######## design 1 ########
## src/rtl/mrv1_wb_arb.sv

```systemverilog
// mrv1_wb_arb: writeback arbiter for the multithreaded exec cluster.
// Each functional unit (FU) feeds a private 2-entry result FIFO. A
// round-robin arbiter picks one non-empty FIFO per cycle and loads the
// winner into a single output register that presents the writeback.
//
// Handshakes:
//   FU side : fu_done_i[k] is a one-cycle pulse. fu_wb_rdy_o[k] means "FIFO k
//             has space" and comes from registered state only. A pulse that
//             arrives while FIFO k is full is dropped and sets the sticky
//             wb_ovf_o flag.
//   WB side : the entry transfers when wb_vld_o & wb_rdy_i are both high.
//             While wb_vld_o=1 and wb_rdy_i=0 all wb_* outputs stay stable.
module mrv1_wb_arb #(
  parameter int NUM_TW_P     = 8,
  parameter int DATA_WIDTH_P = 32,
  parameter int ITAG_WIDTH_P = 3,
  parameter int NUM_FU_P     = 6,
  localparam int TID_W       = $clog2(NUM_TW_P),
  localparam int FU_W        = $clog2(NUM_FU_P)
) (
  input  logic                             clk_i,
  input  logic                             rst_i,
  input  logic [NUM_FU_P-1:0]              fu_done_i,
  input  logic [NUM_FU_P*DATA_WIDTH_P-1:0] fu_res_data_i,
  input  logic [NUM_FU_P*ITAG_WIDTH_P-1:0] fu_itag_i,
  input  logic [NUM_FU_P*TID_W-1:0]        fu_tid_i,
  output logic [NUM_FU_P-1:0]              fu_wb_rdy_o,
  output logic                             wb_vld_o,
  input  logic                             wb_rdy_i,
  output logic [DATA_WIDTH_P-1:0]          wb_data_o,
  output logic [ITAG_WIDTH_P-1:0]          wb_itag_o,
  output logic [TID_W-1:0]                 wb_tid_o,
  output logic [FU_W-1:0]                  wb_fu_o,
  output logic                             wb_ovf_o
);

  // Per-FU FIFO status and head-of-queue views.
  logic [NUM_FU_P-1:0]                   full;
  logic [NUM_FU_P-1:0]                   nonempty;
  logic [NUM_FU_P-1:0]                   push;
  logic [NUM_FU_P-1:0]                   pop;
  logic [NUM_FU_P-1:0][DATA_WIDTH_P-1:0] head_data;
  logic [NUM_FU_P-1:0][ITAG_WIDTH_P-1:0] head_itag;
  logic [NUM_FU_P-1:0][TID_W-1:0]        head_tid;

  // Arbiter state and decisions.
  logic [FU_W-1:0] rr_ptr;
  logic [FU_W-1:0] grant_idx;
  logic            grant_vld;
  logic            load;
  logic            ovf_evt;
  int              arb_idx;

  // Full-state backpressure: decided purely from registered counts so there
  // is no combinational path from wb_rdy_i to the FUs.
  assign fu_wb_rdy_o = ~full;

  // A pulse into a full FIFO is lost even if that FIFO pops this cycle.
  assign ovf_evt = |(fu_done_i & full);

  // The output register refills when it is empty or draining this cycle.
  assign load = grant_vld & (~wb_vld_o | wb_rdy_i);

  for (genvar k = 0; k < NUM_FU_P; k++) begin : g_fu
    logic [DATA_WIDTH_P-1:0] mem_data [2];
    logic [ITAG_WIDTH_P-1:0] mem_itag [2];
    logic [TID_W-1:0]        mem_tid  [2];
    logic                    rd_ptr;
    logic                    wr_ptr;
    logic [1:0]              cnt;

    assign full[k]      = (cnt == 2'd2);
    assign nonempty[k]  = (cnt != 2'd0);
    assign push[k]      = fu_done_i[k] & ~full[k];
    assign pop[k]       = load & (grant_idx == FU_W'(k));
    assign head_data[k] = mem_data[rd_ptr];
    assign head_itag[k] = mem_itag[rd_ptr];
    assign head_tid[k]  = mem_tid[rd_ptr];

    // FIFO pointers and occupancy; push and pop together leave cnt unchanged.
    always_ff @(posedge clk_i) begin
      if (rst_i) begin
        rd_ptr <= 1'b0;
        wr_ptr <= 1'b0;
        cnt    <= 2'd0;
      end else begin
        if (push[k]) wr_ptr <= ~wr_ptr;
        if (pop[k])  rd_ptr <= ~rd_ptr;
        cnt <= cnt + {1'b0, push[k]} - {1'b0, pop[k]};
      end
    end

    // FIFO storage; contents are meaningless until cnt says otherwise.
    always_ff @(posedge clk_i) begin
      if (push[k]) begin
        mem_data[wr_ptr] <= fu_res_data_i[k*DATA_WIDTH_P +: DATA_WIDTH_P];
        mem_itag[wr_ptr] <= fu_itag_i[k*ITAG_WIDTH_P +: ITAG_WIDTH_P];
        mem_tid[wr_ptr]  <= fu_tid_i[k*TID_W +: TID_W];
      end
    end
  end

  // Round-robin pick: first non-empty FIFO at or after rr_ptr, wrapping.
  always_comb begin
    grant_vld = 1'b0;
    grant_idx = '0;
    arb_idx   = 0;
    for (int i = 0; i < NUM_FU_P; i++) begin
      arb_idx = (int'(rr_ptr) + i) % NUM_FU_P;
      if (!grant_vld && nonempty[arb_idx]) begin
        grant_vld = 1'b1;
        grant_idx = FU_W'(arb_idx);
      end
    end
  end

  // Output register, round-robin pointer and sticky overflow flag.
  always_ff @(posedge clk_i) begin
    if (rst_i) begin
      wb_vld_o  <= 1'b0;
      wb_data_o <= '0;
      wb_itag_o <= '0;
      wb_tid_o  <= '0;
      wb_fu_o   <= '0;
      wb_ovf_o  <= 1'b0;
      rr_ptr    <= '0;
    end else begin
      if (load) begin
        wb_vld_o  <= 1'b1;
        wb_data_o <= head_data[grant_idx];
        wb_itag_o <= head_itag[grant_idx];
        wb_tid_o  <= head_tid[grant_idx];
        wb_fu_o   <= grant_idx;
        rr_ptr    <= (grant_idx == FU_W'(NUM_FU_P - 1)) ? '0 : grant_idx + 1'b1;
      end else if (wb_rdy_i) begin
        wb_vld_o <= 1'b0;
      end
      if (ovf_evt) wb_ovf_o <= 1'b1;
    end
  end

endmodule

```

## config.mk

```make
export PLATFORM = sky130hd
export DESIGN_NAME = mrv1_wb_arb
export DESIGN_NICKNAME = d
export VERILOG_FILES = /design/src/rtl/mrv1_wb_arb.sv
export SDC_FILE = /design/constraint.sdc
export NUM_CORES = 1
export LEC_CHECK = 0
export ABC_AREA = 1
export CAP_MARGIN = 5
export CORE_MARGIN = 5
export CORE_UTILIZATION = 40
export CTS_BUF_LIST = sky130_fd_sc_hd__clkbuf_8
export DETAILED_ROUTE_END_ITERATION = 10
export PLACE_DENSITY = 0.6
export SLEW_MARGIN = 20
export SYNTH_ARGS = -nofsm -noshare
export SYNTH_HDL_FRONTEND = slang
export SYNTH_SLANG_ARGS = --single-unit
```

## constraint.sdc

```tcl
create_clock -name clk_i -period 6.1 [get_ports clk_i]
set_input_delay 0.61 -clock clk_i [delete_from_list [all_inputs] [get_ports clk_i]]
set_output_delay 0.61 -clock clk_i [all_outputs]
set_load 0.05 [all_outputs]
```

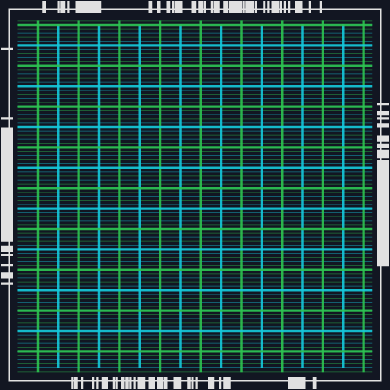
Figure 1: design 1, floorplan with the power grid.
Scale: 1.5 px per um. Pins as bars on the die edge.
legend:
  green:
    net: VSS
  cyan:
    net: VDD
met4 straps: 17
met1 rails: 87
rows: 86
maximum vdd drop: 0.000724 V
placeable core area: 55300 sq um
x dimension of the die: 247 um
height of the die: 247 um

==> notes.md <==
This note records the results obtained with Yosys and OpenROAD.

Status
The run finished with clean final reports.

Layout
The register with the most flip-flops in the layout has 384 of them. The largest cell class by area is registers.

Worst setup path
The most frequent cell on the critical path is sky130_fd_sc_hd__nand2_1. All stages included, the depth of the critical timing path comes to 27. According to the timing report, the data required time at the worst endpoint equals 6.69 ns.

For reference, the critical path is launched at rr_ptr[0]. The kind of capture point of the worst setup path is a flip-flop. For the worst reg-to-reg path, the startpoint reported by OpenROAD is rr_ptr[0].

Power and ir drop
The power in sequential cells is 4.79 mW. Of the total power, the clock network draws 0.182. The share of total power dissipated in sequential elements is 0.293.

Final timing
The post-layout period usage of the worst path is 0.827.

Place
Once detailed placement completed, the half-perimeter wirelength came to 43800 um.

GRT
The global-route track usage on met2 is 0.340.

Worst hold path
The cell depth of the worst hold path is 2. The class of the most critical hold timing path is reg2reg.

Die
The flow inserted 748 tap cells.

Routing
The length of routed wiring on met1 is 27500 um.

Synthesis
Per the synthesis report, the AND-OR/OR-AND share of the synthesized area is 0.0237.

Clocking
The total of cells resized after clock tree synthesis is 0.

######## design 2 ########
`src/rtl/clock_display.sv`:
```
// Time-of-day display back-end: syncs ripple-counter sec/min/hr, converts to BCD, drives six active-low 7-seg digits.
// Latency: 13 clk from a stable input change to HEX update (3 sync, accept, load, 6 shift, store, output reg).
// Backpressure: none; inputs are sampled continuously and a change during a conversion is reconverted afterwards.
module clock_display #(
    parameter int BLINK_DIV = 25_000_000
) (
    input  logic       clk,
    input  logic       rst,
    input  logic [5:0] sec,
    input  logic [5:0] min,
    input  logic [4:0] hr,
    input  logic       set_mode,
    input  logic       mode_12h,
    output logic [6:0] HEX0,
    output logic [6:0] HEX1,
    output logic [6:0] HEX2,
    output logic [6:0] HEX3,
    output logic [6:0] HEX4,
    output logic [6:0] HEX5,
    output logic       pm,
    output logic       valid
);

    localparam logic [1:0] IDLE  = 2'd0;
    localparam logic [1:0] LOAD  = 2'd1;
    localparam logic [1:0] SHIFT = 2'd2;
    localparam logic [1:0] STORE = 2'd3;

    localparam int             CW         = $clog2(BLINK_DIV);
    localparam logic [CW-1:0]  BLINK_LAST = CW'(BLINK_DIV - 1);
    localparam logic [6:0]     BLANK      = 7'b1111111;

    // synchronizer stages
    logic [5:0] sec_s1, sec_s2, sec_s3;
    logic [5:0] min_s1, min_s2, min_s3;
    logic [4:0] hr_s1, hr_s2, hr_s3;
    logic       set_s1, set_s2;
    logic [1:0] fill_cnt;

    // conversion datapath
    logic [1:0] state;
    logic [5:0] cand_sec, cand_min;
    logic [4:0] cand_hr;
    logic       cand_12h;
    logic [5:0] bin_sec, bin_min, bin_hr;
    logic [7:0] bcd_sec, bcd_min, bcd_hr;
    logic [2:0] bit_cnt;
    logic       pm_next;

    // stored result
    logic [7:0] dig_sec, dig_min, dig_hr;
    logic [5:0] snap_sec, snap_min;
    logic [4:0] snap_hr;
    logic       snap_12h;
    logic       pm_r;
    logic       valid_r;

    // blink
    logic [CW-1:0] blink_cnt;
    logic          blink_on;

    logic       accept;
    logic       changed;
    logic [4:0] hr_conv;
    logic       pm_calc;

    // One double-dabble step on a two-nibble BCD value: add 3 to nibbles >=5, then shift in msb.
    function automatic logic [7:0] dabble(input logic [7:0] b, input logic msb);
        logic [7:0] t;
        t = b;
        if (t[3:0] >= 4'd5) t[3:0] = t[3:0] + 4'd3;
        if (t[7:4] >= 4'd5) t[7:4] = t[7:4] + 4'd3;
        return {t[6:0], msb};
    endfunction

    // Active-low {g,f,e,d,c,b,a} decode; anything above 9 shows blank.
    function automatic logic [6:0] seg7(input logic [3:0] d);
        case (d)
            4'd0:    seg7 = 7'b1000000;
            4'd1:    seg7 = 7'b1111001;
            4'd2:    seg7 = 7'b0100100;
            4'd3:    seg7 = 7'b0110000;
            4'd4:    seg7 = 7'b0011001;
            4'd5:    seg7 = 7'b0010010;
            4'd6:    seg7 = 7'b0000010;
            4'd7:    seg7 = 7'b1111000;
            4'd8:    seg7 = 7'b0000000;
            4'd9:    seg7 = 7'b0010000;
            default: seg7 = BLANK;
        endcase
    endfunction

    // The sync pipeline holds reset zeros until three clocks have passed, so fill_cnt gates acceptance.
    assign accept  = (fill_cnt == 2'd3) && (sec_s2 == sec_s3) && (min_s2 == min_s3) && (hr_s2 == hr_s3);
    assign changed = (sec_s3 != snap_sec) || (min_s3 != snap_min) || (hr_s3 != snap_hr) ||
                     (mode_12h != snap_12h) || !valid_r;
    assign valid   = valid_r;

    // 12-hour mapping: 0 -> 12, 1..12 as-is, 13..31 -> hr-12.
    always_comb begin
        hr_conv = cand_hr;
        pm_calc = cand_12h && (cand_hr >= 5'd12);
        if (cand_12h) begin
            if (cand_hr == 5'd0)       hr_conv = 5'd12;
            else if (cand_hr > 5'd12)  hr_conv = cand_hr - 5'd12;
        end
    end

    // Input synchronizers plus the third stage used to reject mid-ripple samples.
    always_ff @(posedge clk) begin
        if (!rst) begin
            sec_s1 <= '0; sec_s2 <= '0; sec_s3 <= '0;
            min_s1 <= '0; min_s2 <= '0; min_s3 <= '0;
            hr_s1  <= '0; hr_s2  <= '0; hr_s3  <= '0;
            set_s1 <= 1'b0; set_s2 <= 1'b0;
            fill_cnt <= 2'd0;
        end else begin
            sec_s1 <= sec; sec_s2 <= sec_s1; sec_s3 <= sec_s2;
            min_s1 <= min; min_s2 <= min_s1; min_s3 <= min_s2;
            hr_s1  <= hr;  hr_s2  <= hr_s1;  hr_s3  <= hr_s2;
            set_s1 <= set_mode; set_s2 <= set_s1;
            if (fill_cnt != 2'd3) fill_cnt <= fill_cnt + 2'd1;
        end
    end

    // Conversion FSM: accept a stable sample, run 6 shift-add-3 steps on all fields, store digits.
    always_ff @(posedge clk) begin
        if (!rst) begin
            state    <= IDLE;
            cand_sec <= '0; cand_min <= '0; cand_hr <= '0; cand_12h <= 1'b0;
            bin_sec  <= '0; bin_min  <= '0; bin_hr  <= '0;
            bcd_sec  <= '0; bcd_min  <= '0; bcd_hr  <= '0;
            bit_cnt  <= 3'd0;
            pm_next  <= 1'b0;
            dig_sec  <= '0; dig_min  <= '0; dig_hr  <= '0;
            snap_sec <= '0; snap_min <= '0; snap_hr <= '0; snap_12h <= 1'b0;
            pm_r     <= 1'b0;
            valid_r  <= 1'b0;
        end else begin
            case (state)
                IDLE: begin
                    if (accept && changed) begin
                        cand_sec <= sec_s3;
                        cand_min <= min_s3;
                        cand_hr  <= hr_s3;
                        cand_12h <= mode_12h;
                        state    <= LOAD;
                    end
                end
                LOAD: begin
                    bin_sec <= cand_sec;
                    bin_min <= cand_min;
                    bin_hr  <= {1'b0, hr_conv};
                    pm_next <= pm_calc;
                    bcd_sec <= '0;
                    bcd_min <= '0;
                    bcd_hr  <= '0;
                    bit_cnt <= 3'd6;
                    state   <= SHIFT;
                end
                SHIFT: begin
                    bcd_sec <= dabble(bcd_sec, bin_sec[5]);
                    bcd_min <= dabble(bcd_min, bin_min[5]);
                    bcd_hr  <= dabble(bcd_hr,  bin_hr[5]);
                    bin_sec <= {bin_sec[4:0], 1'b0};
                    bin_min <= {bin_min[4:0], 1'b0};
                    bin_hr  <= {bin_hr[4:0],  1'b0};
                    bit_cnt <= bit_cnt - 3'd1;
                    if (bit_cnt == 3'd1) state <= STORE;
                end
                STORE: begin
                    dig_sec  <= bcd_sec;
                    dig_min  <= bcd_min;
                    dig_hr   <= bcd_hr;
                    pm_r     <= pm_next;
                    snap_sec <= cand_sec;
                    snap_min <= cand_min;
                    snap_hr  <= cand_hr;
                    snap_12h <= cand_12h;
                    valid_r  <= 1'b1;
                    state    <= IDLE;
                end
                default: state <= IDLE;
            endcase
        end
    end

    // Blink generator: held ON outside set mode, otherwise toggles every BLINK_DIV cycles.
    always_ff @(posedge clk) begin
        if (!rst) begin
            blink_cnt <= '0;
            blink_on  <= 1'b1;
        end else if (!set_s2) begin
            blink_cnt <= '0;
            blink_on  <= 1'b1;
        end else if (blink_cnt == BLINK_LAST) begin
            blink_cnt <= '0;
            blink_on  <= !blink_on;
        end else begin
            blink_cnt <= blink_cnt + 1'b1;
        end
    end

    // Registered segment outputs with blanking: invalid > blink-off > 12h leading zero.
    always_ff @(posedge clk) begin
        if (!rst) begin
            HEX0 <= BLANK; HEX1 <= BLANK; HEX2 <= BLANK;
            HEX3 <= BLANK; HEX4 <= BLANK; HEX5 <= BLANK;
            pm   <= 1'b0;
        end else begin
            HEX0 <= valid_r ? seg7(dig_sec[3:0]) : BLANK;
            HEX1 <= valid_r ? seg7(dig_sec[7:4]) : BLANK;
            HEX2 <= (valid_r && blink_on) ? seg7(dig_min[3:0]) : BLANK;
            HEX3 <= (valid_r && blink_on) ? seg7(dig_min[7:4]) : BLANK;
            HEX4 <= (valid_r && blink_on) ? seg7(dig_hr[3:0])  : BLANK;
            HEX5 <= (valid_r && blink_on && !(snap_12h && dig_hr[7:4] == 4'd0)) ?
                    seg7(dig_hr[7:4]) : BLANK;
            pm   <= pm_r;
        end
    end

endmodule

```
`config.mk`:
```
export PLATFORM = sky130hd
export DESIGN_NAME = clock_display
export DESIGN_NICKNAME = d
export VERILOG_FILES = /design/src/rtl/clock_display.sv
export SDC_FILE = /design/constraint.sdc
export NUM_CORES = 1
export LEC_CHECK = 0
export CAP_MARGIN = 20
export CELL_PAD_IN_SITES_DETAIL_PLACEMENT = 0
export CELL_PAD_IN_SITES_GLOBAL_PLACEMENT = 2
export CORE_MARGIN = 2
export CORE_UTILIZATION = 41
export DETAILED_ROUTE_END_ITERATION = 10
export PLACE_DENSITY = 0.92
export SYNTH_ARGS = -nofsm -noshare
export SYNTH_HDL_FRONTEND = slang
export SYNTH_SLANG_ARGS = --single-unit
export TNS_END_PERCENT = 50
```
`constraint.sdc`:
```
create_clock -name clk -period 4 [get_ports clk]
set_clock_uncertainty 0.05 [all_clocks]
set_input_delay 1 -clock clk [delete_from_list [all_inputs] [get_ports clk]]
set_output_delay 1 -clock clk [all_outputs]
set_load 0.02 [all_outputs]
```
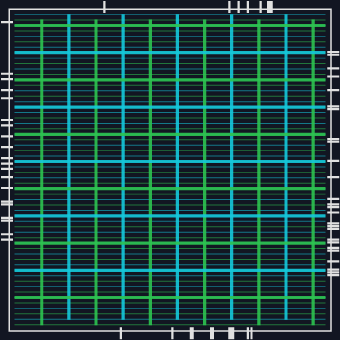
Figure 2: design 2, floorplan with the power grid.
Scale: 2 px per um. Pins as bars on the die edge.
legend:
  cyan:
    net: VDD
  green:
    net: VSS
met4 straps: 11
met5 straps: 11
rows: 57
x dimension of the die: 160 um
placeable core area: 24100 sq um
maximum vdd drop: 0.000310 V

==> notes.md <==
This note records the results obtained with Yosys and OpenROAD.

Status
The flow ran to the end, and the final reports show no timing, DRC or antenna violations.

GRT
The overall track demand over capacity in global routing is 0.140. The via count of the first global-routing pass is 6410. The number of antenna violations at the first check in global routing came to 0.

Synthesis
The synthesized flop and latch total is 234.

Layout
For this run, the script counts the antenna cells in the layout as 1. The clock buffers instantiated in the layout total 34. Excluding fillers, the count of instances in the completed layout stands at 1430.

Routing
The number of design-rule violations left by the first detailed-router iteration is 336. The number of remaining DRC errors is 0. The total detailed-routing wirelength is 17900 um. The routed length per instance is 12.5 um.

Flow run
The total tool warning count is 64.

Power and ir drop
The share of total power dissipated in sequential elements is 0.473.

Worst setup path
The number of buffers and inverters on the critical path is 1. The type of the setup path with the least slack is reg2out. The worst path required time is 2.95 ns. STA lists the endpoint of the worst register-to-register path as bcd_hr[4]. Per the timing report, the biggest fanout along the worst path comes to 6.

Place
Prior to clock tree synthesis, the placed netlist has a worst setup slack of 1.08 ns. The global placer's final weighted congestion is 0.766.

######## design 3 ########
`config.mk`:
```
export PLATFORM = sky130hd
export DESIGN_NAME = i2c_bus_arbiter_flat
export DESIGN_NICKNAME = d
export VERILOG_FILES = /design/src/rtl/i2c_bus_arbiter_pkg.sv /design/src/rtl/i2c_bus_arbiter_if.sv /design/src/rtl/i2c_bus_arbiter_rr2.sv /design/src/rtl/i2c_bus_arbiter.sv /design/src/flat_wrapper.sv
export SDC_FILE = /design/constraint.sdc
export NUM_CORES = 1
export LEC_CHECK = 0
export CORE_UTILIZATION = 30
export DETAILED_ROUTE_END_ITERATION = 12
export PLACE_DENSITY = 0.51
export REMOVE_ABC_BUFFERS = 1
export SLEW_MARGIN = 20
export SYNTH_ARGS = -nofsm -noshare
export SYNTH_HDL_FRONTEND = slang
export SYNTH_SLANG_ARGS = --single-unit
export TNS_END_PERCENT = 10
```
`constraint.sdc`:
```
create_clock -name clk -period 3 [get_ports clk]
set_clock_uncertainty 0.05 [all_clocks]
set_input_delay 0.9 -clock clk [delete_from_list [all_inputs] [get_ports clk]]
set_output_delay 0.9 -clock clk [all_outputs]
set_load 0.01 [all_outputs]
```
`src/rtl/i2c_bus_arbiter_pkg.sv`:
```
// Shared types and constants for the I2C bus arbiter and its round-robin picker.
// Latency: n/a (declarations only).
// Backpressure: n/a (declarations only).
package i2c_arb_pkg;

   // Arbiter FSM states
   typedef enum logic [1:0] {
      ST_IDLE     = 2'd0,
      ST_OWN_SEN  = 2'd1,
      ST_OWN_OLED = 2'd2,
      ST_GUARD    = 2'd3
   } arb_state_t;

   // Owner codes, bit-compatible with {gnt_oled, gnt_sen}
   localparam logic [1:0] OWNER_NONE = 2'b00;
   localparam logic [1:0] OWNER_SEN  = 2'b01;
   localparam logic [1:0] OWNER_OLED = 2'b10;

   // Requester indices into the eligible vector
   localparam int REQ_SEN  = 0;
   localparam int REQ_OLED = 1;

   // Defaults for a 125 MHz clk: 5 us bus-free time, 100 ms hold limit
   localparam int T_BUF_DEF    = 625;
   localparam int MAX_HOLD_DEF = 12_500_000;
   localparam int CNT_W_DEF    = 24;

endpackage

```
`src/rtl/i2c_bus_arbiter_if.sv`:
```
// Request/grant handshake and pad signals between the two I2C masters, the pads and the arbiter.
// Latency: n/a (wiring only).
// Backpressure: n/a; requests are levels held until the owner's transaction ends.
interface i2c_bus_arbiter_if;

   logic       req_sen;
   logic       req_oled;
   logic       gnt_sen;
   logic       gnt_oled;
   logic       sda_o_sen;
   logic       sda_t_sen;
   logic       scl_t_sen;
   logic       sda_o_oled;
   logic       sda_t_oled;
   logic       scl_t_oled;
   logic       sda_i_sen;
   logic       sda_i_oled;
   logic       sda_i;
   logic       sda_o;
   logic       sda_t;
   logic       scl;
   logic [1:0] owner;
   logic       timeout;

   // Masters, sequencer and IOBUF side
   modport master (
      output req_sen, req_oled,
      output sda_o_sen, sda_t_sen, scl_t_sen,
      output sda_o_oled, sda_t_oled, scl_t_oled,
      output sda_i,
      input  gnt_sen, gnt_oled, sda_i_sen, sda_i_oled,
      input  sda_o, sda_t, scl, owner, timeout
   );

   // Arbiter side
   modport slave (
      input  req_sen, req_oled,
      input  sda_o_sen, sda_t_sen, scl_t_sen,
      input  sda_o_oled, sda_t_oled, scl_t_oled,
      input  sda_i,
      output gnt_sen, gnt_oled, sda_i_sen, sda_i_oled,
      output sda_o, sda_t, scl, owner, timeout
   );

endinterface

```
`src/rtl/i2c_bus_arbiter_rr2.sv`:
```
// Two-input round-robin pick: winner is the only eligible input, or the one that did not win last.
// Latency: combinational.
// Backpressure: none; caller decides when to act on the pick.
module arb_rr2 (
   input  logic [1:0] elig,
   input  logic       last,
   output logic       win_vld,
   output logic       win
);

   // Pick the sole eligible input, or alternate when both are eligible
   always_comb begin
      win_vld = |elig;
      win     = 1'b0;
      case (elig)
         2'b01:   win = 1'b0;
         2'b10:   win = 1'b1;
         2'b11:   win = ~last;
         default: win = 1'b0;
      endcase
   end

endmodule

```
`src/rtl/i2c_bus_arbiter.sv`:
```
// Shares one I2C bus between the sensor and OLED masters with round-robin grants, guard time and hold timeout.
// Latency: req->gnt 1 cycle from IDLE; grant-to-grant gap at least T_BUF+1 cycles.
// Backpressure: requests wait while another owner holds the bus or during the guard time.
module i2c_bus_arbiter
   import i2c_arb_pkg::*;
#(
   parameter int T_BUF    = T_BUF_DEF,
   parameter int MAX_HOLD = MAX_HOLD_DEF,
   parameter int CNT_W    = CNT_W_DEF
) (
   input logic          clk,
   input logic          rst_n,
   i2c_bus_arbiter_if.slave bus
);

   localparam logic [CNT_W-1:0] GUARD_LAST = CNT_W'(T_BUF - 1);
   localparam logic [CNT_W-1:0] HOLD_LAST  = CNT_W'(MAX_HOLD - 1);

   arb_state_t       state, state_nxt;
   logic [CNT_W-1:0] cnt, cnt_nxt;
   logic             last_oled, last_oled_nxt;
   logic             blk_sen, blk_oled;
   logic             set_blk_sen, set_blk_oled;
   logic             timeout_q, timeout_nxt;
   logic [1:0]       elig;
   logic             win_vld, win;

   // A master that timed out stays ineligible until it drops its request
   always_comb begin
      elig           = 2'b00;
      elig[REQ_SEN]  = bus.req_sen  & ~blk_sen;
      elig[REQ_OLED] = bus.req_oled & ~blk_oled;
   end

   arb_rr2 u_rr (
      .elig    (elig),
      .last    (last_oled),
      .win_vld (win_vld),
      .win     (win)
   );

   // State, shared hold/guard counter, round-robin history and timeout pulse
   always_ff @(posedge clk or negedge rst_n) begin
      if (!rst_n) begin
         state     <= ST_IDLE;
         cnt       <= '0;
         last_oled <= 1'b1;
         timeout_q <= 1'b0;
      end else begin
         state     <= state_nxt;
         cnt       <= cnt_nxt;
         last_oled <= last_oled_nxt;
         timeout_q <= timeout_nxt;
      end
   end

   // Blocked flags set on timeout and cleared whenever the request is low
   always_ff @(posedge clk or negedge rst_n) begin
      if (!rst_n) begin
         blk_sen  <= 1'b0;
         blk_oled <= 1'b0;
      end else begin
         blk_sen  <= bus.req_sen  & (blk_sen  | set_blk_sen);
         blk_oled <= bus.req_oled & (blk_oled | set_blk_oled);
      end
   end

   // Next-state: grant from IDLE, release on req drop or hold limit, count out the guard
   always_comb begin
      state_nxt     = state;
      cnt_nxt       = cnt;
      last_oled_nxt = last_oled;
      timeout_nxt   = 1'b0;
      set_blk_sen   = 1'b0;
      set_blk_oled  = 1'b0;
      case (state)
         ST_IDLE: begin
            cnt_nxt = '0;
            if (win_vld) begin
               state_nxt     = win ? ST_OWN_OLED : ST_OWN_SEN;
               last_oled_nxt = win;
            end
         end
         ST_OWN_SEN: begin
            if (!bus.req_sen) begin
               state_nxt = ST_GUARD;
               cnt_nxt   = '0;
            end else if (cnt == HOLD_LAST) begin
               state_nxt   = ST_GUARD;
               cnt_nxt     = '0;
               timeout_nxt = 1'b1;
               set_blk_sen = 1'b1;
            end else begin
               cnt_nxt = cnt + 1'b1;
            end
         end
         ST_OWN_OLED: begin
            if (!bus.req_oled) begin
               state_nxt = ST_GUARD;
               cnt_nxt   = '0;
            end else if (cnt == HOLD_LAST) begin
               state_nxt    = ST_GUARD;
               cnt_nxt      = '0;
               timeout_nxt  = 1'b1;
               set_blk_oled = 1'b1;
            end else begin
               cnt_nxt = cnt + 1'b1;
            end
         end
         ST_GUARD: begin
            if (cnt == GUARD_LAST) begin
               state_nxt = ST_IDLE;
               cnt_nxt   = '0;
            end else begin
               cnt_nxt = cnt + 1'b1;
            end
         end
         default: begin
            state_nxt = ST_IDLE;
            cnt_nxt   = '0;
         end
      endcase
   end

   // Pad mux and SDA read-back: released/idle-high unless a master owns the bus
   always_comb begin
      bus.gnt_sen    = 1'b0;
      bus.gnt_oled   = 1'b0;
      bus.owner      = OWNER_NONE;
      bus.scl        = 1'b1;
      bus.sda_o      = 1'b1;
      bus.sda_t      = 1'b1;
      bus.sda_i_sen  = 1'b1;
      bus.sda_i_oled = 1'b1;
      case (state)
         ST_OWN_SEN: begin
            bus.gnt_sen   = 1'b1;
            bus.owner     = OWNER_SEN;
            bus.scl       = bus.scl_t_sen;
            bus.sda_o     = bus.sda_o_sen;
            bus.sda_t     = bus.sda_t_sen;
            bus.sda_i_sen = bus.sda_i;
         end
         ST_OWN_OLED: begin
            bus.gnt_oled   = 1'b1;
            bus.owner      = OWNER_OLED;
            bus.scl        = bus.scl_t_oled;
            bus.sda_o      = bus.sda_o_oled;
            bus.sda_t      = bus.sda_t_oled;
            bus.sda_i_oled = bus.sda_i;
         end
         default: ;
      endcase
   end

   assign bus.timeout = timeout_q;

endmodule
```
`src/flat_wrapper.sv`:
```
// flat-port wrapper written by rule: the top's interface ports become plain ports
module i2c_bus_arbiter_flat import i2c_arb_pkg::*;
#(
   parameter int T_BUF    = T_BUF_DEF,
   parameter int MAX_HOLD = MAX_HOLD_DEF,
   parameter int CNT_W    = CNT_W_DEF
)
  (clk, rst_n, bus_req_sen, bus_req_oled, bus_sda_o_sen, bus_sda_t_sen, bus_scl_t_sen, bus_sda_o_oled, bus_sda_t_oled, bus_scl_t_oled, bus_sda_i, bus_gnt_sen, bus_gnt_oled, bus_sda_i_sen, bus_sda_i_oled, bus_sda_o, bus_sda_t, bus_scl, bus_owner, bus_timeout);
  i2c_bus_arbiter_if bus_i ();
  input logic clk;
  input logic rst_n;
  input wire logic [$bits(bus_i.req_sen)-1:0] bus_req_sen;
  input wire logic [$bits(bus_i.req_oled)-1:0] bus_req_oled;
  input wire logic [$bits(bus_i.sda_o_sen)-1:0] bus_sda_o_sen;
  input wire logic [$bits(bus_i.sda_t_sen)-1:0] bus_sda_t_sen;
  input wire logic [$bits(bus_i.scl_t_sen)-1:0] bus_scl_t_sen;
  input wire logic [$bits(bus_i.sda_o_oled)-1:0] bus_sda_o_oled;
  input wire logic [$bits(bus_i.sda_t_oled)-1:0] bus_sda_t_oled;
  input wire logic [$bits(bus_i.scl_t_oled)-1:0] bus_scl_t_oled;
  input wire logic [$bits(bus_i.sda_i)-1:0] bus_sda_i;
  output wire logic [$bits(bus_i.gnt_sen)-1:0] bus_gnt_sen;
  output wire logic [$bits(bus_i.gnt_oled)-1:0] bus_gnt_oled;
  output wire logic [$bits(bus_i.sda_i_sen)-1:0] bus_sda_i_sen;
  output wire logic [$bits(bus_i.sda_i_oled)-1:0] bus_sda_i_oled;
  output wire logic [$bits(bus_i.sda_o)-1:0] bus_sda_o;
  output wire logic [$bits(bus_i.sda_t)-1:0] bus_sda_t;
  output wire logic [$bits(bus_i.scl)-1:0] bus_scl;
  output wire logic [$bits(bus_i.owner)-1:0] bus_owner;
  output wire logic [$bits(bus_i.timeout)-1:0] bus_timeout;
  assign bus_i.req_sen = bus_req_sen;
  assign bus_i.req_oled = bus_req_oled;
  assign bus_i.sda_o_sen = bus_sda_o_sen;
  assign bus_i.sda_t_sen = bus_sda_t_sen;
  assign bus_i.scl_t_sen = bus_scl_t_sen;
  assign bus_i.sda_o_oled = bus_sda_o_oled;
  assign bus_i.sda_t_oled = bus_sda_t_oled;
  assign bus_i.scl_t_oled = bus_scl_t_oled;
  assign bus_i.sda_i = bus_sda_i;
  assign bus_gnt_sen = bus_i.gnt_sen;
  assign bus_gnt_oled = bus_i.gnt_oled;
  assign bus_sda_i_sen = bus_i.sda_i_sen;
  assign bus_sda_i_oled = bus_i.sda_i_oled;
  assign bus_sda_o = bus_i.sda_o;
  assign bus_sda_t = bus_i.sda_t;
  assign bus_scl = bus_i.scl;
  assign bus_owner = bus_i.owner;
  assign bus_timeout = bus_i.timeout;
  i2c_bus_arbiter #(.T_BUF(T_BUF), .MAX_HOLD(MAX_HOLD), .CNT_W(CNT_W)) u_core (.clk(clk), .rst_n(rst_n), .bus(bus_i));
endmodule
```
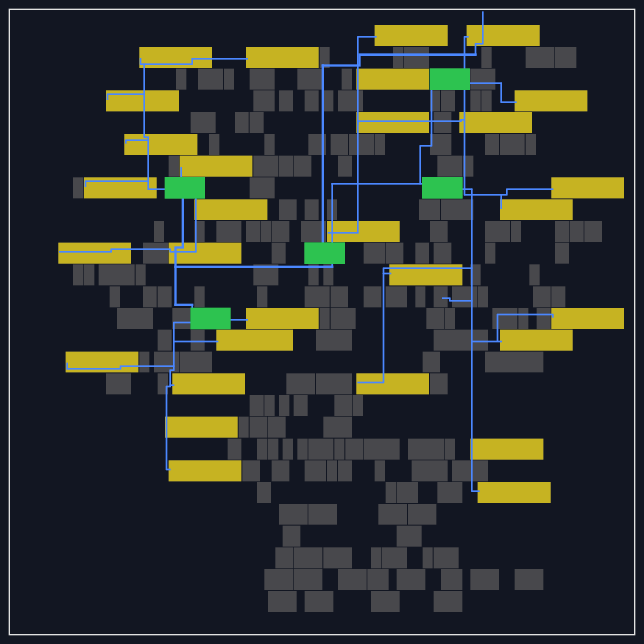
Figure 3: design 3, clock network drawn from the DEF.
Scale: 8 px per um.
legend:
  yellow:
    item: flip-flops
    count: 30
  blue:
    item: clock wires
    length: 437 um
  green:
    item: cells driving clock nets
    count: 5
routed clock nets: 6
part of the power in the clock network: 0.209
power of the clock network: 0.304 mW
clock latency at the later pin of the worst-skew pair: 0.28 ns

==> notes.md <==
This note records the results obtained with Yosys and OpenROAD.

Status
The flow ran to the end, and the final reports show no timing, DRC or antenna violations.

Synthesis
The commonest register cell is sky130_fd_sc_hd__dfrtp_1. The synthesis log from Yosys contains 0 warnings.

Layout
The count of fill cells added during filler insertion is 576. The register with the most flip-flops in the layout has 24 of them. In the layout the commonest cells are 32 x sky130_fd_sc_hd__nor2_1, 29 x sky130_fd_sc_hd__dfrtp_1, 17 x sky130_fd_sc_hd__clkdlybuf4s50_1. The most frequent standard cell in the layout excluding fill and tap cells is sky130_fd_sc_hd__nor2_1. The registers reported with the highest flop counts are u_core.cnt x24, u_core.state x2.

The proportion of final cell area spent on non-clock buffers is 0.111. According to the finish report, the design has a final net count of 229.

Worst setup path
The critical path is of the in2out type. The worst setup path endpoint is bus_sda_i_oled. The critical path's largest stage delay is 0.54 ns.

Final timing
Headroom to the max-slew limit came out at 0.711.

Place
The global placer's final weighted congestion is 0.744. Per the placement log, port buffering inserted 20 buffers.

Power and ir drop
The power consumed by combinational cells is 0.668 mW. The switching portion of total power comes to 0.381. In this run, power in flip-flops and latches comes to 0.482 mW.

Die
The initial utilization of the core area, before any placement, comes to 0.313.

Worst hold path
The worst-case hold path end point is u_core.cnt[0].

######## design 4 ########
--- config.mk ---
export PLATFORM = sky130hd
export DESIGN_NAME = logic_unit_pipe
export DESIGN_NICKNAME = d
export VERILOG_FILES = /design/src/rtl/logic_unit_pipe.sv
export SDC_FILE = /design/constraint.sdc
export NUM_CORES = 1
export LEC_CHECK = 0
export CORE_MARGIN = 3
export CORE_UTILIZATION = 53
export DETAILED_ROUTE_END_ITERATION = 16
export PLACE_DENSITY = 0.85
export SLEW_MARGIN = 20
export SYNTH_ARGS = -nofsm -noshare
export SYNTH_HDL_FRONTEND = slang
export SYNTH_SLANG_ARGS = --single-unit
export TNS_END_PERCENT = 50
--- constraint.sdc ---
create_clock -name clk -period 1.9 [get_ports clk]
set_input_delay 0.285 -clock clk [delete_from_list [all_inputs] [get_ports clk]]
set_output_delay 0.285 -clock clk [all_outputs]
set_load 0.01 [all_outputs]
--- src/rtl/logic_unit_pipe.sv ---
// Bitwise logic unit feeding a 2-entry output FIFO; result visible one cycle after accept, in_ready drops only when full.
// Optional per-entry zero/parity flag storage under LOGIC_UNIT_PIPE_FLAGS_EN; flags tie to 0 otherwise.
module logic_unit_pipe #(
    parameter int WIDTH = 32
) (
    input  logic             clk,
    input  logic             rst_n,
    input  logic             in_valid,
    output logic             in_ready,
    input  logic [2:0]       op,
    input  logic             acc_sel,
    input  logic             clr_acc,
    input  logic [WIDTH-1:0] a,
    input  logic [WIDTH-1:0] b,
    output logic             out_valid,
    input  logic             out_ready,
    output logic [WIDTH-1:0] result,
    output logic             zero,
    output logic             parity,
    output logic [WIDTH-1:0] acc
);

    logic [1:0]       count_q, count_d;
    logic             wr_ptr_q, rd_ptr_q;
    logic [WIDTH-1:0] mem_q [2];
    logic [WIDTH-1:0] acc_q;
    logic [WIDTH-1:0] opa, res;
    logic             push, pop;

    assign in_ready  = (count_q != 2'd2);
    assign out_valid = (count_q != 2'd0);
    assign push      = in_valid && in_ready;
    assign pop       = out_valid && out_ready;
    assign opa       = acc_sel ? acc_q : a;
    assign acc       = acc_q;
    assign result    = out_valid ? mem_q[rd_ptr_q] : '0;

    always_comb begin
        res = '0;
        case (op)
            3'b000:  res = '0;
            3'b001:  res = opa & b;
            3'b010:  res = opa | b;
            3'b011:  res = opa ^ b;
            3'b100:  res = ~(opa & b);
            3'b101:  res = ~(opa | b);
            3'b110:  res = ~(opa ^ b);
            default: res = ~opa;
        endcase
    end

    always_comb begin
        count_d = count_q;
        case ({push, pop})
            2'b10:   count_d = count_q + 2'd1;
            2'b01:   count_d = count_q - 2'd1;
            default: count_d = count_q;
        endcase
    end

    always_ff @(posedge clk or negedge rst_n) begin
        if (!rst_n) begin
            count_q  <= '0;
            wr_ptr_q <= 1'b0;
            rd_ptr_q <= 1'b0;
            mem_q[0] <= '0;
            mem_q[1] <= '0;
            acc_q    <= '0;
        end else begin
            count_q <= count_d;
            if (push) begin
                mem_q[wr_ptr_q] <= res;
                wr_ptr_q        <= ~wr_ptr_q;
            end
            if (pop)
                rd_ptr_q <= ~rd_ptr_q;
            // Clear wins over the accept-time load; the operand already used the old value.
            if (clr_acc)
                acc_q <= '0;
            else if (push)
                acc_q <= res;
        end
    end

`ifdef LOGIC_UNIT_PIPE_FLAGS_EN
    logic [1:0] zf_q, pf_q;

    always_ff @(posedge clk or negedge rst_n) begin
        if (!rst_n) begin
            zf_q <= '0;
            pf_q <= '0;
        end else if (push) begin
            zf_q[wr_ptr_q] <= (res == '0);
            pf_q[wr_ptr_q] <= ^res;
        end
    end

    assign zero   = out_valid & zf_q[rd_ptr_q];
    assign parity = out_valid & pf_q[rd_ptr_q];
`else
    assign zero   = 1'b0;
    assign parity = 1'b0;
`endif

endmodule
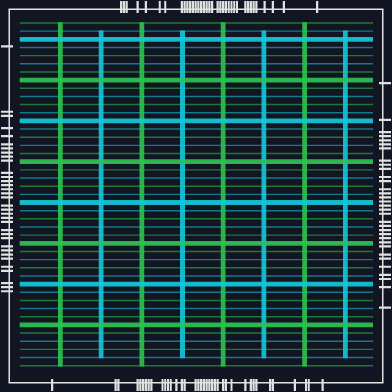
Figure 4: design 4, floorplan with the power grid.
Scale: 3 px per um. Pins as bars on the die edge.
legend:
  green:
    net: VSS
  cyan:
    net: VDD
met1 rails: 43
rows: 42
signal pins: 141
x dimension of the die: 124 um
height of the die: 124 um
placeable core area: 13500 sq um
maximum vdd drop: 0.000567 V

==> notes.md <==
This note records the results obtained with Yosys and OpenROAD.

Routing
The met2 wire length is 9900 um. The highest layer used for signal routing is met4.

GRT
The number of antenna violations at the first check in global routing is 0. In the global route stage, met2 resource usage came out at 0.451.

Layout
568 cells are multi-input combinational gates. The most area-hungry cell class in the final design is logic gates. Leaving out fill and tap cells, the most frequent cells in the layout are 104 x sky130_fd_sc_hd__nand2_1, 100 x sky130_fd_sc_hd__clkdlybuf4s50_1, 98 x sky130_fd_sc_hd__dfrtp_1. The finished layout reports a core utilization of 0.726.

Worst setup path
The critical path's largest stage delay is 0.53 ns. In this design, the largest share of critical-path delay is due to buffers and inverters.

Synthesis
The share of synthesized cell area in and, or, nand and nor gates is 0.126.

Final timing
Setup slack on the critical path of the routed design comes to -0.109 ns. The final hold violation count is 0. The final-report setup violation count is 3.

Power and ir drop
The power consumed by combinational cells is 5.74 mW. The share of total power dissipated in the clock network is 0.159. Summing internal, switching and leakage power gives 10.9 mW.

Clocking
The clock transition time at the flip-flop clock pins of the worst setup and hold paths is 0.07 ns. The total of cells resized after clock tree synthesis is 13. TritonCTS built the clock tree.

Status
The run finished, with violations left. The final reports fail on setup timing.

Flow run
The max-cap violation count is 0.

######## design 5 ########
<file path="src/rtl/writeback_stage.sv">
// MEM/WB stage: selects ALU/load/link result and drives the regfile write port.
// Ports: clk, rst_n, in_* from MEM, dmem_rvalid/rdata, flush -> RegWrite, rw, wdata, busy, retire_count.
module writeback_stage #(
  parameter int DATA_W = 32,
  parameter int ADDR_W = 5,
  parameter int CNT_W  = 32
) (
  input  logic              clk,
  input  logic              rst_n,
  input  logic              in_valid,
  output logic              in_ready,
  input  logic              in_reg_write,
  input  logic [ADDR_W-1:0] in_rw,
  input  logic [1:0]        in_wb_sel,
  input  logic [DATA_W-1:0] in_alu_result,
  input  logic [DATA_W-1:0] in_link_pc,
  input  logic              dmem_rvalid,
  input  logic [DATA_W-1:0] dmem_rdata,
  input  logic              flush,
  output logic              RegWrite,
  output logic [ADDR_W-1:0] rw,
  output logic [DATA_W-1:0] wdata,
  output logic              busy,
  output logic [CNT_W-1:0]  retire_count
);

  typedef enum logic {IDLE, WAIT_LOAD} state_t;

  localparam logic [1:0] SEL_LOAD = 2'b01;
  localparam logic [1:0] SEL_LINK = 2'b10;

  state_t            state, state_n;
  logic [ADDR_W-1:0] pend_rw;
  logic              pend_we;

  logic              commit;
  logic              cap;
  logic              c_we;
  logic [ADDR_W-1:0] c_rw;
  logic [DATA_W-1:0] c_data;

  logic idle, wait_ld, live, is_ld;

  assign idle     = (state == IDLE);
  assign wait_ld  = (state == WAIT_LOAD);
  assign live     = !flush;
  assign is_ld    = (in_wb_sel == SEL_LOAD);
  assign in_ready = idle;
  assign busy     = wait_ld;

  always_comb begin
    state_n = state;
    commit  = 1'b0;
    cap     = 1'b0;
    c_we    = 1'b0;
    c_rw    = rw;
    c_data  = wdata;
    unique case (1'b1)
      flush: begin
        state_n = IDLE;
      end
      live && idle && in_valid && is_ld: begin
        state_n = WAIT_LOAD;
        cap     = 1'b1;
      end
      live && idle && in_valid && !is_ld: begin
        commit = 1'b1;
        c_we   = in_reg_write;
        c_rw   = in_rw;
        c_data = (in_wb_sel == SEL_LINK)
               ? in_link_pc : in_alu_result;
      end
      live && wait_ld && dmem_rvalid: begin
        state_n = IDLE;
        commit  = 1'b1;
        c_we    = pend_we;
        c_rw    = pend_rw;
        c_data  = dmem_rdata;
      end
      default: ;
    endcase
  end

  always_ff @(posedge clk or negedge rst_n) begin
    if (!rst_n) begin
      state        <= IDLE;
      pend_rw      <= '0;
      pend_we      <= 1'b0;
      RegWrite     <= 1'b0;
      rw           <= '0;
      wdata        <= '0;
      retire_count <= '0;
    end else begin
      state    <= state_n;
      // $0 is hardwired; suppress the enable but still retire.
      RegWrite <= commit && c_we && (c_rw != '0);
      if (cap) begin
        pend_rw <= in_rw;
        pend_we <= in_reg_write;
      end
      if (commit) begin
        rw           <= c_rw;
        wdata        <= c_data;
        retire_count <= retire_count + CNT_W'(1);
      end
    end
  end

endmodule

</file>
<file path="config.mk">
export PLATFORM = sky130hd
export DESIGN_NAME = writeback_stage
export DESIGN_NICKNAME = d
export VERILOG_FILES = /design/src/rtl/writeback_stage.sv
export SDC_FILE = /design/constraint.sdc
export NUM_CORES = 1
export LEC_CHECK = 0
export CAP_MARGIN = 25
export CORE_ASPECT_RATIO = 2
export CORE_MARGIN = 2
export CORE_UTILIZATION = 25
export CTS_BUF_LIST = sky130_fd_sc_hd__clkbuf_8 sky130_fd_sc_hd__clkbuf_16
export DETAILED_ROUTE_END_ITERATION = 7
export SLEW_MARGIN = 40
export SYNTH_ARGS = -nofsm -noshare
export SYNTH_HDL_FRONTEND = slang
export SYNTH_SLANG_ARGS = --single-unit
</file>
<file path="constraint.sdc">
create_clock -name clk -period 3.9 [get_ports clk]
set_input_delay 0.78 -clock clk [delete_from_list [all_inputs] [get_ports clk]]
set_output_delay 0.78 -clock clk [all_outputs]
set_load 0.05 [all_outputs]
</file>
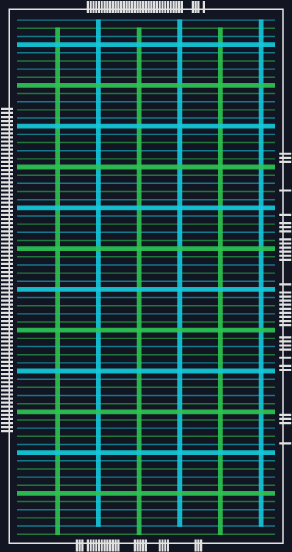
Figure 5: design 5, floorplan with the power grid.
Scale: 3 px per um. Pins as bars on the die edge.
legend:
  green:
    net: VSS
  cyan:
    net: VDD
rows: 63
met1 rails: 64
met4 straps: 6
signal pins: 181
met5 straps: 12
maximum vdd drop: 0.000200 V
height of the die: 177 um

==> notes.md <==
This note records the results obtained with Yosys and OpenROAD.

Routing
In this run the remaining antenna-violating nets after routing total 0. The pre-antenna-repair detailed-routing pass consisted of 4 iterations. In the post-route report, total wirelength is listed as 11000 um.

Clocking
The total of cells resized after clock tree synthesis is 0. The root buffer cell is sky130_fd_sc_hd__clkbuf_16. The clock transition time at the flip-flop clock pins of the worst setup and hold paths is 0.06 ns.

Worst setup path
The critical path depth in cells is 7.

Synthesis
The proportion of netlist area held by the largest area contributor is 0.512. The synthesized cell area is 3760 sq um. The share of synthesized cell area in and, or, nand and nor gates is 0.174. In this run, the synthesized area fraction spent on xor and xnor cells is recorded as 0.0722. The number of flops mapped to enable cells by yosys is 0. The stat command in Yosys gives a chip area of 3760 sq um. The cell count listed in synth_stat.txt is 384. The share of synthesized area spent on multiplexers is 0.103.

Per the synth log, the flip-flop and latch total comes to 77.

Layout
Sequential cells placed in the final layout were counted as 77. After filler insertion, the fill cell instance count of the layout stands at 1456. Measured on the final layout, buffering overhead outside the clock network stands at 0.304.

Final timing
Setup repair after global routing left no endpoint under its margin. The final hold violation count is 0. The worst hold slack is 0.462 ns. After layout, the setup clock skew is reported as 0.00963 ns.

GRT
The overall track demand over capacity in global routing is 0.138.

Flow run
Max-cap violations in this run came to 0.

Status
The flow ran to the end, and the final reports show no timing, DRC or antenna violations.

Power and ir drop
In this run the power density over the cells is 446 nW/um^2.
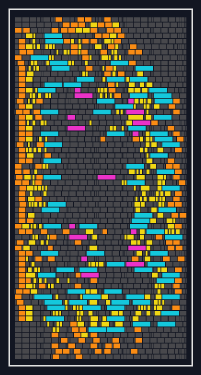
Figure 6: design 5, cells coloured by class.
Scale: 2 px per um. Fill, decap, tap and diode cells in grey.
legend:
  magenta:
    class: clock drivers and dummy loads
    cells: 16
  yellow:
    class: all other logic
    cells: 287
  cyan:
    class: flip-flops
    cells: 77
  orange:
    class: other buffers and delay cells
    cells: 185
Site Rows: 63
Seq/total area: 0.318
Final Util: 0.411
summed area of non-filler cells in the final layout: 6050 sq um


######## design 6 ########
Figure 7. Floorplan with the power grid (design 6).
Scale: 4 px per um. Pins as bars on the die edge.
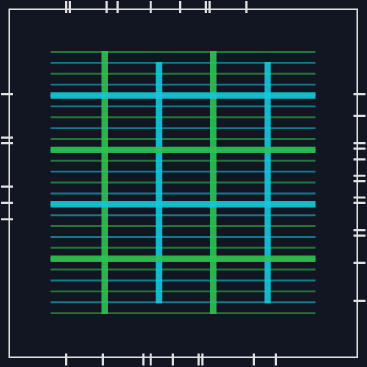
Figure 8. Cells coloured by class (design 6).
Scale: 3 px per um. Fill, decap, tap and diode cells in grey.
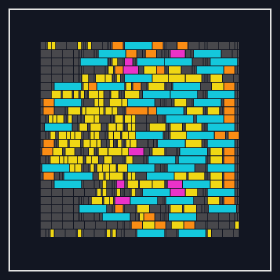
Figure 9. Clock network drawn from the DEF (design 6).
Scale: 6 px per um.
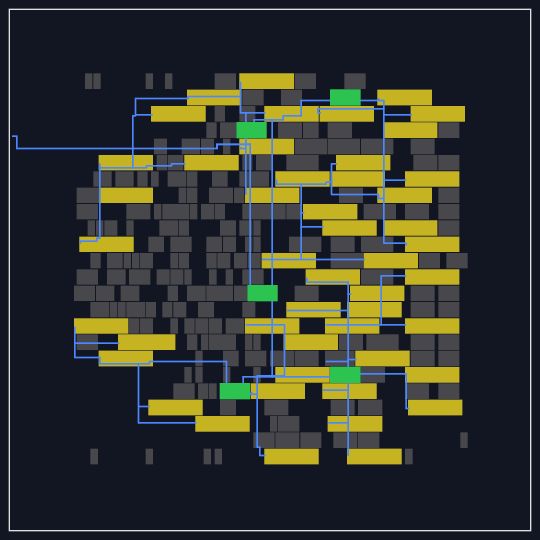
===== src/rtl/i2c_pkg.sv =====
// Shared types and constants for the I2C temperature read sequencer.
package i2c_pkg;

    typedef enum logic [3:0] {
        IDLE,
        START,
        ADDR,
        ADDR_ACK,
        RD_BYTE,
        M_ACK,
        STOP_LOW,
        STOP,
        DONE
    } i2c_state_t;

    localparam logic I2C_READ_BIT   = 1'b1;
    localparam int   BYTES_PER_READ = 2;
    localparam int   DATA_W         = 8 * BYTES_PER_READ;
    localparam int   DIV_W          = 10;

endpackage


===== src/rtl/i2c_temp_reader_if.sv =====
// Handshake, divider control and open-drain pin signals of the temperature reader.
interface i2c_temp_reader_if;
    import i2c_pkg::*;

    logic              req;
    logic              busy;
    logic              valid;
    logic [DATA_W-1:0] data;
    logic              ack_error;
    logic              clk_cs;
    logic [DIV_W-1:0]  clk_divisor;
    logic              scl_in;
    logic              scl_oe;
    logic              sda_oe;
    logic              sda_in;

    modport master (
        input  req, scl_in, sda_in,
        output busy, valid, data, ack_error, clk_cs, clk_divisor, scl_oe, sda_oe
    );

    modport slave (
        output req, scl_in, sda_in,
        input  busy, valid, data, ack_error, clk_cs, clk_divisor, scl_oe, sda_oe
    );

endinterface


===== src/rtl/i2c_tick_detect.sv =====
// Half-period tick: any level change on the divider output while the divider is enabled.
module i2c_tick_detect (
    input  logic in_clock,
    input  logic reset,
    input  logic scl_in,
    input  logic clk_cs,
    output logic tick
);

    logic scl_q;

    always_ff @(posedge in_clock or posedge reset) begin
        if (reset) begin
            scl_q <= 1'b0;
        end else begin
            scl_q <= scl_in;
        end
    end

    assign tick = (scl_in != scl_q) && clk_cs;

endmodule


===== src/rtl/i2c_temp_reader.sv =====
// Sequences one two-byte I2C read (START, addr+R, 2 data bytes, STOP) using divider
// level changes as half-period ticks; drives the open-drain SCL/SDA enables directly.
//
//   state    | meaning
//   ---------+-------------------------------------------------------------
//   IDLE     | bus released, waiting for req
//   START    | SDA pulled low with SCL high until the first tick
//   ADDR     | shifting out {DEV_ADDR, R}, MSB first
//   ADDR_ACK | sampling the slave acknowledge
//   RD_BYTE  | shifting in one data byte on rising SCL
//   M_ACK    | master ACK after byte 0, NACK after the last byte
//   STOP_LOW | SDA held low while SCL returns high
//   STOP     | SDA released with SCL high (STOP condition)
//   DONE     | one-cycle valid pulse, then back to IDLE
module i2c_temp_reader
    import i2c_pkg::*;
#(
    parameter logic [6:0]       DEV_ADDR = 7'h48,
    parameter logic [DIV_W-1:0] DIVISOR  = 10'd248
) (
    input  logic               in_clock,
    input  logic               reset,
    i2c_temp_reader_if.master  bus
);

    localparam logic [7:0] ADDR_BYTE = {DEV_ADDR, I2C_READ_BIT};

    i2c_state_t        state;
    logic              tick;
    logic              rise;
    logic              fall;
    logic              scl;
    logic              sda_oe;
    logic              clk_cs;
    logic              busy;
    logic              valid;
    logic              ack_error;
    logic [DATA_W-1:0] data;
    logic [DATA_W-1:0] rx_shift;
    logic [7:0]        tx_shift;
    logic [2:0]        bitcnt;
    logic [2:0]        bitcnt_dec;
    logic              bytecnt;

    i2c_tick_detect u_tick_detect (
        .in_clock (in_clock),
        .reset    (reset),
        .scl_in   (bus.scl_in),
        .clk_cs   (clk_cs),
        .tick     (tick)
    );

    // scl is the level this block is driving; a tick moves it to the opposite level.
    assign rise       = tick && !scl;
    assign fall       = tick && scl;
    assign bitcnt_dec = bitcnt - 3'd1;

    always_ff @(posedge in_clock or posedge reset) begin
        if (reset) begin
            state     <= IDLE;
            scl       <= 1'b1;
            sda_oe    <= 1'b0;
            clk_cs    <= 1'b0;
            busy      <= 1'b0;
            valid     <= 1'b0;
            ack_error <= 1'b0;
            data      <= '0;
            rx_shift  <= '0;
            tx_shift  <= '0;
            bitcnt    <= 3'd0;
            bytecnt   <= 1'b0;
        end else begin
            valid <= 1'b0;
            case (state)
                IDLE: begin
                    if (bus.req) begin
                        sda_oe    <= 1'b1;
                        clk_cs    <= 1'b1;
                        busy      <= 1'b1;
                        ack_error <= 1'b0;
                        state     <= START;
                    end
                end
                START: begin
                    if (tick) begin
                        scl      <= 1'b0;
                        tx_shift <= ADDR_BYTE;
                        bitcnt   <= 3'd7;
                        sda_oe   <= ~ADDR_BYTE[7];
                        state    <= ADDR;
                    end
                end
                ADDR: begin
                    if (rise) begin
                        scl <= 1'b1;
                    end else if (fall) begin
                        scl <= 1'b0;
                        if (bitcnt == 3'd0) begin
                            sda_oe <= 1'b0;
                            state  <= ADDR_ACK;
                        end else begin
                            bitcnt <= bitcnt_dec;
                            sda_oe <= ~tx_shift[bitcnt_dec];
                        end
                    end
                end
                ADDR_ACK: begin
                    // Sample on the rising tick, but leave only on the falling tick so the
                    // following state always starts with SCL low.
                    if (rise) begin
                        scl       <= 1'b1;
                        ack_error <= bus.sda_in;
                    end else if (fall) begin
                        scl <= 1'b0;
                        if (ack_error) begin
                            sda_oe <= 1'b1;
                            state  <= STOP_LOW;
                        end else begin
                            bitcnt  <= 3'd7;
                            bytecnt <= 1'b0;
                            state   <= RD_BYTE;
                        end
                    end
                end
                RD_BYTE: begin
                    if (rise) begin
                        scl      <= 1'b1;
                        rx_shift <= {rx_shift[DATA_W-2:0], bus.sda_in};
                    end else if (fall) begin
                        scl <= 1'b0;
                        if (bitcnt == 3'd0) begin
                            sda_oe <= ~bytecnt;
                            state  <= M_ACK;
                        end else begin
                            bitcnt <= bitcnt_dec;
                        end
                    end
                end
                M_ACK: begin
                    if (rise) begin
                        scl <= 1'b1;
                    end else if (fall) begin
                        scl <= 1'b0;
                        if (!bytecnt) begin
                            bytecnt <= 1'b1;
                            bitcnt  <= 3'd7;
                            sda_oe  <= 1'b0;
                            state   <= RD_BYTE;
                        end else begin
                            sda_oe <= 1'b1;
                            state  <= STOP_LOW;
                        end
                    end
                end
                STOP_LOW: begin
                    if (rise) begin
                        scl   <= 1'b1;
                        state <= STOP;
                    end
                end
                STOP: begin
                    if (tick) begin
                        sda_oe <= 1'b0;
                        clk_cs <= 1'b0;
                        valid  <= 1'b1;
                        if (!ack_error) begin
                            data <= rx_shift;
                        end
                        state <= DONE;
                    end
                end
                DONE: begin
                    busy  <= 1'b0;
                    state <= IDLE;
                end
                default: begin
                    state <= IDLE;
                end
            endcase
        end
    end

    assign bus.busy        = busy;
    assign bus.valid       = valid;
    assign bus.data        = data;
    assign bus.ack_error   = ack_error;
    assign bus.clk_cs      = clk_cs;
    assign bus.clk_divisor = DIVISOR;
    assign bus.scl_oe      = ~scl;
    assign bus.sda_oe      = sda_oe;

endmodule


===== src/flat_wrapper.sv =====
// flat-port wrapper written by rule: the top's interface ports become plain ports
module i2c_temp_reader_flat import i2c_pkg::*;
#(
    parameter logic [6:0]       DEV_ADDR = 7'h48,
    parameter logic [DIV_W-1:0] DIVISOR  = 10'd248
)
  (in_clock, reset, bus_req, bus_scl_in, bus_sda_in, bus_busy, bus_valid, bus_data, bus_ack_error, bus_clk_cs, bus_clk_divisor, bus_scl_oe, bus_sda_oe);
  i2c_temp_reader_if bus_i ();
  input  logic in_clock;
  input  logic reset;
  input wire logic [$bits(bus_i.req)-1:0] bus_req;
  input wire logic [$bits(bus_i.scl_in)-1:0] bus_scl_in;
  input wire logic [$bits(bus_i.sda_in)-1:0] bus_sda_in;
  output wire logic [$bits(bus_i.busy)-1:0] bus_busy;
  output wire logic [$bits(bus_i.valid)-1:0] bus_valid;
  output wire logic [$bits(bus_i.data)-1:0] bus_data;
  output wire logic [$bits(bus_i.ack_error)-1:0] bus_ack_error;
  output wire logic [$bits(bus_i.clk_cs)-1:0] bus_clk_cs;
  output wire logic [$bits(bus_i.clk_divisor)-1:0] bus_clk_divisor;
  output wire logic [$bits(bus_i.scl_oe)-1:0] bus_scl_oe;
  output wire logic [$bits(bus_i.sda_oe)-1:0] bus_sda_oe;
  assign bus_i.req = bus_req;
  assign bus_i.scl_in = bus_scl_in;
  assign bus_i.sda_in = bus_sda_in;
  assign bus_busy = bus_i.busy;
  assign bus_valid = bus_i.valid;
  assign bus_data = bus_i.data;
  assign bus_ack_error = bus_i.ack_error;
  assign bus_clk_cs = bus_i.clk_cs;
  assign bus_clk_divisor = bus_i.clk_divisor;
  assign bus_scl_oe = bus_i.scl_oe;
  assign bus_sda_oe = bus_i.sda_oe;
  i2c_temp_reader #(.DEV_ADDR(DEV_ADDR), .DIVISOR(DIVISOR)) u_core (.in_clock(in_clock), .reset(reset), .bus(bus_i));
endmodule

===== config.mk =====
export PLATFORM = sky130hd
export DESIGN_NAME = i2c_temp_reader_flat
export DESIGN_NICKNAME = d
export VERILOG_FILES = /design/src/rtl/i2c_pkg.sv /design/src/rtl/i2c_temp_reader_if.sv /design/src/rtl/i2c_tick_detect.sv /design/src/rtl/i2c_temp_reader.sv /design/src/flat_wrapper.sv
export SDC_FILE = /design/constraint.sdc
export NUM_CORES = 1
export LEC_CHECK = 0
export CORE_MARGIN = 10
export CORE_UTILIZATION = 53
export CTS_CLUSTER_SIZE = 28
export DETAILED_ROUTE_END_ITERATION = 16
export MAX_ROUTING_LAYER = met4
export PLACE_DENSITY = 0.79
export SLEW_MARGIN = 20
export SYNTH_ARGS = -nofsm -noshare
export SYNTH_HDL_FRONTEND = slang
export SYNTH_SLANG_ARGS = --single-unit

===== constraint.sdc =====
create_clock -name in_clock -period 2.7 [get_ports in_clock]
set_clock_uncertainty 0.2 [all_clocks]
set_input_delay 0.27 -clock in_clock [delete_from_list [all_inputs] [get_ports in_clock]]
set_output_delay 0.27 -clock in_clock [all_outputs]
set_load 0.01 [all_outputs]

==> notes.md <==
This note records the results obtained with Yosys and OpenROAD.

Routing
Per the detail_route log, met3 wirelength is 255 um. The pre-antenna-repair detailed-routing pass consisted of 4 iterations. The highest layer used for signal routing is met4. The post-detailed-route via-to-cell ratio is 5.40. The met2 wire length is 2030 um.

Worst setup path
In this run the critical register-to-register path is captured at u_core.rx_shift[15]. The worst setup path endpoint is u_core.rx_shift[15]. The worst register-to-register path depth is 4. The worst setup path is launched from a flip-flop.

Place
RePlAce ended its routability-driven mode at a weighted congestion of 0.922. During placement, the flow inserted port buffers numbering 26.

Synthesis
The number of flops mapped to enable cells by yosys is 0. The leading cell type by number of instances after synthesis is sky130_fd_sc_hd__dfrtp_1. The main flop type is sky130_fd_sc_hd__dfrtp_1. In the synthesized netlist, the cells that appear most often are 47 x sky130_fd_sc_hd__dfrtp_1, 24 x sky130_fd_sc_hd__mux2_2, 13 x sky130_fd_sc_hd__nor2_1, 11 x sky130_fd_sc_hd__buf_4, 11 x sky130_fd_sc_hd__nand2_1. The synthesized cell area is 2350 sq um.

GRT
For met2 alone, demand over resource in global routing was 0.185. The met3 routing resource usage after global routing is 0.0394. The number of antenna violations at the first check in global routing is 0.

Flow run
OpenROAD emitted warnings numbering 27. The max-cap violation count is 0.

Layout
The share of the final layout cell area in multi-input gates is 0.370. Per the cell usage report, the commonest logic cell in the layout is sky130_fd_sc_hd__dfrtp_1. The number of multi-input logic gates is 133. The registers reported with the highest flop counts are u_core.bus.data x16, u_core.rx_shift x16, u_core.state x4. The final sequential cell count is 48. The final net count is 235.

Status
The run finished with clean final reports.

Clocking
Post-CTS repair changed the size of 0 cells.

Power and ir drop
The power report lists the sequential group at 1.09 mW.
Notes on Figure 7 above:
legend:
  green:
    net: VSS
  cyan:
    net: VDD
met4 straps: 4
signal pins: 37
placeable core area: 4320 sq um
x dimension of the die: 86.7 um
height of the die: 86.7 um
maximum vdd drop: 0.000451 V

Notes on Figure 8 above:
legend:
  orange:
    class: other buffers and delay cells
    cells: 33
  yellow:
    class: all other logic
    cells: 140
  cyan:
    class: flip-flops
    cells: 48
  magenta:
    class: clock drivers and dummy loads
    cells: 8
Site Rows: 24
Seq/total area: 0.441
summed area of non-filler cells in the final layout: 2730 sq um
Final Util: 0.630

Notes on Figure 9 above:
legend:
  blue:
    item: clock wires
    length: 564 um
  yellow:
    item: flip-flops
    count: 48
  green:
    item: cells driving clock nets
    count: 5
routed clock nets: 6
clock latency at the later pin of the worst-skew pair: 0.30 ns
part of the power in the clock network: 0.171


######## design 7 ########
Figure 10. Floorplan with the power grid (design 7).
Scale: 1.5 px per um. Pins as bars on the die edge.
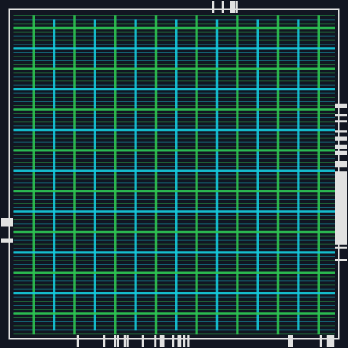
Figure 11. Cells coloured by class (design 7).
Scale: 1 px per um. Fill, decap, tap and diode cells in grey.
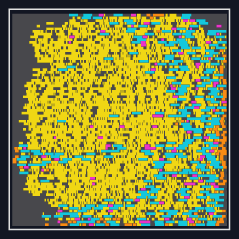
## src/rtl/rotate_pipe.sv

```systemverilog
// rotate_pipe: rotates unsigned screen points about a registered pivot/sin/cos pose, clamps to screen range.
// Latency: 4 clocks from acceptance to out_valid (S1 capture, S2 multiply, S3 sum/round, S4 clamp).
// Backpressure: all stages advance together when the output is empty or taken; in_ready = ~out_valid | out_ready.
//
// Ports:
//   clk, rst            : clock, asynchronous active-high reset (clears pipeline and pose)
//   pose_load           : latch pivot_x/pivot_y/sin_in/cos_in into the pose register (never stalls)
//   in_valid/in_ready   : point handshake for pt_x/pt_y
//   out_valid/out_ready : result handshake for out_x/out_y/out_clip
//   busy                : any pipeline stage holds a valid point
module rotate_pipe #(
    parameter int W    = 10,
    parameter int FRAC = 8
) (
    input  logic                   clk,
    input  logic                   rst,
    input  logic                   pose_load,
    input  logic [W-1:0]           pivot_x,
    input  logic [W-1:0]           pivot_y,
    input  logic signed [FRAC+1:0] sin_in,
    input  logic signed [FRAC+1:0] cos_in,
    input  logic                   in_valid,
    output logic                   in_ready,
    input  logic [W-1:0]           pt_x,
    input  logic [W-1:0]           pt_y,
    output logic                   out_valid,
    input  logic                   out_ready,
    output logic [W-1:0]           out_x,
    output logic [W-1:0]           out_y,
    output logic                   out_clip,
    output logic                   busy
);
    localparam int TW = FRAC + 2;      // trig width (Q1.FRAC signed)
    localparam int DW = W + 1;         // signed offset from pivot
    localparam int PW = W + FRAC + 3;  // product width
    localparam int SW = W + FRAC + 4;  // sum width, also used for the rounded result

    localparam logic signed [TW-1:0] TRIG_ONE  = TW'(1 << FRAC);
    localparam logic signed [SW-1:0] RND_HALF  = SW'(1 << (FRAC - 1));
    localparam logic signed [SW-1:0] COORD_MAX = SW'((1 << W) - 1);

    typedef struct packed {
        logic [W-1:0]  px;
        logic [W-1:0]  py;
        logic [TW-1:0] s;
        logic [TW-1:0] c;
    } pose_t;

    pose_t pose_q;
    logic  adv;

    // S1: offsets and pose snapshot
    logic                 s1_vld;
    logic signed [DW-1:0] s1_dx;
    logic signed [DW-1:0] s1_dy;
    logic signed [TW-1:0] s1_sin;
    logic signed [TW-1:0] s1_cos;
    logic [W-1:0]         s1_px;
    logic [W-1:0]         s1_py;

    // S2: products
    logic                 s2_vld;
    logic signed [PW-1:0] s2_cdx;
    logic signed [PW-1:0] s2_sdy;
    logic signed [PW-1:0] s2_sdx;
    logic signed [PW-1:0] s2_cdy;
    logic [W-1:0]         s2_px;
    logic [W-1:0]         s2_py;

    // S3: rounded, pivot-added result (kept at full sum width so clamping sees the true value)
    logic                 s3_vld;
    logic signed [SW-1:0] s3_x;
    logic signed [SW-1:0] s3_y;

    logic signed [SW-1:0] sum_x;
    logic signed [SW-1:0] sum_y;
    logic signed [SW-1:0] res_x;
    logic signed [SW-1:0] res_y;

    logic [W-1:0] clamp_x;
    logic [W-1:0] clamp_y;
    logic         clip_x;
    logic         clip_y;

    assign adv      = ~out_valid | out_ready;
    assign in_ready = adv;
    assign busy     = s1_vld | s2_vld | s3_vld | out_valid;

    // Pose register updates independently of the pipeline; S1 samples the
    // pre-edge value, so a point accepted alongside a load uses the old pose.
    always_ff @(posedge clk or posedge rst) begin
        if (rst) begin
            pose_q.px <= '0;
            pose_q.py <= '0;
            pose_q.s  <= '0;
            pose_q.c  <= TRIG_ONE;
        end else if (pose_load) begin
            pose_q.px <= pivot_x;
            pose_q.py <= pivot_y;
            pose_q.s  <= sin_in;
            pose_q.c  <= cos_in;
        end
    end

    // S3 arithmetic: round half toward +inf by adding half an LSB before the arithmetic shift.
    always_comb begin
        sum_x = SW'(s2_cdx) - SW'(s2_sdy);
        sum_y = SW'(s2_sdx) + SW'(s2_cdy);
        res_x = ((sum_x + RND_HALF) >>> FRAC) + $signed(SW'({1'b0, s2_px}));
        res_y = ((sum_y + RND_HALF) >>> FRAC) + $signed(SW'({1'b0, s2_py}));
    end

    // S4 clamp to [0, 2^W-1].
    always_comb begin
        clamp_x = s3_x[W-1:0];
        clip_x  = 1'b0;
        if (s3_x[SW-1]) begin
            clamp_x = '0;
            clip_x  = 1'b1;
        end else if (s3_x > COORD_MAX) begin
            clamp_x = '1;
            clip_x  = 1'b1;
        end

        clamp_y = s3_y[W-1:0];
        clip_y  = 1'b0;
        if (s3_y[SW-1]) begin
            clamp_y = '0;
            clip_y  = 1'b1;
        end else if (s3_y > COORD_MAX) begin
            clamp_y = '1;
            clip_y  = 1'b1;
        end
    end

    // Single shift enable for every stage: bubbles are kept during a stall.
    always_ff @(posedge clk or posedge rst) begin
        if (rst) begin
            s1_vld    <= 1'b0;
            s1_dx     <= '0;
            s1_dy     <= '0;
            s1_sin    <= '0;
            s1_cos    <= '0;
            s1_px     <= '0;
            s1_py     <= '0;
            s2_vld    <= 1'b0;
            s2_cdx    <= '0;
            s2_sdy    <= '0;
            s2_sdx    <= '0;
            s2_cdy    <= '0;
            s2_px     <= '0;
            s2_py     <= '0;
            s3_vld    <= 1'b0;
            s3_x      <= '0;
            s3_y      <= '0;
            out_valid <= 1'b0;
            out_x     <= '0;
            out_y     <= '0;
            out_clip  <= 1'b0;
        end else if (adv) begin
            s1_vld <= in_valid;
            s1_dx  <= $signed({1'b0, pt_x}) - $signed({1'b0, pose_q.px});
            s1_dy  <= $signed({1'b0, pt_y}) - $signed({1'b0, pose_q.py});
            s1_sin <= pose_q.s;
            s1_cos <= pose_q.c;
            s1_px  <= pose_q.px;
            s1_py  <= pose_q.py;

            s2_vld <= s1_vld;
            s2_cdx <= PW'(s1_cos) * PW'(s1_dx);
            s2_sdy <= PW'(s1_sin) * PW'(s1_dy);
            s2_sdx <= PW'(s1_sin) * PW'(s1_dx);
            s2_cdy <= PW'(s1_cos) * PW'(s1_dy);
            s2_px  <= s1_px;
            s2_py  <= s1_py;

            s3_vld <= s2_vld;
            s3_x   <= res_x;
            s3_y   <= res_y;

            out_valid <= s3_vld;
            if (s3_vld) begin
                out_x    <= clamp_x;
                out_y    <= clamp_y;
                out_clip <= clip_x | clip_y;
            end
        end
    end
endmodule

```

## config.mk

```make
export PLATFORM = sky130hd
export DESIGN_NAME = rotate_pipe
export DESIGN_NICKNAME = d
export VERILOG_FILES = /design/src/rtl/rotate_pipe.sv
export SDC_FILE = /design/constraint.sdc
export NUM_CORES = 2
export LEC_CHECK = 0
export CAP_MARGIN = 20
export CORE_MARGIN = 2
export CORE_UTILIZATION = 66
export CTS_BUF_LIST = sky130_fd_sc_hd__clkbuf_4 sky130_fd_sc_hd__clkbuf_8
export DETAILED_ROUTE_END_ITERATION = 7
export GPL_ROUTABILITY_DRIVEN = 0
export HOLD_SLACK_MARGIN = 0.03
export PLACE_DENSITY_LB_ADDON = 0.3
export SYNTH_ARGS = -nofsm -noshare
export SYNTH_HDL_FRONTEND = slang
export SYNTH_SLANG_ARGS = --single-unit
export TNS_END_PERCENT = 10
```

## constraint.sdc

```tcl
create_clock -name clk -period 9.27 [get_ports clk]
set_input_delay 1.3905 -clock clk [delete_from_list [all_inputs] [get_ports clk]]
set_output_delay 1.3905 -clock clk [all_outputs]
set_load 0.02 [all_outputs]
```

==> notes.md <==
This note records the results obtained with Yosys and OpenROAD.

Clocking
The count of hold buffers inserted by post-cts repair is 0. Clock tree synthesis inserted a total of 47 buffers.

Layout
The most area-hungry cell class in the final design is logic gates. The number of flip-flops in the largest register is 40. Compared with the post-synthesis result, the final layout area differs by 7.52%. The fraction of final cell area spent on clock buffers and inverters in this run is 0.0330.

Routing
For this run, the detailed router reports a per-instance via density of 5.72.

Final timing
The post-layout period usage of the worst path is 0.714. The worst path in the final design needs a cycle of 6.62 ns, including I/O delays and setup. The worst pin sits at a relative slew slack of 0.286. Timing would allow up to 151 MHz. The final hold violation count is 0.

Die
The core utilization at floorplan is 0.669.

Worst hold path
The hold path startpoint is s1_px[0].

Status
The run finished with clean final reports.

Worst setup path
Traced cell by cell, the critical path runs through nand2_1, fa_1, inv_1, fa_1, inv_1, fa_1, inv_1, fa_1, inv_1, fa_1, inv_1, ha_1, nand2_1, o21ai_1, a41oi_1, a2111oi_0, nor3_1, o41ai_1, xnor2_1, a21oi_1.
About Figure 10:
legend:
  cyan:
    net: VDD
  green:
    net: VSS
met1 rails: 79
met5 straps: 15
height of the die: 219 um

About Figure 11:
legend:
  orange:
    class: other buffers and delay cells
    cells: 99
  magenta:
    class: clock drivers and dummy loads
    cells: 86
  cyan:
    class: flip-flops
    cells: 261
  yellow:
    class: all other logic
    cells: 3016
Final Util: 0.719
placeable core area: 45500 sq um
Seq/total area: 0.200
summed area of non-filler cells in the final layout: 32700 sq um
Site Rows: 78


######## design 8 ########
File: config.mk
export PLATFORM = sky130hd
export DESIGN_NAME = operand_fetch_stage
export DESIGN_NICKNAME = d
export VERILOG_FILES = /design/src/rtl/operand_fetch_stage.sv
export SDC_FILE = /design/constraint.sdc
export NUM_CORES = 1
export LEC_CHECK = 0
export CORE_ASPECT_RATIO = 0.8
export CORE_MARGIN = 3
export CORE_UTILIZATION = 40
export DETAILED_ROUTE_END_ITERATION = 10
export HOLD_SLACK_MARGIN = 0.05
export PLACE_DENSITY = 0.8
export REMOVE_ABC_BUFFERS = 1
export SLEW_MARGIN = 40
export SYNTH_ARGS = -nofsm -noshare
export SYNTH_HDL_FRONTEND = slang
export SYNTH_SLANG_ARGS = --single-unit
File: constraint.sdc
create_clock -name clk -period 2.15 [get_ports clk]
set_input_delay 0.215 -clock clk [delete_from_list [all_inputs] [get_ports clk]]
set_output_delay 0.215 -clock clk [all_outputs]
set_load 0.05 [all_outputs]
File: src/rtl/operand_fetch_stage.sv
// Register-read stage: bypassed operand resolution, load-use
// stall detection and a valid/ready pipeline register to execute.
module operand_fetch_stage #(
    parameter int OP_W  = 4,
    parameter int CNT_W = 8
) (
    input  logic            clk,
    input  logic            rst,
    input  logic            dec_valid,
    output logic            dec_ready,
    input  logic [2:0]      dec_rs1,
    input  logic [2:0]      dec_rs2,
    input  logic            dec_use1,
    input  logic            dec_use2,
    input  logic [2:0]      dec_rd,
    input  logic            dec_rd_we,
    input  logic [OP_W-1:0] dec_op,
    input  logic [7:0]      dec_imm,
    output logic [2:0]      rf_read_reg1,
    output logic [2:0]      rf_read_reg2,
    input  logic [7:0]      rf_read_data1,
    input  logic [7:0]      rf_read_data2,
    input  logic            wb_write_reg_en,
    input  logic [2:0]      wb_write_reg,
    input  logic [7:0]      wb_write_data,
    input  logic            ex_fwd_valid,
    input  logic            ex_fwd_pending,
    input  logic [2:0]      ex_fwd_reg,
    input  logic [7:0]      ex_fwd_data,
    input  logic            flush,
    output logic            ex_valid,
    input  logic            ex_ready,
    output logic [7:0]      ex_a,
    output logic [7:0]      ex_b,
    output logic [2:0]      ex_rd,
    output logic            ex_rd_we,
    output logic [OP_W-1:0] ex_op,
    output logic [7:0]      ex_imm,
    output logic [CNT_W-1:0] stall_count
);

    logic            valid_q, valid_d;
    logic [7:0]      a_q, b_q, imm_q;
    logic [2:0]      rd_q;
    logic            we_q;
    logic [OP_W-1:0] op_q;
    logic [CNT_W-1:0] cnt_q, cnt_d;
    logic [7:0]      opa, opb;
    logic            hazard, load;

    assign rf_read_reg1 = dec_rs1;
    assign rf_read_reg2 = dec_rs2;

    // Operand bypass: execute result beats writeback beats register file
    always_comb begin
        opa = rf_read_data1;
        opb = rf_read_data2;
        if (ex_fwd_valid && ex_fwd_reg == dec_rs1)
            opa = ex_fwd_data;
        else if (wb_write_reg_en && wb_write_reg == dec_rs1)
            opa = wb_write_data;
        if (ex_fwd_valid && ex_fwd_reg == dec_rs2)
            opb = ex_fwd_data;
        else if (wb_write_reg_en && wb_write_reg == dec_rs2)
            opb = wb_write_data;
    end

    // Load-use hazard, handshake and next-state of valid and counter
    always_comb begin
        hazard = ex_fwd_pending &&
                 ((dec_use1 && ex_fwd_reg == dec_rs1) ||
                  (dec_use2 && ex_fwd_reg == dec_rs2));
        dec_ready = !flush && !hazard && (!valid_q || ex_ready);
        load = dec_valid && dec_ready;
        valid_d = valid_q;
        if (flush)
            valid_d = 1'b0;
        else if (load)
            valid_d = 1'b1;
        else if (ex_ready)
            valid_d = 1'b0;
        cnt_d = cnt_q;
        if (dec_valid && hazard && !flush && cnt_q != {CNT_W{1'b1}})
            cnt_d = cnt_q + CNT_W'(1);
    end

    // Pipeline register; payload only changes on an accepted instruction
    always_ff @(posedge clk) begin
        if (!rst) begin
            valid_q <= 1'b0;
            a_q     <= '0;
            b_q     <= '0;
            rd_q    <= '0;
            we_q    <= 1'b0;
            op_q    <= '0;
            imm_q   <= '0;
            cnt_q   <= '0;
        end else begin
            valid_q <= valid_d;
            cnt_q   <= cnt_d;
            if (load) begin
                a_q   <= opa;
                b_q   <= opb;
                rd_q  <= dec_rd;
                we_q  <= dec_rd_we;
                op_q  <= dec_op;
                imm_q <= dec_imm;
            end
        end
    end

    assign ex_valid    = valid_q;
    assign ex_a        = a_q;
    assign ex_b        = b_q;
    assign ex_rd       = rd_q;
    assign ex_rd_we    = we_q;
    assign ex_op       = op_q;
    assign ex_imm      = imm_q;
    assign stall_count = cnt_q;

endmodule

==> notes.md <==
This note records the results obtained with Yosys and OpenROAD.

Status
The run finished with clean final reports.

Layout
The diode insertion count for antenna repair is 0. In the layout the tool counted multi-input logic cells amounting to 182.

Power and ir drop
Power attributed to combinational cells is 0.633 mW. In this run the static leakage power is 1.39 nW. The share of total power dissipated in sequential elements is 0.392. The relative contribution of combinational cells to total power is 0.304.

Clocking
The count of hold buffers inserted by post-cts repair is 0. In this run the clock root is driven by a sky130_fd_sc_hd__clkbuf_8.

Final timing
The final-report setup violation count is 0. The achievable clock frequency is 490 MHz. Setup repair after global routing left no endpoint under its margin.

Routing
The script logs the mean routed wire length per placed instance as 14.8 um. The total length of routed met3 wires is 459 um.

Synthesis
The share of synthesized cell area in and, or, nand and nor gates is 0.193. By area the synthesized netlist is led by sky130_fd_sc_hd__dfxtp_1 35%, sky130_fd_sc_hd__mux2i_1 15%, sky130_fd_sc_hd__nand2_1 9.2%, sky130_fd_sc_hd__mux2_1 7.8%, sky130_fd_sc_hd__o221ai_1 6.0%. Yosys reports the multiplexer fraction of the synthesized area as 0.228.

Die
After floorplanning, the die was sized to cover 6770 sq um.

GRT
After global routing the overflow that remains totals 0.

Worst setup path
STA lists the endpoint of the worst register-to-register path as stall_count[2]. The most frequent cell on the critical path is sky130_fd_sc_hd__buf_4. The slack of the worst reg-to-reg path is 0.36 ns.
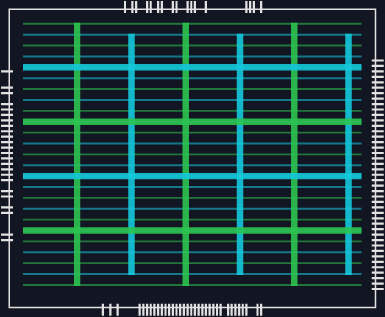
Figure 12: design 8, floorplan with the power grid.
Scale: 4 px per um. Pins as bars on the die edge.
legend:
  green:
    net: VSS
  cyan:
    net: VDD
rows: 24
signal pins: 118
height of the die: 74.2 um
maximum vdd drop: 0.000357 V
placeable core area: 5530 sq um
x dimension of the die: 91.2 um

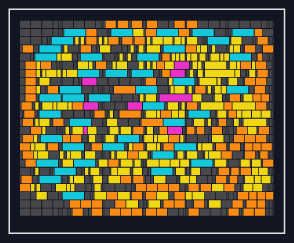
Figure 13: design 8, cells coloured by class.
Scale: 3 px per um. Fill, decap, tap and diode cells in grey.
legend:
  magenta:
    class: clock drivers and dummy loads
    cells: 8
  cyan:
    class: flip-flops
    cells: 41
  yellow:
    class: all other logic
    cells: 189
  orange:
    class: other buffers and delay cells
    cells: 136
Seq/total area: 0.218
Site Rows: 24
summed area of non-filler cells in the final layout: 3760 sq um
Final Util: 0.680

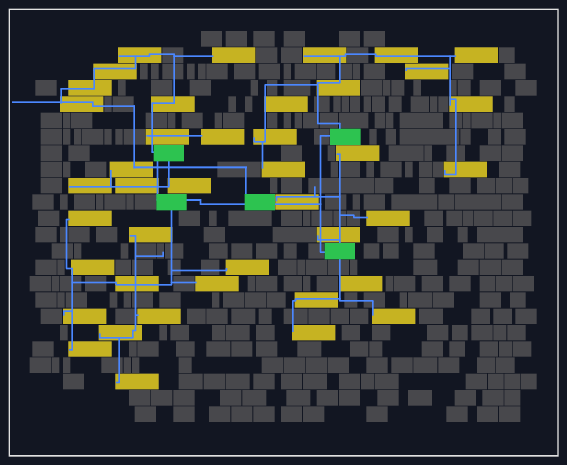
Figure 14: design 8, clock network drawn from the DEF.
Scale: 6 px per um.
legend:
  blue:
    item: clock wires
    length: 493 um
  yellow:
    item: flip-flops
    count: 41
  green:
    item: cells driving clock nets
    count: 5
routed clock nets: 6
part of the power in the clock network: 0.304
clock latency at the later pin of the worst-skew pair: 0.28 ns
power of the clock network: 0.632 mW
clk_skew: 0.00696 ns


######## design 9 ########
===== src/rtl/an_pkg.sv =====
// Shared definitions for the AN (product code) encoder and decoder pair.
// A=83 is chosen so that +/-2^0..2^40 leave distinct residues.
package an_pkg;

    localparam int AN_A      = 83;
    localparam int AN_A_W    = 7;
    localparam int AN_DATA_W = 28;
    localparam int AN_CW_W   = AN_DATA_W + AN_A_W;

    typedef enum logic [1:0] {
        IDLE = 2'd0,
        BUSY = 2'd1,
        DONE = 2'd2
    } an_state_t;

    // Weight of bit position i modulo A; evaluated on constant loop indices only.
    function automatic logic [AN_A_W-1:0] pow2_mod(input int i);
        int r;
        r = 1;
        for (int k = 0; k < i; k++) begin
            r = (r * 2) % AN_A;
        end
        return AN_A_W'(r);
    endfunction

endpackage


===== src/rtl/an_mod_residue.sv =====
// Combinational residue of a codeword modulo A.
// Shared by the encoder self-check and the decoder syndrome path.
module an_mod_residue
    import an_pkg::*;
(
    input  logic [AN_CW_W-1:0] cw,
    output logic [AN_A_W-1:0]  residue
);

    // 35 weights below 83 sum to at most 2870, well inside 12 bits and below 64*A.
    localparam int SUM_W = 12;

    logic [SUM_W-1:0] sum;

    always_comb begin
        sum = '0;
        for (int i = 0; i < AN_CW_W; i++) begin
            if (cw[i]) begin
                sum = sum + SUM_W'(pow2_mod(i));
            end
        end
        // Restoring reduction by A*32 .. A*1 leaves a value below A.
        for (int k = 5; k >= 0; k--) begin
            if (sum >= (SUM_W'(AN_A) << k)) begin
                sum = sum - (SUM_W'(AN_A) << k);
            end
        end
        residue = sum[AN_A_W-1:0];
    end

endmodule


===== src/rtl/an_encoder_28bits.sv =====
// AN code encoder: out_cw = 83 * in_data via shift-add, one multiplier bit per cycle.
// Valid/ready on both sides; chk_err flags a codeword that is not a multiple of A.
//
// state | meaning
// IDLE  | waiting for an operand, in_ready high
// BUSY  | accumulating N<<cnt for each set bit of A, cnt = 0..A_W-1
// DONE  | codeword presented, held until out_ready
module an_encoder_28bits
    import an_pkg::*;
(
    input  logic                 clk,
    input  logic                 rst,
    input  logic                 in_valid,
    output logic                 in_ready,
    input  logic [AN_DATA_W-1:0] in_data,
    output logic                 out_valid,
    input  logic                 out_ready,
    output logic [AN_CW_W-1:0]   out_cw,
    output logic                 chk_err
);

    // A padded to 8 bits so every 3-bit cnt value is a legal index.
    localparam logic [7:0] A_VEC = 8'(AN_A);
    localparam logic [2:0] CNT_LAST = 3'(AN_A_W - 1);

    an_state_t            state, state_nxt;
    logic [AN_DATA_W-1:0] n_q, n_nxt;
    logic [AN_CW_W-1:0]   acc, acc_nxt;
    logic [AN_CW_W-1:0]   cw_q, cw_nxt;
    logic [AN_CW_W-1:0]   addend;
    logic [2:0]           cnt, cnt_nxt;
    logic [AN_A_W-1:0]    residue;

    always_ff @(posedge clk) begin
        if (rst) begin
            state <= IDLE;
            n_q   <= '0;
            acc   <= '0;
            cw_q  <= '0;
            cnt   <= '0;
        end else begin
            state <= state_nxt;
            n_q   <= n_nxt;
            acc   <= acc_nxt;
            cw_q  <= cw_nxt;
            cnt   <= cnt_nxt;
        end
    end

    always_comb begin
        state_nxt = state;
        n_nxt     = n_q;
        acc_nxt   = acc;
        cw_nxt    = cw_q;
        cnt_nxt   = cnt;
        in_ready  = 1'b0;
        out_valid = 1'b0;
        addend    = A_VEC[cnt] ? (AN_CW_W'(n_q) << cnt) : '0;

        case (state)
            IDLE: begin
                in_ready = 1'b1;
                if (in_valid) begin
                    n_nxt     = in_data;
                    acc_nxt   = '0;
                    cnt_nxt   = '0;
                    state_nxt = BUSY;
                end
            end
            BUSY: begin
                acc_nxt = acc + addend;
                if (cnt == CNT_LAST) begin
                    cw_nxt    = acc + addend;
                    cnt_nxt   = '0;
                    state_nxt = DONE;
                end else begin
                    cnt_nxt = cnt + 3'd1;
                end
            end
            DONE: begin
                out_valid = 1'b1;
                if (out_ready) begin
                    state_nxt = IDLE;
                end
            end
            default: state_nxt = IDLE;
        endcase
    end

    an_mod_residue u_residue (
        .cw      (cw_q),
        .residue (residue)
    );

    assign out_cw  = cw_q;
    assign chk_err = out_valid && (residue != '0);

endmodule


===== config.mk =====
export PLATFORM = sky130hd
export DESIGN_NAME = an_encoder_28bits
export DESIGN_NICKNAME = d
export VERILOG_FILES = /design/src/rtl/an_pkg.sv /design/src/rtl/an_mod_residue.sv /design/src/rtl/an_encoder_28bits.sv
export SDC_FILE = /design/constraint.sdc
export NUM_CORES = 1
export LEC_CHECK = 0
export CAP_MARGIN = 15
export CORE_MARGIN = 1
export CORE_UTILIZATION = 70
export CTS_BUF_LIST = sky130_fd_sc_hd__clkbuf_4
export CTS_CLUSTER_DIAMETER = 50
export DETAILED_ROUTE_END_ITERATION = 8
export GPL_TIMING_DRIVEN = 0
export PLACE_DENSITY = 0.89
export SLEW_MARGIN = 20
export SYNTH_ARGS = -nofsm -noshare
export SYNTH_HDL_FRONTEND = slang
export SYNTH_HIERARCHICAL = 1
export SYNTH_SLANG_ARGS = --single-unit

===== constraint.sdc =====
create_clock -name clk -period 48.8 [get_ports clk]
set_clock_uncertainty 0.15 [all_clocks]
set_input_delay 7.32 -clock clk [delete_from_list [all_inputs] [get_ports clk]]
set_output_delay 7.32 -clock clk [all_outputs]
set_load 0.005 [all_outputs]

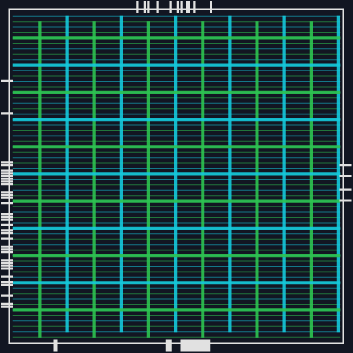
Figure 15: design 9, floorplan with the power grid.
Scale: 2 px per um. Pins as bars on the die edge.
legend:
  cyan:
    net: VDD
  green:
    net: VSS
met5 straps: 11
rows: 59
met4 straps: 12
signal pins: 70
x dimension of the die: 166 um
maximum vdd drop: 0.0000207 V
height of the die: 166 um
placeable core area: 26300 sq um

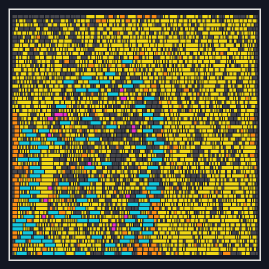
Figure 16: design 9, cells coloured by class.
Scale: 1.5 px per um. Fill, decap, tap and diode cells in grey.
legend:
  orange:
    class: other buffers and delay cells
    cells: 185
  cyan:
    class: flip-flops
    cells: 104
  magenta:
    class: clock drivers and dummy loads
    cells: 16
  yellow:
    class: all other logic
    cells: 2318
Site Rows: 59
Final Util: 0.767
Seq/total area: 0.103

==> notes.md <==
This note records the results obtained with Yosys and OpenROAD.

Synthesis
The synth_stat.txt file lists the number of cells as 2537. The fraction of synthesis flops using an asynchronous set or reset pin is 0. In the synthesized netlist, the number of instances is 2537. The share of the yosys chip area belonging to registers is 0.110. The share of synthesized area spent on multiplexers is 0.0659.

The number of distinct library cells after synthesis is 143. Of the post-synthesis cell area, the dominant cell type holds 0.110.

Die
The area of the die is 27700 sq um.

GRT
For met2 alone, demand over resource in global routing was 0.665.

Power and ir drop
The fraction of power spent switching nets is 0.355. The top power consumer group is registers. The switching component of the power was reported as 0.0631 mW. Combinational power for this build is 0.0401 mW.

Clocking
The count of hold buffers inserted by post-cts repair is 0.

Layout
The buffer count excluding the clock tree in the final layout is 185. For the completed layout, the total cell area is recorded as 20200 sq um. The number of non-clock inverters in the layout is 86.

Worst hold path
The class of the most critical hold timing path is reg2reg. The worst-case hold path end point is acc[19].

Status
The flow ran to the end, but the final reports show violations. The final reports fail on DRC.

Routing
The routed layout has 20100 vias. After detailed routing, no signal wire sits above met4. Summed over all nets, wire length on met3 after detailed routing comes to 4110 um.

The number of remaining DRC errors is 2.

Flow run
In this run the maximum-capacitance check reported violations numbering 0.

Worst setup path
The gate family responsible for the most delay along the worst path is AND-OR/OR-AND gates. The most critical setup path has its startpoint at out_cw[1].

Place
The post-detailed-placement cell area is 20000 sq um. Once detailed placement completed, the half-perimeter wirelength came to 43400 um.
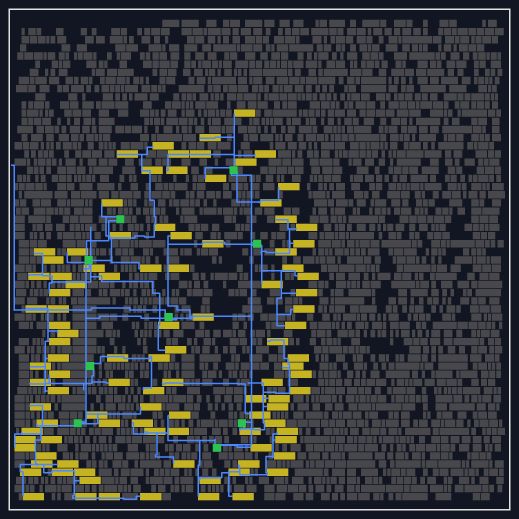
Figure 17: design 9, clock network drawn from the DEF.
Scale: 3 px per um.
legend:
  yellow:
    item: flip-flops
    count: 104
  blue:
    item: clock wires
    length: 1420 um
  green:
    item: cells driving clock nets
    count: 9
routed clock nets: 10
part of the power in the clock network: 0.269
power of the clock network: 0.0477 mW
clock latency at the later pin of the worst-skew pair: 0.52 ns


######## design 10 ########
===== config.mk =====
export PLATFORM = sky130hd
export DESIGN_NAME = lsu_mem_align
export DESIGN_NICKNAME = d
export VERILOG_FILES = /design/src/rtl/lsu_mem_align.sv
export SDC_FILE = /design/constraint.sdc
export NUM_CORES = 1
export LEC_CHECK = 0
export ABC_AREA = 1
export CAP_MARGIN = 40
export CORE_ASPECT_RATIO = 1.75
export CORE_MARGIN = 10
export CORE_UTILIZATION = 39
export DETAILED_ROUTE_END_ITERATION = 8
export PLACE_DENSITY = 0.81
export SYNTH_ARGS = -nofsm -noshare
export SYNTH_HDL_FRONTEND = slang
export SYNTH_SLANG_ARGS = --single-unit

===== constraint.sdc =====
create_clock -name clk -period 2 [get_ports clk]
set_input_delay 0.4 -clock clk [delete_from_list [all_inputs] [get_ports clk]]
set_output_delay 0.4 -clock clk [all_outputs]
set_load 0.01 [all_outputs]

===== src/rtl/lsu_mem_align.sv =====
// lsu_mem_align
//
// Load/store alignment unit that sits between a single-issue LSU request
// port and a 32-bit byte-lane data memory with a one-cycle synchronous read.
// Each request is handled in three steps:
//   - IDLE:   accept the request.
//   - ACCESS: drive the address, and for stores the write data and lanes.
//   - RESP:   present formatted load data or the error flag until consumed.
//
// Parameters
//   ADDRESS_WIDTH  memory word-address width; byte address is ADDRESS_WIDTH+2
//
// Ports
//   clk, rst_n                    clock, synchronous active-low reset
//   req_valid/req_ready           request handshake (ready only in IDLE)
//   req_store, req_funct3         1=store; RISC-V width code B/H/W/BU/HU
//   req_addr, req_wdata           byte address, right-aligned store data
//   resp_valid/resp_ready         response handshake
//   resp_data, resp_err           formatted load data, access error flag
//   mem_byteEnable, mem_addr      per-lane write enable, word address
//   mem_din, mem_dout             lane-replicated write data, read data
//
// Build option
//   LSU_MISALIGN_TRAP_EN  when defined, misaligned H/W accesses are
//                         reported through resp_err and perform no access.
//                         When undefined, the low address bits are cleared
//                         so the access is aligned down and proceeds.
//                         Illegal width codes error in both builds.
module lsu_mem_align #(
  parameter int ADDRESS_WIDTH = 4
) (
  input  logic                     clk,
  input  logic                     rst_n,
  input  logic                     req_valid,
  output logic                     req_ready,
  input  logic                     req_store,
  input  logic [2:0]               req_funct3,
  input  logic [ADDRESS_WIDTH+1:0] req_addr,
  input  logic [31:0]              req_wdata,
  output logic                     resp_valid,
  input  logic                     resp_ready,
  output logic [31:0]              resp_data,
  output logic                     resp_err,
  output logic [3:0]               mem_byteEnable,
  output logic [ADDRESS_WIDTH-1:0] mem_addr,
  output logic [31:0]              mem_din,
  input  logic [31:0]              mem_dout
);

  localparam int AW = ADDRESS_WIDTH + 2;

  typedef enum logic [1:0] {
    IDLE   = 2'd0,
    ACCESS = 2'd1,
    RESP   = 2'd2
  } state_t;

  state_t state, state_nxt;

  logic          store_p0;
  logic [2:0]    funct3_p0;
  logic [AW-1:0] addr_p0;
  logic [31:0]   wdata_p0;
  logic          err_p0;

  logic [1:0]    req_off;
  logic          req_err;

  // Only 000/001/010 are legal for stores; loads add the unsigned 100/101.
  function automatic logic illegal_f(input logic store, input logic [2:0] f3);
    logic ill;
    case (f3)
      3'b000, 3'b001, 3'b010: ill = 1'b0;
      3'b100, 3'b101:         ill = store;
      default:                ill = 1'b1;
    endcase
    return ill;
  endfunction

`ifdef LSU_MISALIGN_TRAP_EN
  function automatic logic misaligned_f(input logic [1:0] sz, input logic [1:0] off);
    logic mis;
    case (sz)
      2'b01:   mis = off[0];
      2'b10:   mis = |off;
      default: mis = 1'b0;
    endcase
    return mis;
  endfunction
`else
  function automatic logic [1:0] align_f(input logic [1:0] sz, input logic [1:0] off);
    logic [1:0] a;
    case (sz)
      2'b01:   a = {off[1], 1'b0};
      2'b10:   a = 2'b00;
      default: a = off;
    endcase
    return a;
  endfunction
`endif

  function automatic logic [3:0] store_be_f(input logic [1:0] sz, input logic [1:0] off);
    logic [3:0] be;
    case (sz)
      2'b00:   be = 4'b0001 << off;
      2'b01:   be = off[1] ? 4'b1100 : 4'b0011;
      default: be = 4'b1111;
    endcase
    return be;
  endfunction

  // Write data is replicated across lanes so the byte enables alone pick
  // the destination; no shifting by offset is needed.
  function automatic logic [31:0] store_din_f(input logic [1:0] sz, input logic [31:0] wd);
    logic [31:0] d;
    case (sz)
      2'b00:   d = {4{wd[7:0]}};
      2'b01:   d = {2{wd[15:0]}};
      default: d = wd;
    endcase
    return d;
  endfunction

  function automatic logic [31:0] load_fmt_f(input logic [2:0] f3, input logic [1:0] off,
                                             input logic [31:0] dout);
    logic signed [7:0]  b;
    logic signed [15:0] h;
    logic [31:0]        r;
    b = dout[{off, 3'b000} +: 8];
    h = off[1] ? dout[31:16] : dout[15:0];
    case (f3)
      3'b000:  r = 32'(b);
      3'b001:  r = 32'(h);
      3'b100:  r = {24'd0, b};
      3'b101:  r = {16'd0, h};
      default: r = dout;
    endcase
    return r;
  endfunction

`ifdef LSU_MISALIGN_TRAP_EN
  assign req_err = illegal_f(req_store, req_funct3) |
                   misaligned_f(req_funct3[1:0], req_addr[1:0]);
  assign req_off = req_addr[1:0];
`else
  assign req_err = illegal_f(req_store, req_funct3);
  assign req_off = align_f(req_funct3[1:0], req_addr[1:0]);
`endif

  // ---- stage p0: request captured on acceptance, held through ACCESS/RESP ----
  always_ff @(posedge clk) begin
    if (!rst_n) begin
      state     <= IDLE;
      store_p0  <= 1'b0;
      funct3_p0 <= 3'b000;
      addr_p0   <= '0;
      wdata_p0  <= '0;
      err_p0    <= 1'b0;
    end else begin
      state <= state_nxt;
      if (state == IDLE && req_valid) begin
        store_p0  <= req_store;
        funct3_p0 <= req_funct3;
        addr_p0   <= {req_addr[AW-1:2], req_off};
        wdata_p0  <= req_wdata;
        err_p0    <= req_err;
      end
    end
  end

  always_comb begin
    state_nxt      = state;
    req_ready      = 1'b0;
    resp_valid     = 1'b0;
    resp_data      = '0;
    resp_err       = 1'b0;
    mem_byteEnable = 4'b0000;
    case (state)
      IDLE: begin
        req_ready = 1'b1;
        if (req_valid) state_nxt = ACCESS;
      end
      ACCESS: begin
        if (store_p0 && !err_p0) mem_byteEnable = store_be_f(funct3_p0[1:0], addr_p0[1:0]);
        state_nxt = RESP;
      end
      RESP: begin
        // mem_dout stays stable here: the address is held and nothing is written.
        resp_valid = 1'b1;
        resp_err   = err_p0;
        if (!store_p0 && !err_p0) resp_data = load_fmt_f(funct3_p0, addr_p0[1:0], mem_dout);
        if (resp_ready) state_nxt = IDLE;
      end
      default: state_nxt = IDLE;
    endcase
  end

  assign mem_addr = addr_p0[AW-1:2];
  assign mem_din  = store_din_f(funct3_p0[1:0], wdata_p0);

endmodule


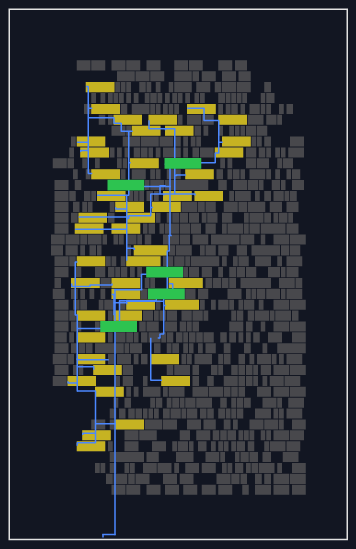
Figure 18: design 10, clock network drawn from the DEF.
Scale: 4 px per um.
legend:
  green:
    item: cells driving clock nets
    count: 5
  blue:
    item: clock wires
    length: 512 um
  yellow:
    item: flip-flops
    count: 45
routed clock nets: 6
part of the power in the clock network: 0.309
clock latency at the later pin of the worst-skew pair: 0.28 ns
clk_skew: 0.00776 ns
power of the clock network: 0.930 mW

==> notes.md <==
This note records the results obtained with Yosys and OpenROAD.

Clocking
TritonCTS built the clock tree.

Synthesis
The post-synthesis share of cell area spent on full adders, half adders and majority gates is 0.0134. The synthesized netlist handed to floorplanning was reported with a cell count of 459. The fraction of synthesis flops using an asynchronous set or reset pin is 0.

The count of synthesis-stage warnings from yosys is 0. For this run, the chip area from Yosys synthesis comes to 2800 sq um. The fraction of the mapped netlist area in compound gates is 0.187.

GRT
The global-route track usage on met2 is 0.398. The first global-routing pass estimated 18800 um of wire. For met1 alone, demand over resource in global routing was 0.196.

Die
The core utilization at floorplan is 0.403.

Layout
The post-layout instance count excluding filler cells is 722. The post-synthesis to final-layout area growth is 78.0%.

Status
The final reports fail on setup timing. The flow ran to the end, but the final reports show violations.

Worst setup path
The most frequent cell on the critical path is sky130_fd_sc_hd__nor2_4. In this run the critical register-to-register path is launched from state[0]. The critical path depth in cells is 8.

Routing
In the per-layer breakdown of the detailed-route log, met1 shows 4270 um. For this block, the initial DRC count from the detailed router was 173. For this run, the detailed router reports a per-instance via density of 5.09.

Flow run
The number of warnings reported in the stage logs is 30.

Final timing
Per the final report, max-transition violations number 0. Adding up every negative setup slack in the final design gives -0.0151 ns. The critical path in the final layout is reported with a setup slack of -0.0112 ns.

The final-report setup violation count is 2.

Power and ir drop
The total design power is 3.01 mW.

Place
Setup slack on the worst path after placement came out at -0.590 ns. For this run the detailed placement stage logged an HPWL of 9570 um.

######## design 11 ########
Figure 19. Cells coloured by class (design 11).
Scale: 2 px per um. Fill, decap, tap and diode cells in grey.
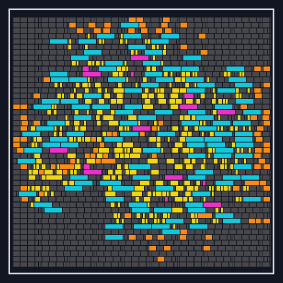
Figure 20. Signal wires by layer (design 11).
Scale: 3 px per um. Two of the layers only.
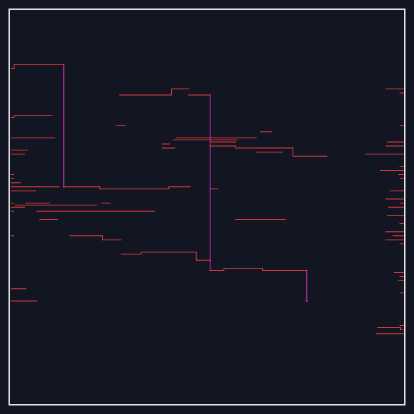
`src/rtl/sar_lteq_search_pkg.sv`:
```
// Shared definitions for the successive-approximation <= search initiator:
// FSM state encoding, default operand width and timeout counter sizing.
package sar_pkg;

    localparam int DEFAULT_WIDTH = 32;

    typedef enum logic [2:0] {
        IDLE,
        ISSUE,
        WAIT,
        DONE,
        ERR
    } state_t;

    // Width of a counter that must be able to hold the value 'limit'.
    // A limit of 0 still needs one bit so the counter is never zero-width.
    function automatic int ctr_width(input int limit);
        return (limit < 1) ? 1 : $clog2(limit + 1);
    endfunction

endpackage

```
`src/rtl/sar_lteq_search_if.sv`:
```
// Request/response link between the search initiator (master) and the
// comparator (slave): trial operand out, single lteq result bit back.
interface sar_lteq_search_if #(
    parameter int WIDTH = sar_pkg::DEFAULT_WIDTH
);
    logic             req_valid;
    logic [WIDTH-1:0] req_a;
    logic             rsp_valid;
    logic             rsp_lteq;

    modport master (
        output req_valid,
        output req_a,
        input  rsp_valid,
        input  rsp_lteq
    );

    modport slave (
        input  req_valid,
        input  req_a,
        output rsp_valid,
        output rsp_lteq
    );
endinterface

```
`src/rtl/sar_lteq_search_timeout_ctr.sv`:
```
// Per-request wait counter for request/response initiators. Counts enabled
// cycles after a clear and saturates at TIMEOUT; 'hit' is high while the
// stored count equals TIMEOUT. TIMEOUT=0 disables it (hit stays low).
module sar_timeout_ctr
    import sar_pkg::*;
#(
    parameter int TIMEOUT = 15
) (
    input  logic clk,
    input  logic rst_n,
    input  logic clear,
    input  logic enable,
    output logic hit
);
    localparam int            CW    = ctr_width(TIMEOUT);
    localparam logic [CW-1:0] LIMIT = CW'(TIMEOUT);

    logic [CW-1:0] cnt;

    // Count unanswered cycles; clear has priority, saturate at the limit.
    // NOTE: sequential state is updated with <= so every flop samples the
    // pre-edge values regardless of statement order.
    always_ff @(posedge clk or negedge rst_n) begin
        if (!rst_n) begin
            cnt <= '0;
        end else if (clear) begin
            cnt <= '0;
        end else if (enable && (TIMEOUT != 0) && (cnt != LIMIT)) begin
            cnt <= cnt + CW'(1);
        end
    end

    assign hit = (TIMEOUT != 0) && (cnt == LIMIT);

endmodule

```
`src/rtl/sar_lteq_search.sv`:
```
// Successive-approximation initiator: recovers the unknown B operand S of a
// WIDTH-bit unsigned A<=B comparator by issuing WIDTH trial operands MSB
// first and keeping each trial bit whose comparison answers lteq=1.
module sar_lteq_search
    import sar_pkg::*;
#(
    parameter int WIDTH   = DEFAULT_WIDTH,
    parameter int TIMEOUT = 15
) (
    input  logic                clk,
    input  logic                rst_n,
    input  logic                start,
    sar_lteq_search_if.master   bus,
    output logic                busy,
    output logic                done,
    output logic [WIDTH-1:0]    result,
    output logic                timeout_err
);
    localparam int               IDX_W   = (WIDTH > 1) ? $clog2(WIDTH) : 1;
    localparam logic [IDX_W-1:0] IDX_TOP = IDX_W'(WIDTH - 1);

    state_t           state;
    logic [WIDTH-1:0] acc;
    logic [IDX_W-1:0] idx;
    logic             tmo_clear;
    logic             tmo_enable;
    logic             tmo_hit;

    // The wait counter restarts with every trial and only runs while a
    // response is outstanding.
    assign tmo_clear  = (state == ISSUE);
    assign tmo_enable = (state == WAIT) && !bus.rsp_valid;

    sar_timeout_ctr #(
        .TIMEOUT (TIMEOUT)
    ) u_timeout_ctr (
        .clk    (clk),
        .rst_n  (rst_n),
        .clear  (tmo_clear),
        .enable (tmo_enable),
        .hit    (tmo_hit)
    );

    // Search FSM with registered request and status outputs.
    always_ff @(posedge clk or negedge rst_n) begin
        if (!rst_n) begin
            state         <= IDLE;
            acc           <= '0;
            idx           <= IDX_TOP;
            bus.req_valid <= 1'b0;
            bus.req_a     <= '0;
            busy          <= 1'b0;
            done          <= 1'b0;
            result        <= '0;
            timeout_err   <= 1'b0;
        end else begin
            done        <= 1'b0;
            timeout_err <= 1'b0;
            case (state)
                IDLE: begin
                    if (start) begin
                        acc   <= '0;
                        idx   <= IDX_TOP;
                        busy  <= 1'b1;
                        state <= ISSUE;
                    end
                end
                ISSUE: begin
                    // Trial bit is ORed in: bits below idx of acc are still
                    // zero, so there is no carry into the kept prefix.
                    bus.req_a     <= acc | (WIDTH'(1) << idx);
                    bus.req_valid <= 1'b1;
                    state         <= WAIT;
                end
                WAIT: begin
                    if (bus.rsp_valid) begin
                        acc[idx]      <= bus.rsp_lteq;
                        bus.req_valid <= 1'b0;
                        if (idx == '0) begin
                            state <= DONE;
                        end else begin
                            idx   <= idx - IDX_W'(1);
                            state <= ISSUE;
                        end
                    end else if (tmo_hit) begin
                        bus.req_valid <= 1'b0;
                        state         <= ERR;
                    end
                end
                DONE: begin
                    result <= acc;
                    done   <= 1'b1;
                    busy   <= 1'b0;
                    state  <= IDLE;
                end
                ERR: begin
                    timeout_err <= 1'b1;
                    busy        <= 1'b0;
                    state       <= IDLE;
                end
                default: begin
                    state <= IDLE;
                end
            endcase
        end
    end

endmodule

```
`src/flat_wrapper.sv`:
```
// flat-port wrapper written by rule: the top's interface ports become plain ports
module sar_lteq_search_flat import sar_pkg::*;
#(
    parameter int WIDTH   = DEFAULT_WIDTH,
    parameter int TIMEOUT = 15
)
  (clk, rst_n, start, busy, done, result, timeout_err, bus_req_valid, bus_req_a, bus_rsp_valid, bus_rsp_lteq);
  sar_lteq_search_if #(.WIDTH(WIDTH)) bus_i ();
  input  logic clk;
  input  logic rst_n;
  input  logic start;
  output logic busy;
  output logic done;
  output logic [WIDTH-1:0] result;
  output logic timeout_err;
  output wire logic [$bits(bus_i.req_valid)-1:0] bus_req_valid;
  output wire logic [$bits(bus_i.req_a)-1:0] bus_req_a;
  input wire logic [$bits(bus_i.rsp_valid)-1:0] bus_rsp_valid;
  input wire logic [$bits(bus_i.rsp_lteq)-1:0] bus_rsp_lteq;
  assign bus_req_valid = bus_i.req_valid;
  assign bus_req_a = bus_i.req_a;
  assign bus_i.rsp_valid = bus_rsp_valid;
  assign bus_i.rsp_lteq = bus_rsp_lteq;
  sar_lteq_search #(.WIDTH(WIDTH), .TIMEOUT(TIMEOUT)) u_core (.clk(clk), .rst_n(rst_n), .start(start), .bus(bus_i), .busy(busy), .done(done), .result(result), .timeout_err(timeout_err));
endmodule
```
`config.mk`:
```
export PLATFORM = sky130hd
export DESIGN_NAME = sar_lteq_search_flat
export DESIGN_NICKNAME = d
export VERILOG_FILES = /design/src/rtl/sar_lteq_search_pkg.sv /design/src/rtl/sar_lteq_search_if.sv /design/src/rtl/sar_lteq_search_timeout_ctr.sv /design/src/rtl/sar_lteq_search.sv /design/src/flat_wrapper.sv
export SDC_FILE = /design/constraint.sdc
export NUM_CORES = 1
export LEC_CHECK = 0
export CORE_UTILIZATION = 30
export CTS_CLUSTER_DIAMETER = 100
export CTS_CLUSTER_SIZE = 28
export DETAILED_ROUTE_END_ITERATION = 8
export PLACE_DENSITY = 0.58
export SETUP_SLACK_MARGIN = 0.15
export SYNTH_ARGS = -nofsm -noshare
export SYNTH_HDL_FRONTEND = slang
export SYNTH_SLANG_ARGS = --single-unit
```
`constraint.sdc`:
```
create_clock -name clk -period 2.19 [get_ports clk]
set_input_delay 0.5475 -clock clk [delete_from_list [all_inputs] [get_ports clk]]
set_output_delay 0.5475 -clock clk [all_outputs]
set_load 0.02 [all_outputs]
```
==> notes.md <==
This note records the results obtained with Yosys and OpenROAD.

Status
The run finished with clean final reports.

Synthesis
The post-synthesis share of cell area spent on full adders, half adders and majority gates is 0.0150. The fraction of the mapped netlist area in compound gates is 0.205. In this run, the synthesized area fraction spent on xor and xnor cells is recorded as 0. The area fraction of the largest cell type after synthesis is 0.533. For this run, the leading register cell type out of synthesis is sky130_fd_sc_hd__dfrtp_1.

Routing
Routed signal wires occupy layers up through met4. The total length of routed met3 wires is 596 um.

GRT
met2 is the most crowded layer.

Power and ir drop
Dividing total power by cell area gives a power density of 1300 nW/um^2. Looking at the group totals, the largest power group turns out to be combinational logic. The fraction of power spent switching nets is 0.390.

Flow run
Per the run summary, max-cap violations total 0.

Layout
The post-layout instance count excluding filler cells is 754. Compared with the post-synthesis result, the final layout area differs by 26.2%. After layout, the buffer instance count without clock buffers stands at 94.

The count of clock-net buffers in the final layout is 10.

Worst setup path
Logic depth along the worst register-to-register path is recorded as 5. The kind of capture point of the worst setup path is a flip-flop. The worst path required time is 2.42 ns.

Clocking
The clock latency reported for the late side of the worst-skew pair is 0.36 ns.

Final timing
The summed negative setup slack over all endpoints is 0 ns.
Notes on Figure 19 above:
legend:
  cyan:
    class: flip-flops
    cells: 112
  orange:
    class: other buffers and delay cells
    cells: 94
  magenta:
    class: clock drivers and dummy loads
    cells: 15
  yellow:
    class: all other logic
    cells: 317
Final Util: 0.393
Site Rows: 46
Seq/total area: 0.445
summed area of non-filler cells in the final layout: 6340 sq um
placeable core area: 16100 sq um

Notes on Figure 20 above:
legend:
  magenta:
    layer: met4
    wire_length: 110 um
  red:
    layer: met3
    wire_length: 596 um
overall via count from detail_route: 3913
gr usage total: 0.152
routed len/inst: 16.2 um
final wirelength: 12200 um


######## design 12 ########
<file path="src/rtl/slave_spi_byte.sv">
// -----------------------------------------------------------------------------
// slave_spi_byte
//
// SPI byte slave. All serial pins are oversampled by the system clock: sck,
// ss_n and mosi go through a short synchronizer, edges are found by comparing
// the last synchronizer stage with a one-cycle delayed copy, and a two-state
// FSM (IDLE / SHIFT) assembles MOSI bytes and shifts a locally loaded byte out
// on MISO, MSB first.
//
// The leading sck edge samples MOSI. The trailing sck edge advances MISO.
// A trailing edge that follows a completed frame reloads the output shifter,
// so frames can run back to back without releasing ss_n.
//
// Ports
//   clk, rst      system clock, synchronous active-high reset
//   cpol          sck idle level (0: leading edge rising, 1: leading falling)
//   sck, ss_n,    asynchronous SPI pins from the master
//   mosi
//   miso, miso_oe serial data out and its pad enable (high while selected)
//   tx_data,      byte for the next frame and its write strobe
//   tx_load
//   tx_ready      holding register empty
//   rx_data,      last complete received byte and its 1-cycle update pulse
//   rx_valid
//   tx_underrun   sticky: a frame started with nothing loaded
//   busy          frame in progress
// -----------------------------------------------------------------------------
module slave_spi_byte #(
    parameter int                DATA_W      = 8,
    parameter int                SYNC_STAGES = 2,
    parameter logic [DATA_W-1:0] TX_IDLE     = {DATA_W{1'b1}}
) (
    input  logic              clk,
    input  logic              rst,
    input  logic              cpol,
    input  logic              sck,
    input  logic              ss_n,
    input  logic              mosi,
    output logic              miso,
    output logic              miso_oe,
    input  logic [DATA_W-1:0] tx_data,
    input  logic              tx_load,
    output logic              tx_ready,
    output logic [DATA_W-1:0] rx_data,
    output logic              rx_valid,
    output logic              tx_underrun,
    output logic              busy
);

    localparam int               CNT_W    = $clog2(DATA_W + 1);
    localparam logic [CNT_W-1:0] CNT_FULL = CNT_W'(DATA_W);
    localparam logic [CNT_W-1:0] CNT_ONE  = CNT_W'(1);

    typedef enum logic {
        IDLE  = 1'b0,
        SHIFT = 1'b1
    } state_t;

    // ------------------------------------------------------------------
    // Input synchronizer. The three pins travel together as {ss_n, sck,
    // mosi} so mosi arrives at the last stage aligned with the sck edge
    // that samples it.
    // ------------------------------------------------------------------
    logic [2:0] sync_reg [SYNC_STAGES];

    always_ff @(posedge clk) begin
        if (rst) begin
            for (int i = 0; i < SYNC_STAGES; i++) begin
                sync_reg[i] <= '0;
            end
        end else begin
            sync_reg[0] <= {ss_n, sck, mosi};
            for (int i = 1; i < SYNC_STAGES; i++) begin
                sync_reg[i] <= sync_reg[i-1];
            end
        end
    end

    logic ss_s;
    logic sck_s;
    logic mosi_s;

    assign {ss_s, sck_s, mosi_s} = sync_reg[SYNC_STAGES-1];

    logic ss_d_reg;
    logic sck_d_reg;

    always_ff @(posedge clk) begin
        if (rst) begin
            ss_d_reg  <= 1'b0;
            sck_d_reg <= 1'b0;
        end else begin
            ss_d_reg  <= ss_s;
            sck_d_reg <= sck_s;
        end
    end

    logic sck_rise;
    logic sck_fall;
    logic lead_edge;
    logic trail_edge;
    logic ss_fall;
    logic ss_rise;

    assign sck_rise   = sck_s & ~sck_d_reg;
    assign sck_fall   = ~sck_s & sck_d_reg;
    assign lead_edge  = cpol ? sck_fall : sck_rise;
    assign trail_edge = cpol ? sck_rise : sck_fall;
    assign ss_fall    = ~ss_s & ss_d_reg;
    assign ss_rise    = ss_s & ~ss_d_reg;

    // ------------------------------------------------------------------
    // State
    // ------------------------------------------------------------------
    state_t            state_reg,    state_next;
    logic [CNT_W-1:0]  bit_cnt_reg,  bit_cnt_next;
    logic [DATA_W-1:0] rx_shift_reg, rx_shift_next;
    logic [DATA_W-1:0] tx_shift_reg, tx_shift_next;
    logic [DATA_W-1:0] hold_reg,     hold_next;
    logic              hold_full_reg, hold_full_next;
    logic [DATA_W-1:0] rx_data_reg,  rx_data_next;
    logic              rx_valid_reg, rx_valid_next;
    logic              underrun_reg, underrun_next;
    logic              reload_now;
    logic              capture_now;

    always_ff @(posedge clk) begin
        if (rst) begin
            state_reg     <= IDLE;
            bit_cnt_reg   <= '0;
            rx_shift_reg  <= '0;
            tx_shift_reg  <= '0;
            hold_reg      <= '0;
            hold_full_reg <= 1'b0;
            rx_data_reg   <= '0;
            rx_valid_reg  <= 1'b0;
            underrun_reg  <= 1'b0;
        end else begin
            state_reg     <= state_next;
            bit_cnt_reg   <= bit_cnt_next;
            rx_shift_reg  <= rx_shift_next;
            tx_shift_reg  <= tx_shift_next;
            hold_reg      <= hold_next;
            hold_full_reg <= hold_full_next;
            rx_data_reg   <= rx_data_next;
            rx_valid_reg  <= rx_valid_next;
            underrun_reg  <= underrun_next;
        end
    end

    always_comb begin
        state_next     = state_reg;
        bit_cnt_next   = bit_cnt_reg;
        rx_shift_next  = rx_shift_reg;
        tx_shift_next  = tx_shift_reg;
        rx_data_next   = rx_data_reg;
        rx_valid_next  = 1'b0;
        reload_now     = 1'b0;

        unique case (state_reg)
            IDLE: begin
                if (ss_fall) begin
                    state_next   = SHIFT;
                    bit_cnt_next = '0;
                    reload_now   = 1'b1;
                end
            end
            SHIFT: begin
                // Deselect has priority over any sck edge seen in the same cycle.
                if (ss_rise) begin
                    state_next = IDLE;
                end else if (lead_edge && (bit_cnt_reg != CNT_FULL)) begin
                    rx_shift_next = {rx_shift_reg[DATA_W-2:0], mosi_s};
                    bit_cnt_next  = bit_cnt_reg + CNT_ONE;
                    // Last bit: publish the byte in the same cycle it completes.
                    if (bit_cnt_reg == (CNT_FULL - CNT_ONE)) begin
                        rx_data_next  = {rx_shift_reg[DATA_W-2:0], mosi_s};
                        rx_valid_next = 1'b1;
                    end
                end else if (trail_edge) begin
                    if (bit_cnt_reg == CNT_FULL) begin
                        // Trailing edge after a full frame starts the next one.
                        bit_cnt_next = '0;
                        reload_now   = 1'b1;
                    end else if (bit_cnt_reg != '0) begin
                        tx_shift_next = {tx_shift_reg[DATA_W-2:0], 1'b0};
                    end
                end
            end
            default: begin
                state_next = IDLE;
            end
        endcase

        if (reload_now) begin
            tx_shift_next = hold_full_reg ? hold_reg : TX_IDLE;
        end
    end

    // Holding register. A load that coincides with a reload is judged
    // against the register's old contents, so the reload never sees it.
    always_comb begin
        capture_now    = tx_load & ~hold_full_reg;
        hold_next      = capture_now ? tx_data : hold_reg;
        hold_full_next = capture_now ? 1'b1 : (reload_now ? 1'b0 : hold_full_reg);
        underrun_next  = underrun_reg | (reload_now & ~hold_full_reg);
    end

    // ------------------------------------------------------------------
    // Outputs
    // ------------------------------------------------------------------
    assign busy        = (state_reg == SHIFT);
    assign miso_oe     = busy;
    assign miso        = busy & tx_shift_reg[DATA_W-1];
    assign tx_ready    = ~hold_full_reg;
    assign rx_data     = rx_data_reg;
    assign rx_valid    = rx_valid_reg;
    assign tx_underrun = underrun_reg;

endmodule
</file>
<file path="config.mk">
export PLATFORM = sky130hd
export DESIGN_NAME = slave_spi_byte
export DESIGN_NICKNAME = d
export VERILOG_FILES = /design/src/rtl/slave_spi_byte.sv
export SDC_FILE = /design/constraint.sdc
export NUM_CORES = 1
export LEC_CHECK = 0
export ABC_CLOCK_PERIOD_IN_PS = 1700
export CELL_PAD_IN_SITES_DETAIL_PLACEMENT = 0
export CELL_PAD_IN_SITES_GLOBAL_PLACEMENT = 1
export CORE_MARGIN = 1.5
export CORE_UTILIZATION = 25
export DETAILED_ROUTE_END_ITERATION = 8
export GPL_TIMING_DRIVEN = 0
export PLACE_DENSITY = 0.65
export SYNTH_ARGS = -nofsm -noshare
export SYNTH_HDL_FRONTEND = slang
export SYNTH_SLANG_ARGS = --single-unit
</file>
<file path="constraint.sdc">
create_clock -name clk -period 1.7 [get_ports clk]
set_input_delay 0.17 -clock clk [delete_from_list [all_inputs] [get_ports clk]]
set_output_delay 0.17 -clock clk [all_outputs]
set_load 0.01 [all_outputs]
</file>
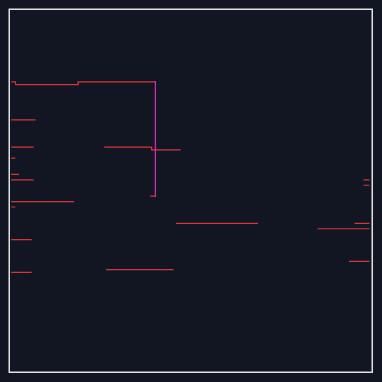
Figure 21: design 12, signal wires by layer.
Scale: 4 px per um. Two of the layers only.
legend:
  magenta:
    layer: met4
    wire_length: 28.6 um
  red:
    layer: met3
    wire_length: 162 um
final wirelength: 4280 um
overall via count from detail_route: 1548

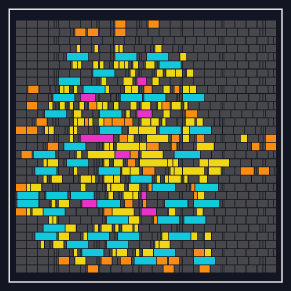
Figure 22: design 12, cells coloured by class.
Scale: 3 px per um. Fill, decap, tap and diode cells in grey.
legend:
  cyan:
    class: flip-flops
    cells: 47
  magenta:
    class: clock drivers and dummy loads
    cells: 8
  yellow:
    class: all other logic
    cells: 145
  orange:
    class: other buffers and delay cells
    cells: 52
Site Rows: 31
Final Util: 0.363
Seq/total area: 0.359
summed area of non-filler cells in the final layout: 2660 sq um

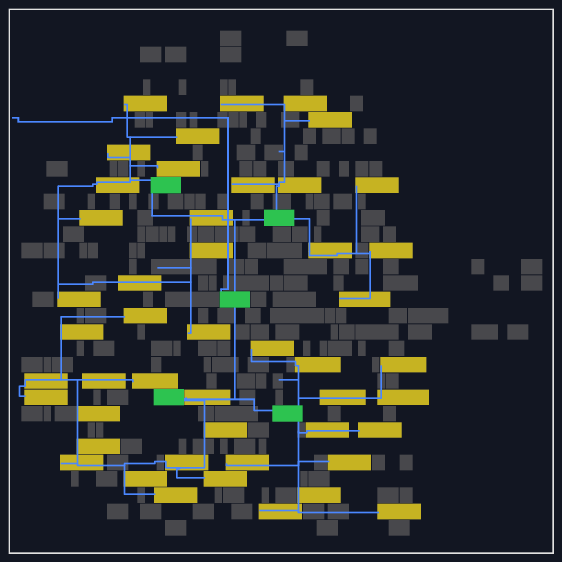
Figure 23: design 12, clock network drawn from the DEF.
Scale: 6 px per um.
legend:
  blue:
    item: clock wires
    length: 582 um
  yellow:
    item: flip-flops
    count: 47
  green:
    item: cells driving clock nets
    count: 5
routed clock nets: 6
clock latency at the later pin of the worst-skew pair: 0.30 ns
clk_skew: 0.00546 ns
part of the power in the clock network: 0.388

==> notes.md <==
This note records the results obtained with Yosys and OpenROAD.

Layout
The number of multi-input logic gates is 140. Fill cells in the final layout number 766. The logic area is 1000 sq um. The most area-hungry cell class in the final design is logic gates.

Status
The checks that failed: setup timing. The flow ran to the end, but the final reports show violations.

Worst hold path
The worst hold path passes through 2 cells.

Clocking
The TritonCTS buffer count is 5. The post-CTS setup buffer count is 6.

Synthesis
In the Yosys stats the netlist draws on 40 distinct library cells. Yosys attributes the largest share of cell area to sky130_fd_sc_hd__dfxtp_1 49%, sky130_fd_sc_hd__mux2i_1 8.4%, sky130_fd_sc_hd__nor2_1 5.1%, sky130_fd_sc_hd__nor2b_1 4.6%, sky130_fd_sc_hd__nand2_1 3.7%. The fraction of the mapped netlist area in compound gates is 0.153. At floorplan, the net count of the design was reported as 220.

Final timing
Across all setup checks in the final design, the least slack found is -0.0123 ns. The final-report setup violation count is 4.

Worst setup path
The launch point of the worst register-to-register path is recorded as sync_reg[0][5].

Die
The chip occupies 8170 sq um.

GRT
After global routing the overflow that remains totals 0.

Place
Routability-driven placement finished with a final weighted congestion of 0.734.

Routing
After detailed routing, the average wire length per cell comes to 12.2 um.

Power and ir drop
The power report puts the net switching power at 0.467 mW.


==> notes/layouts.md <==
Pictures saved along the way, in no particular order.

Signal wires by layer.
(a)
Scale: 3 px per um. Two of the layers only.
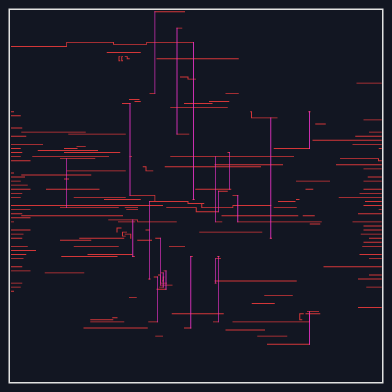
(b)
Scale: 2 px per um. Two of the layers only.
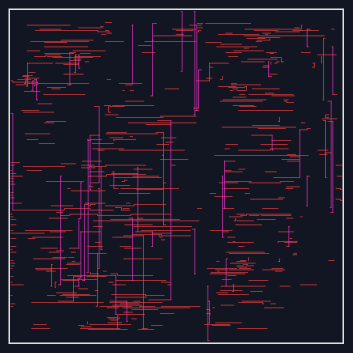
(c)
Scale: 4 px per um. Two of the layers only.
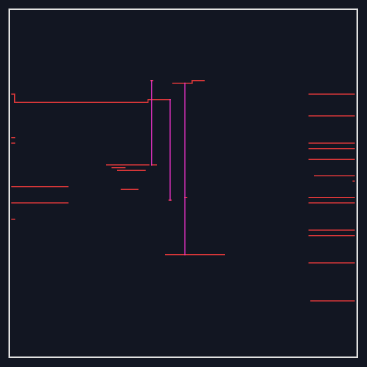
(d)
Scale: 2 px per um. Two of the layers only.
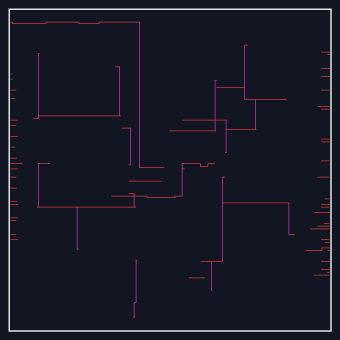
(e)
Scale: 1.5 px per um. Two of the layers only.
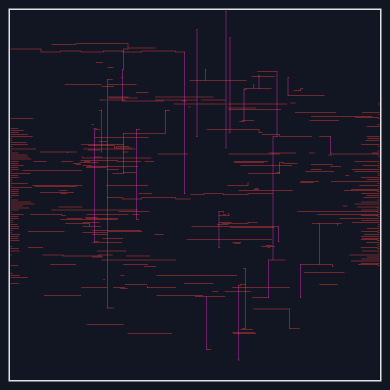
(f)
Scale: 3 px per um. Two of the layers only.
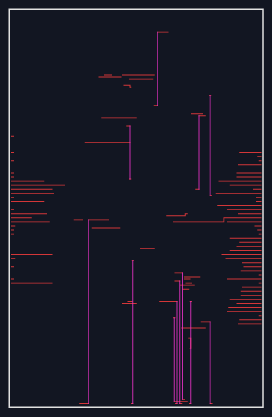
Design 9 is (b).
Design 2 is (d).
Design 1 is (e).
Design 6 is (c).
Design 4 is (a).
Design 10 is (f).

Key to (d):
legend:
  magenta:
    layer: met4
    wire_length: 399 um
  red:
    layer: met3
    wire_length: 583 um


==> notes/layouts.md <==
Pictures saved along the way, in no particular order.

Clock network drawn from the DEF.
image #1
Scale: 4 px per um.
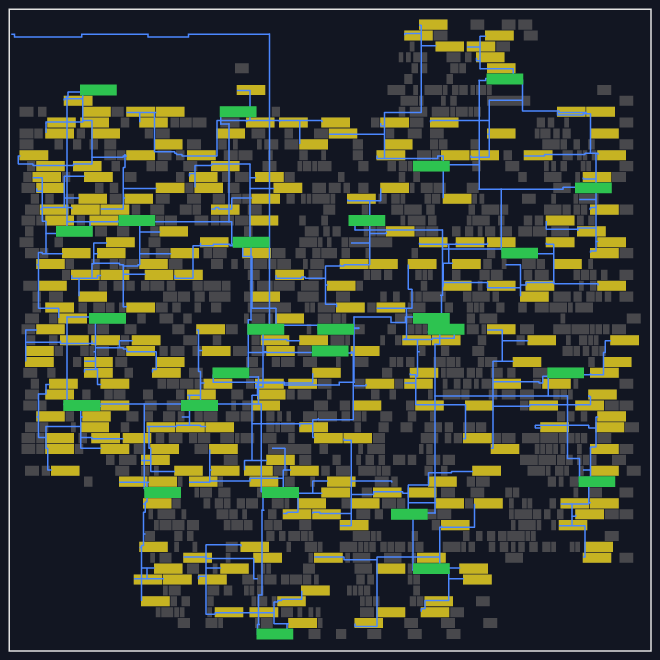
image #2
Scale: 4 px per um.
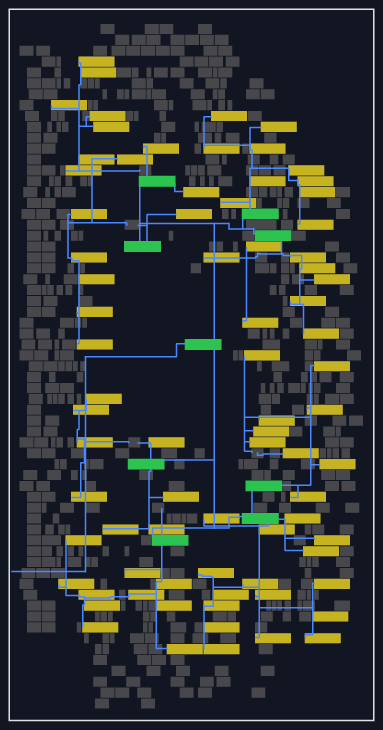
image #3
Scale: 4 px per um.
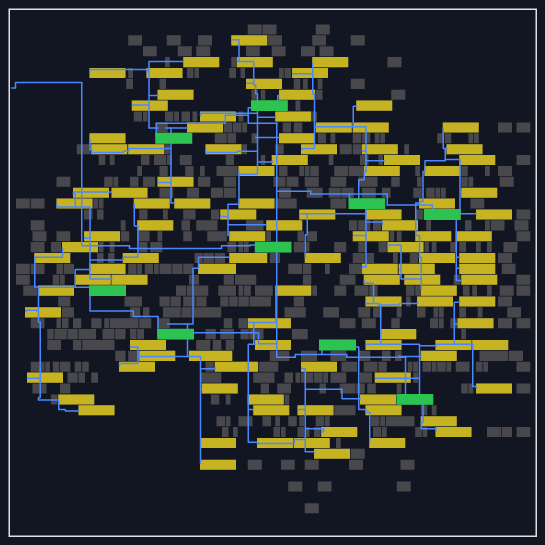
image #4
Scale: 2 px per um.
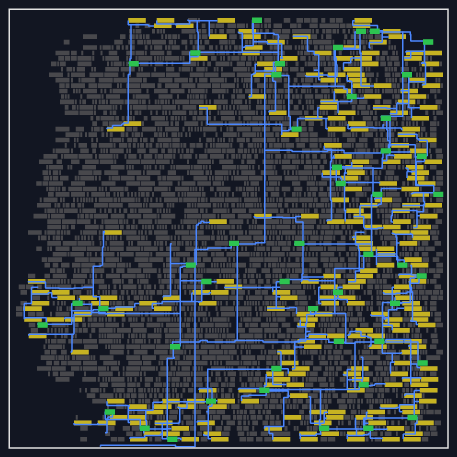
image #5
Scale: 2 px per um.
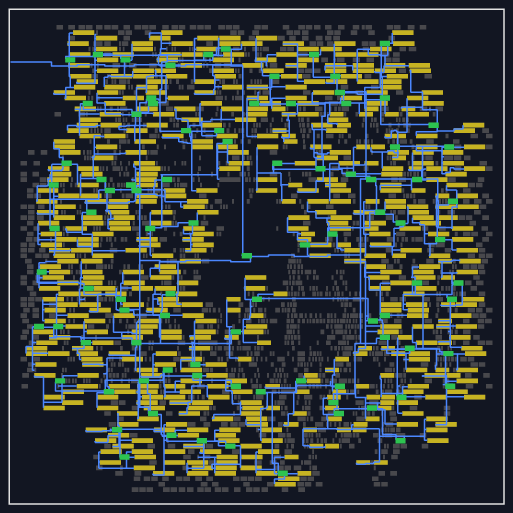
image #6
Scale: 4 px per um.
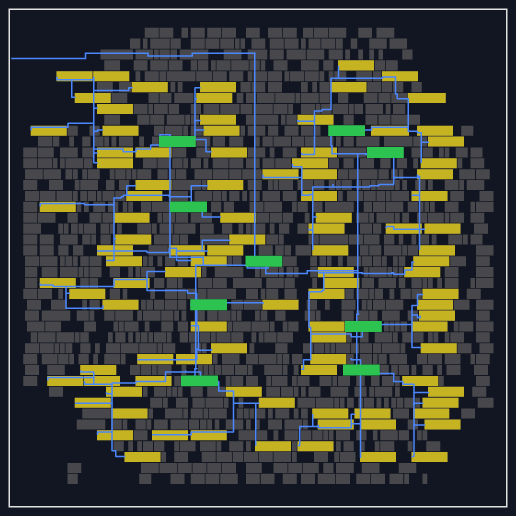
design 11: image #3
design 5: image #2
design 1: image #5
design 7: image #4
design 4: image #6
design 2: image #1
- most sequential cells: image #5

Power and IR drop assume default switching activity.
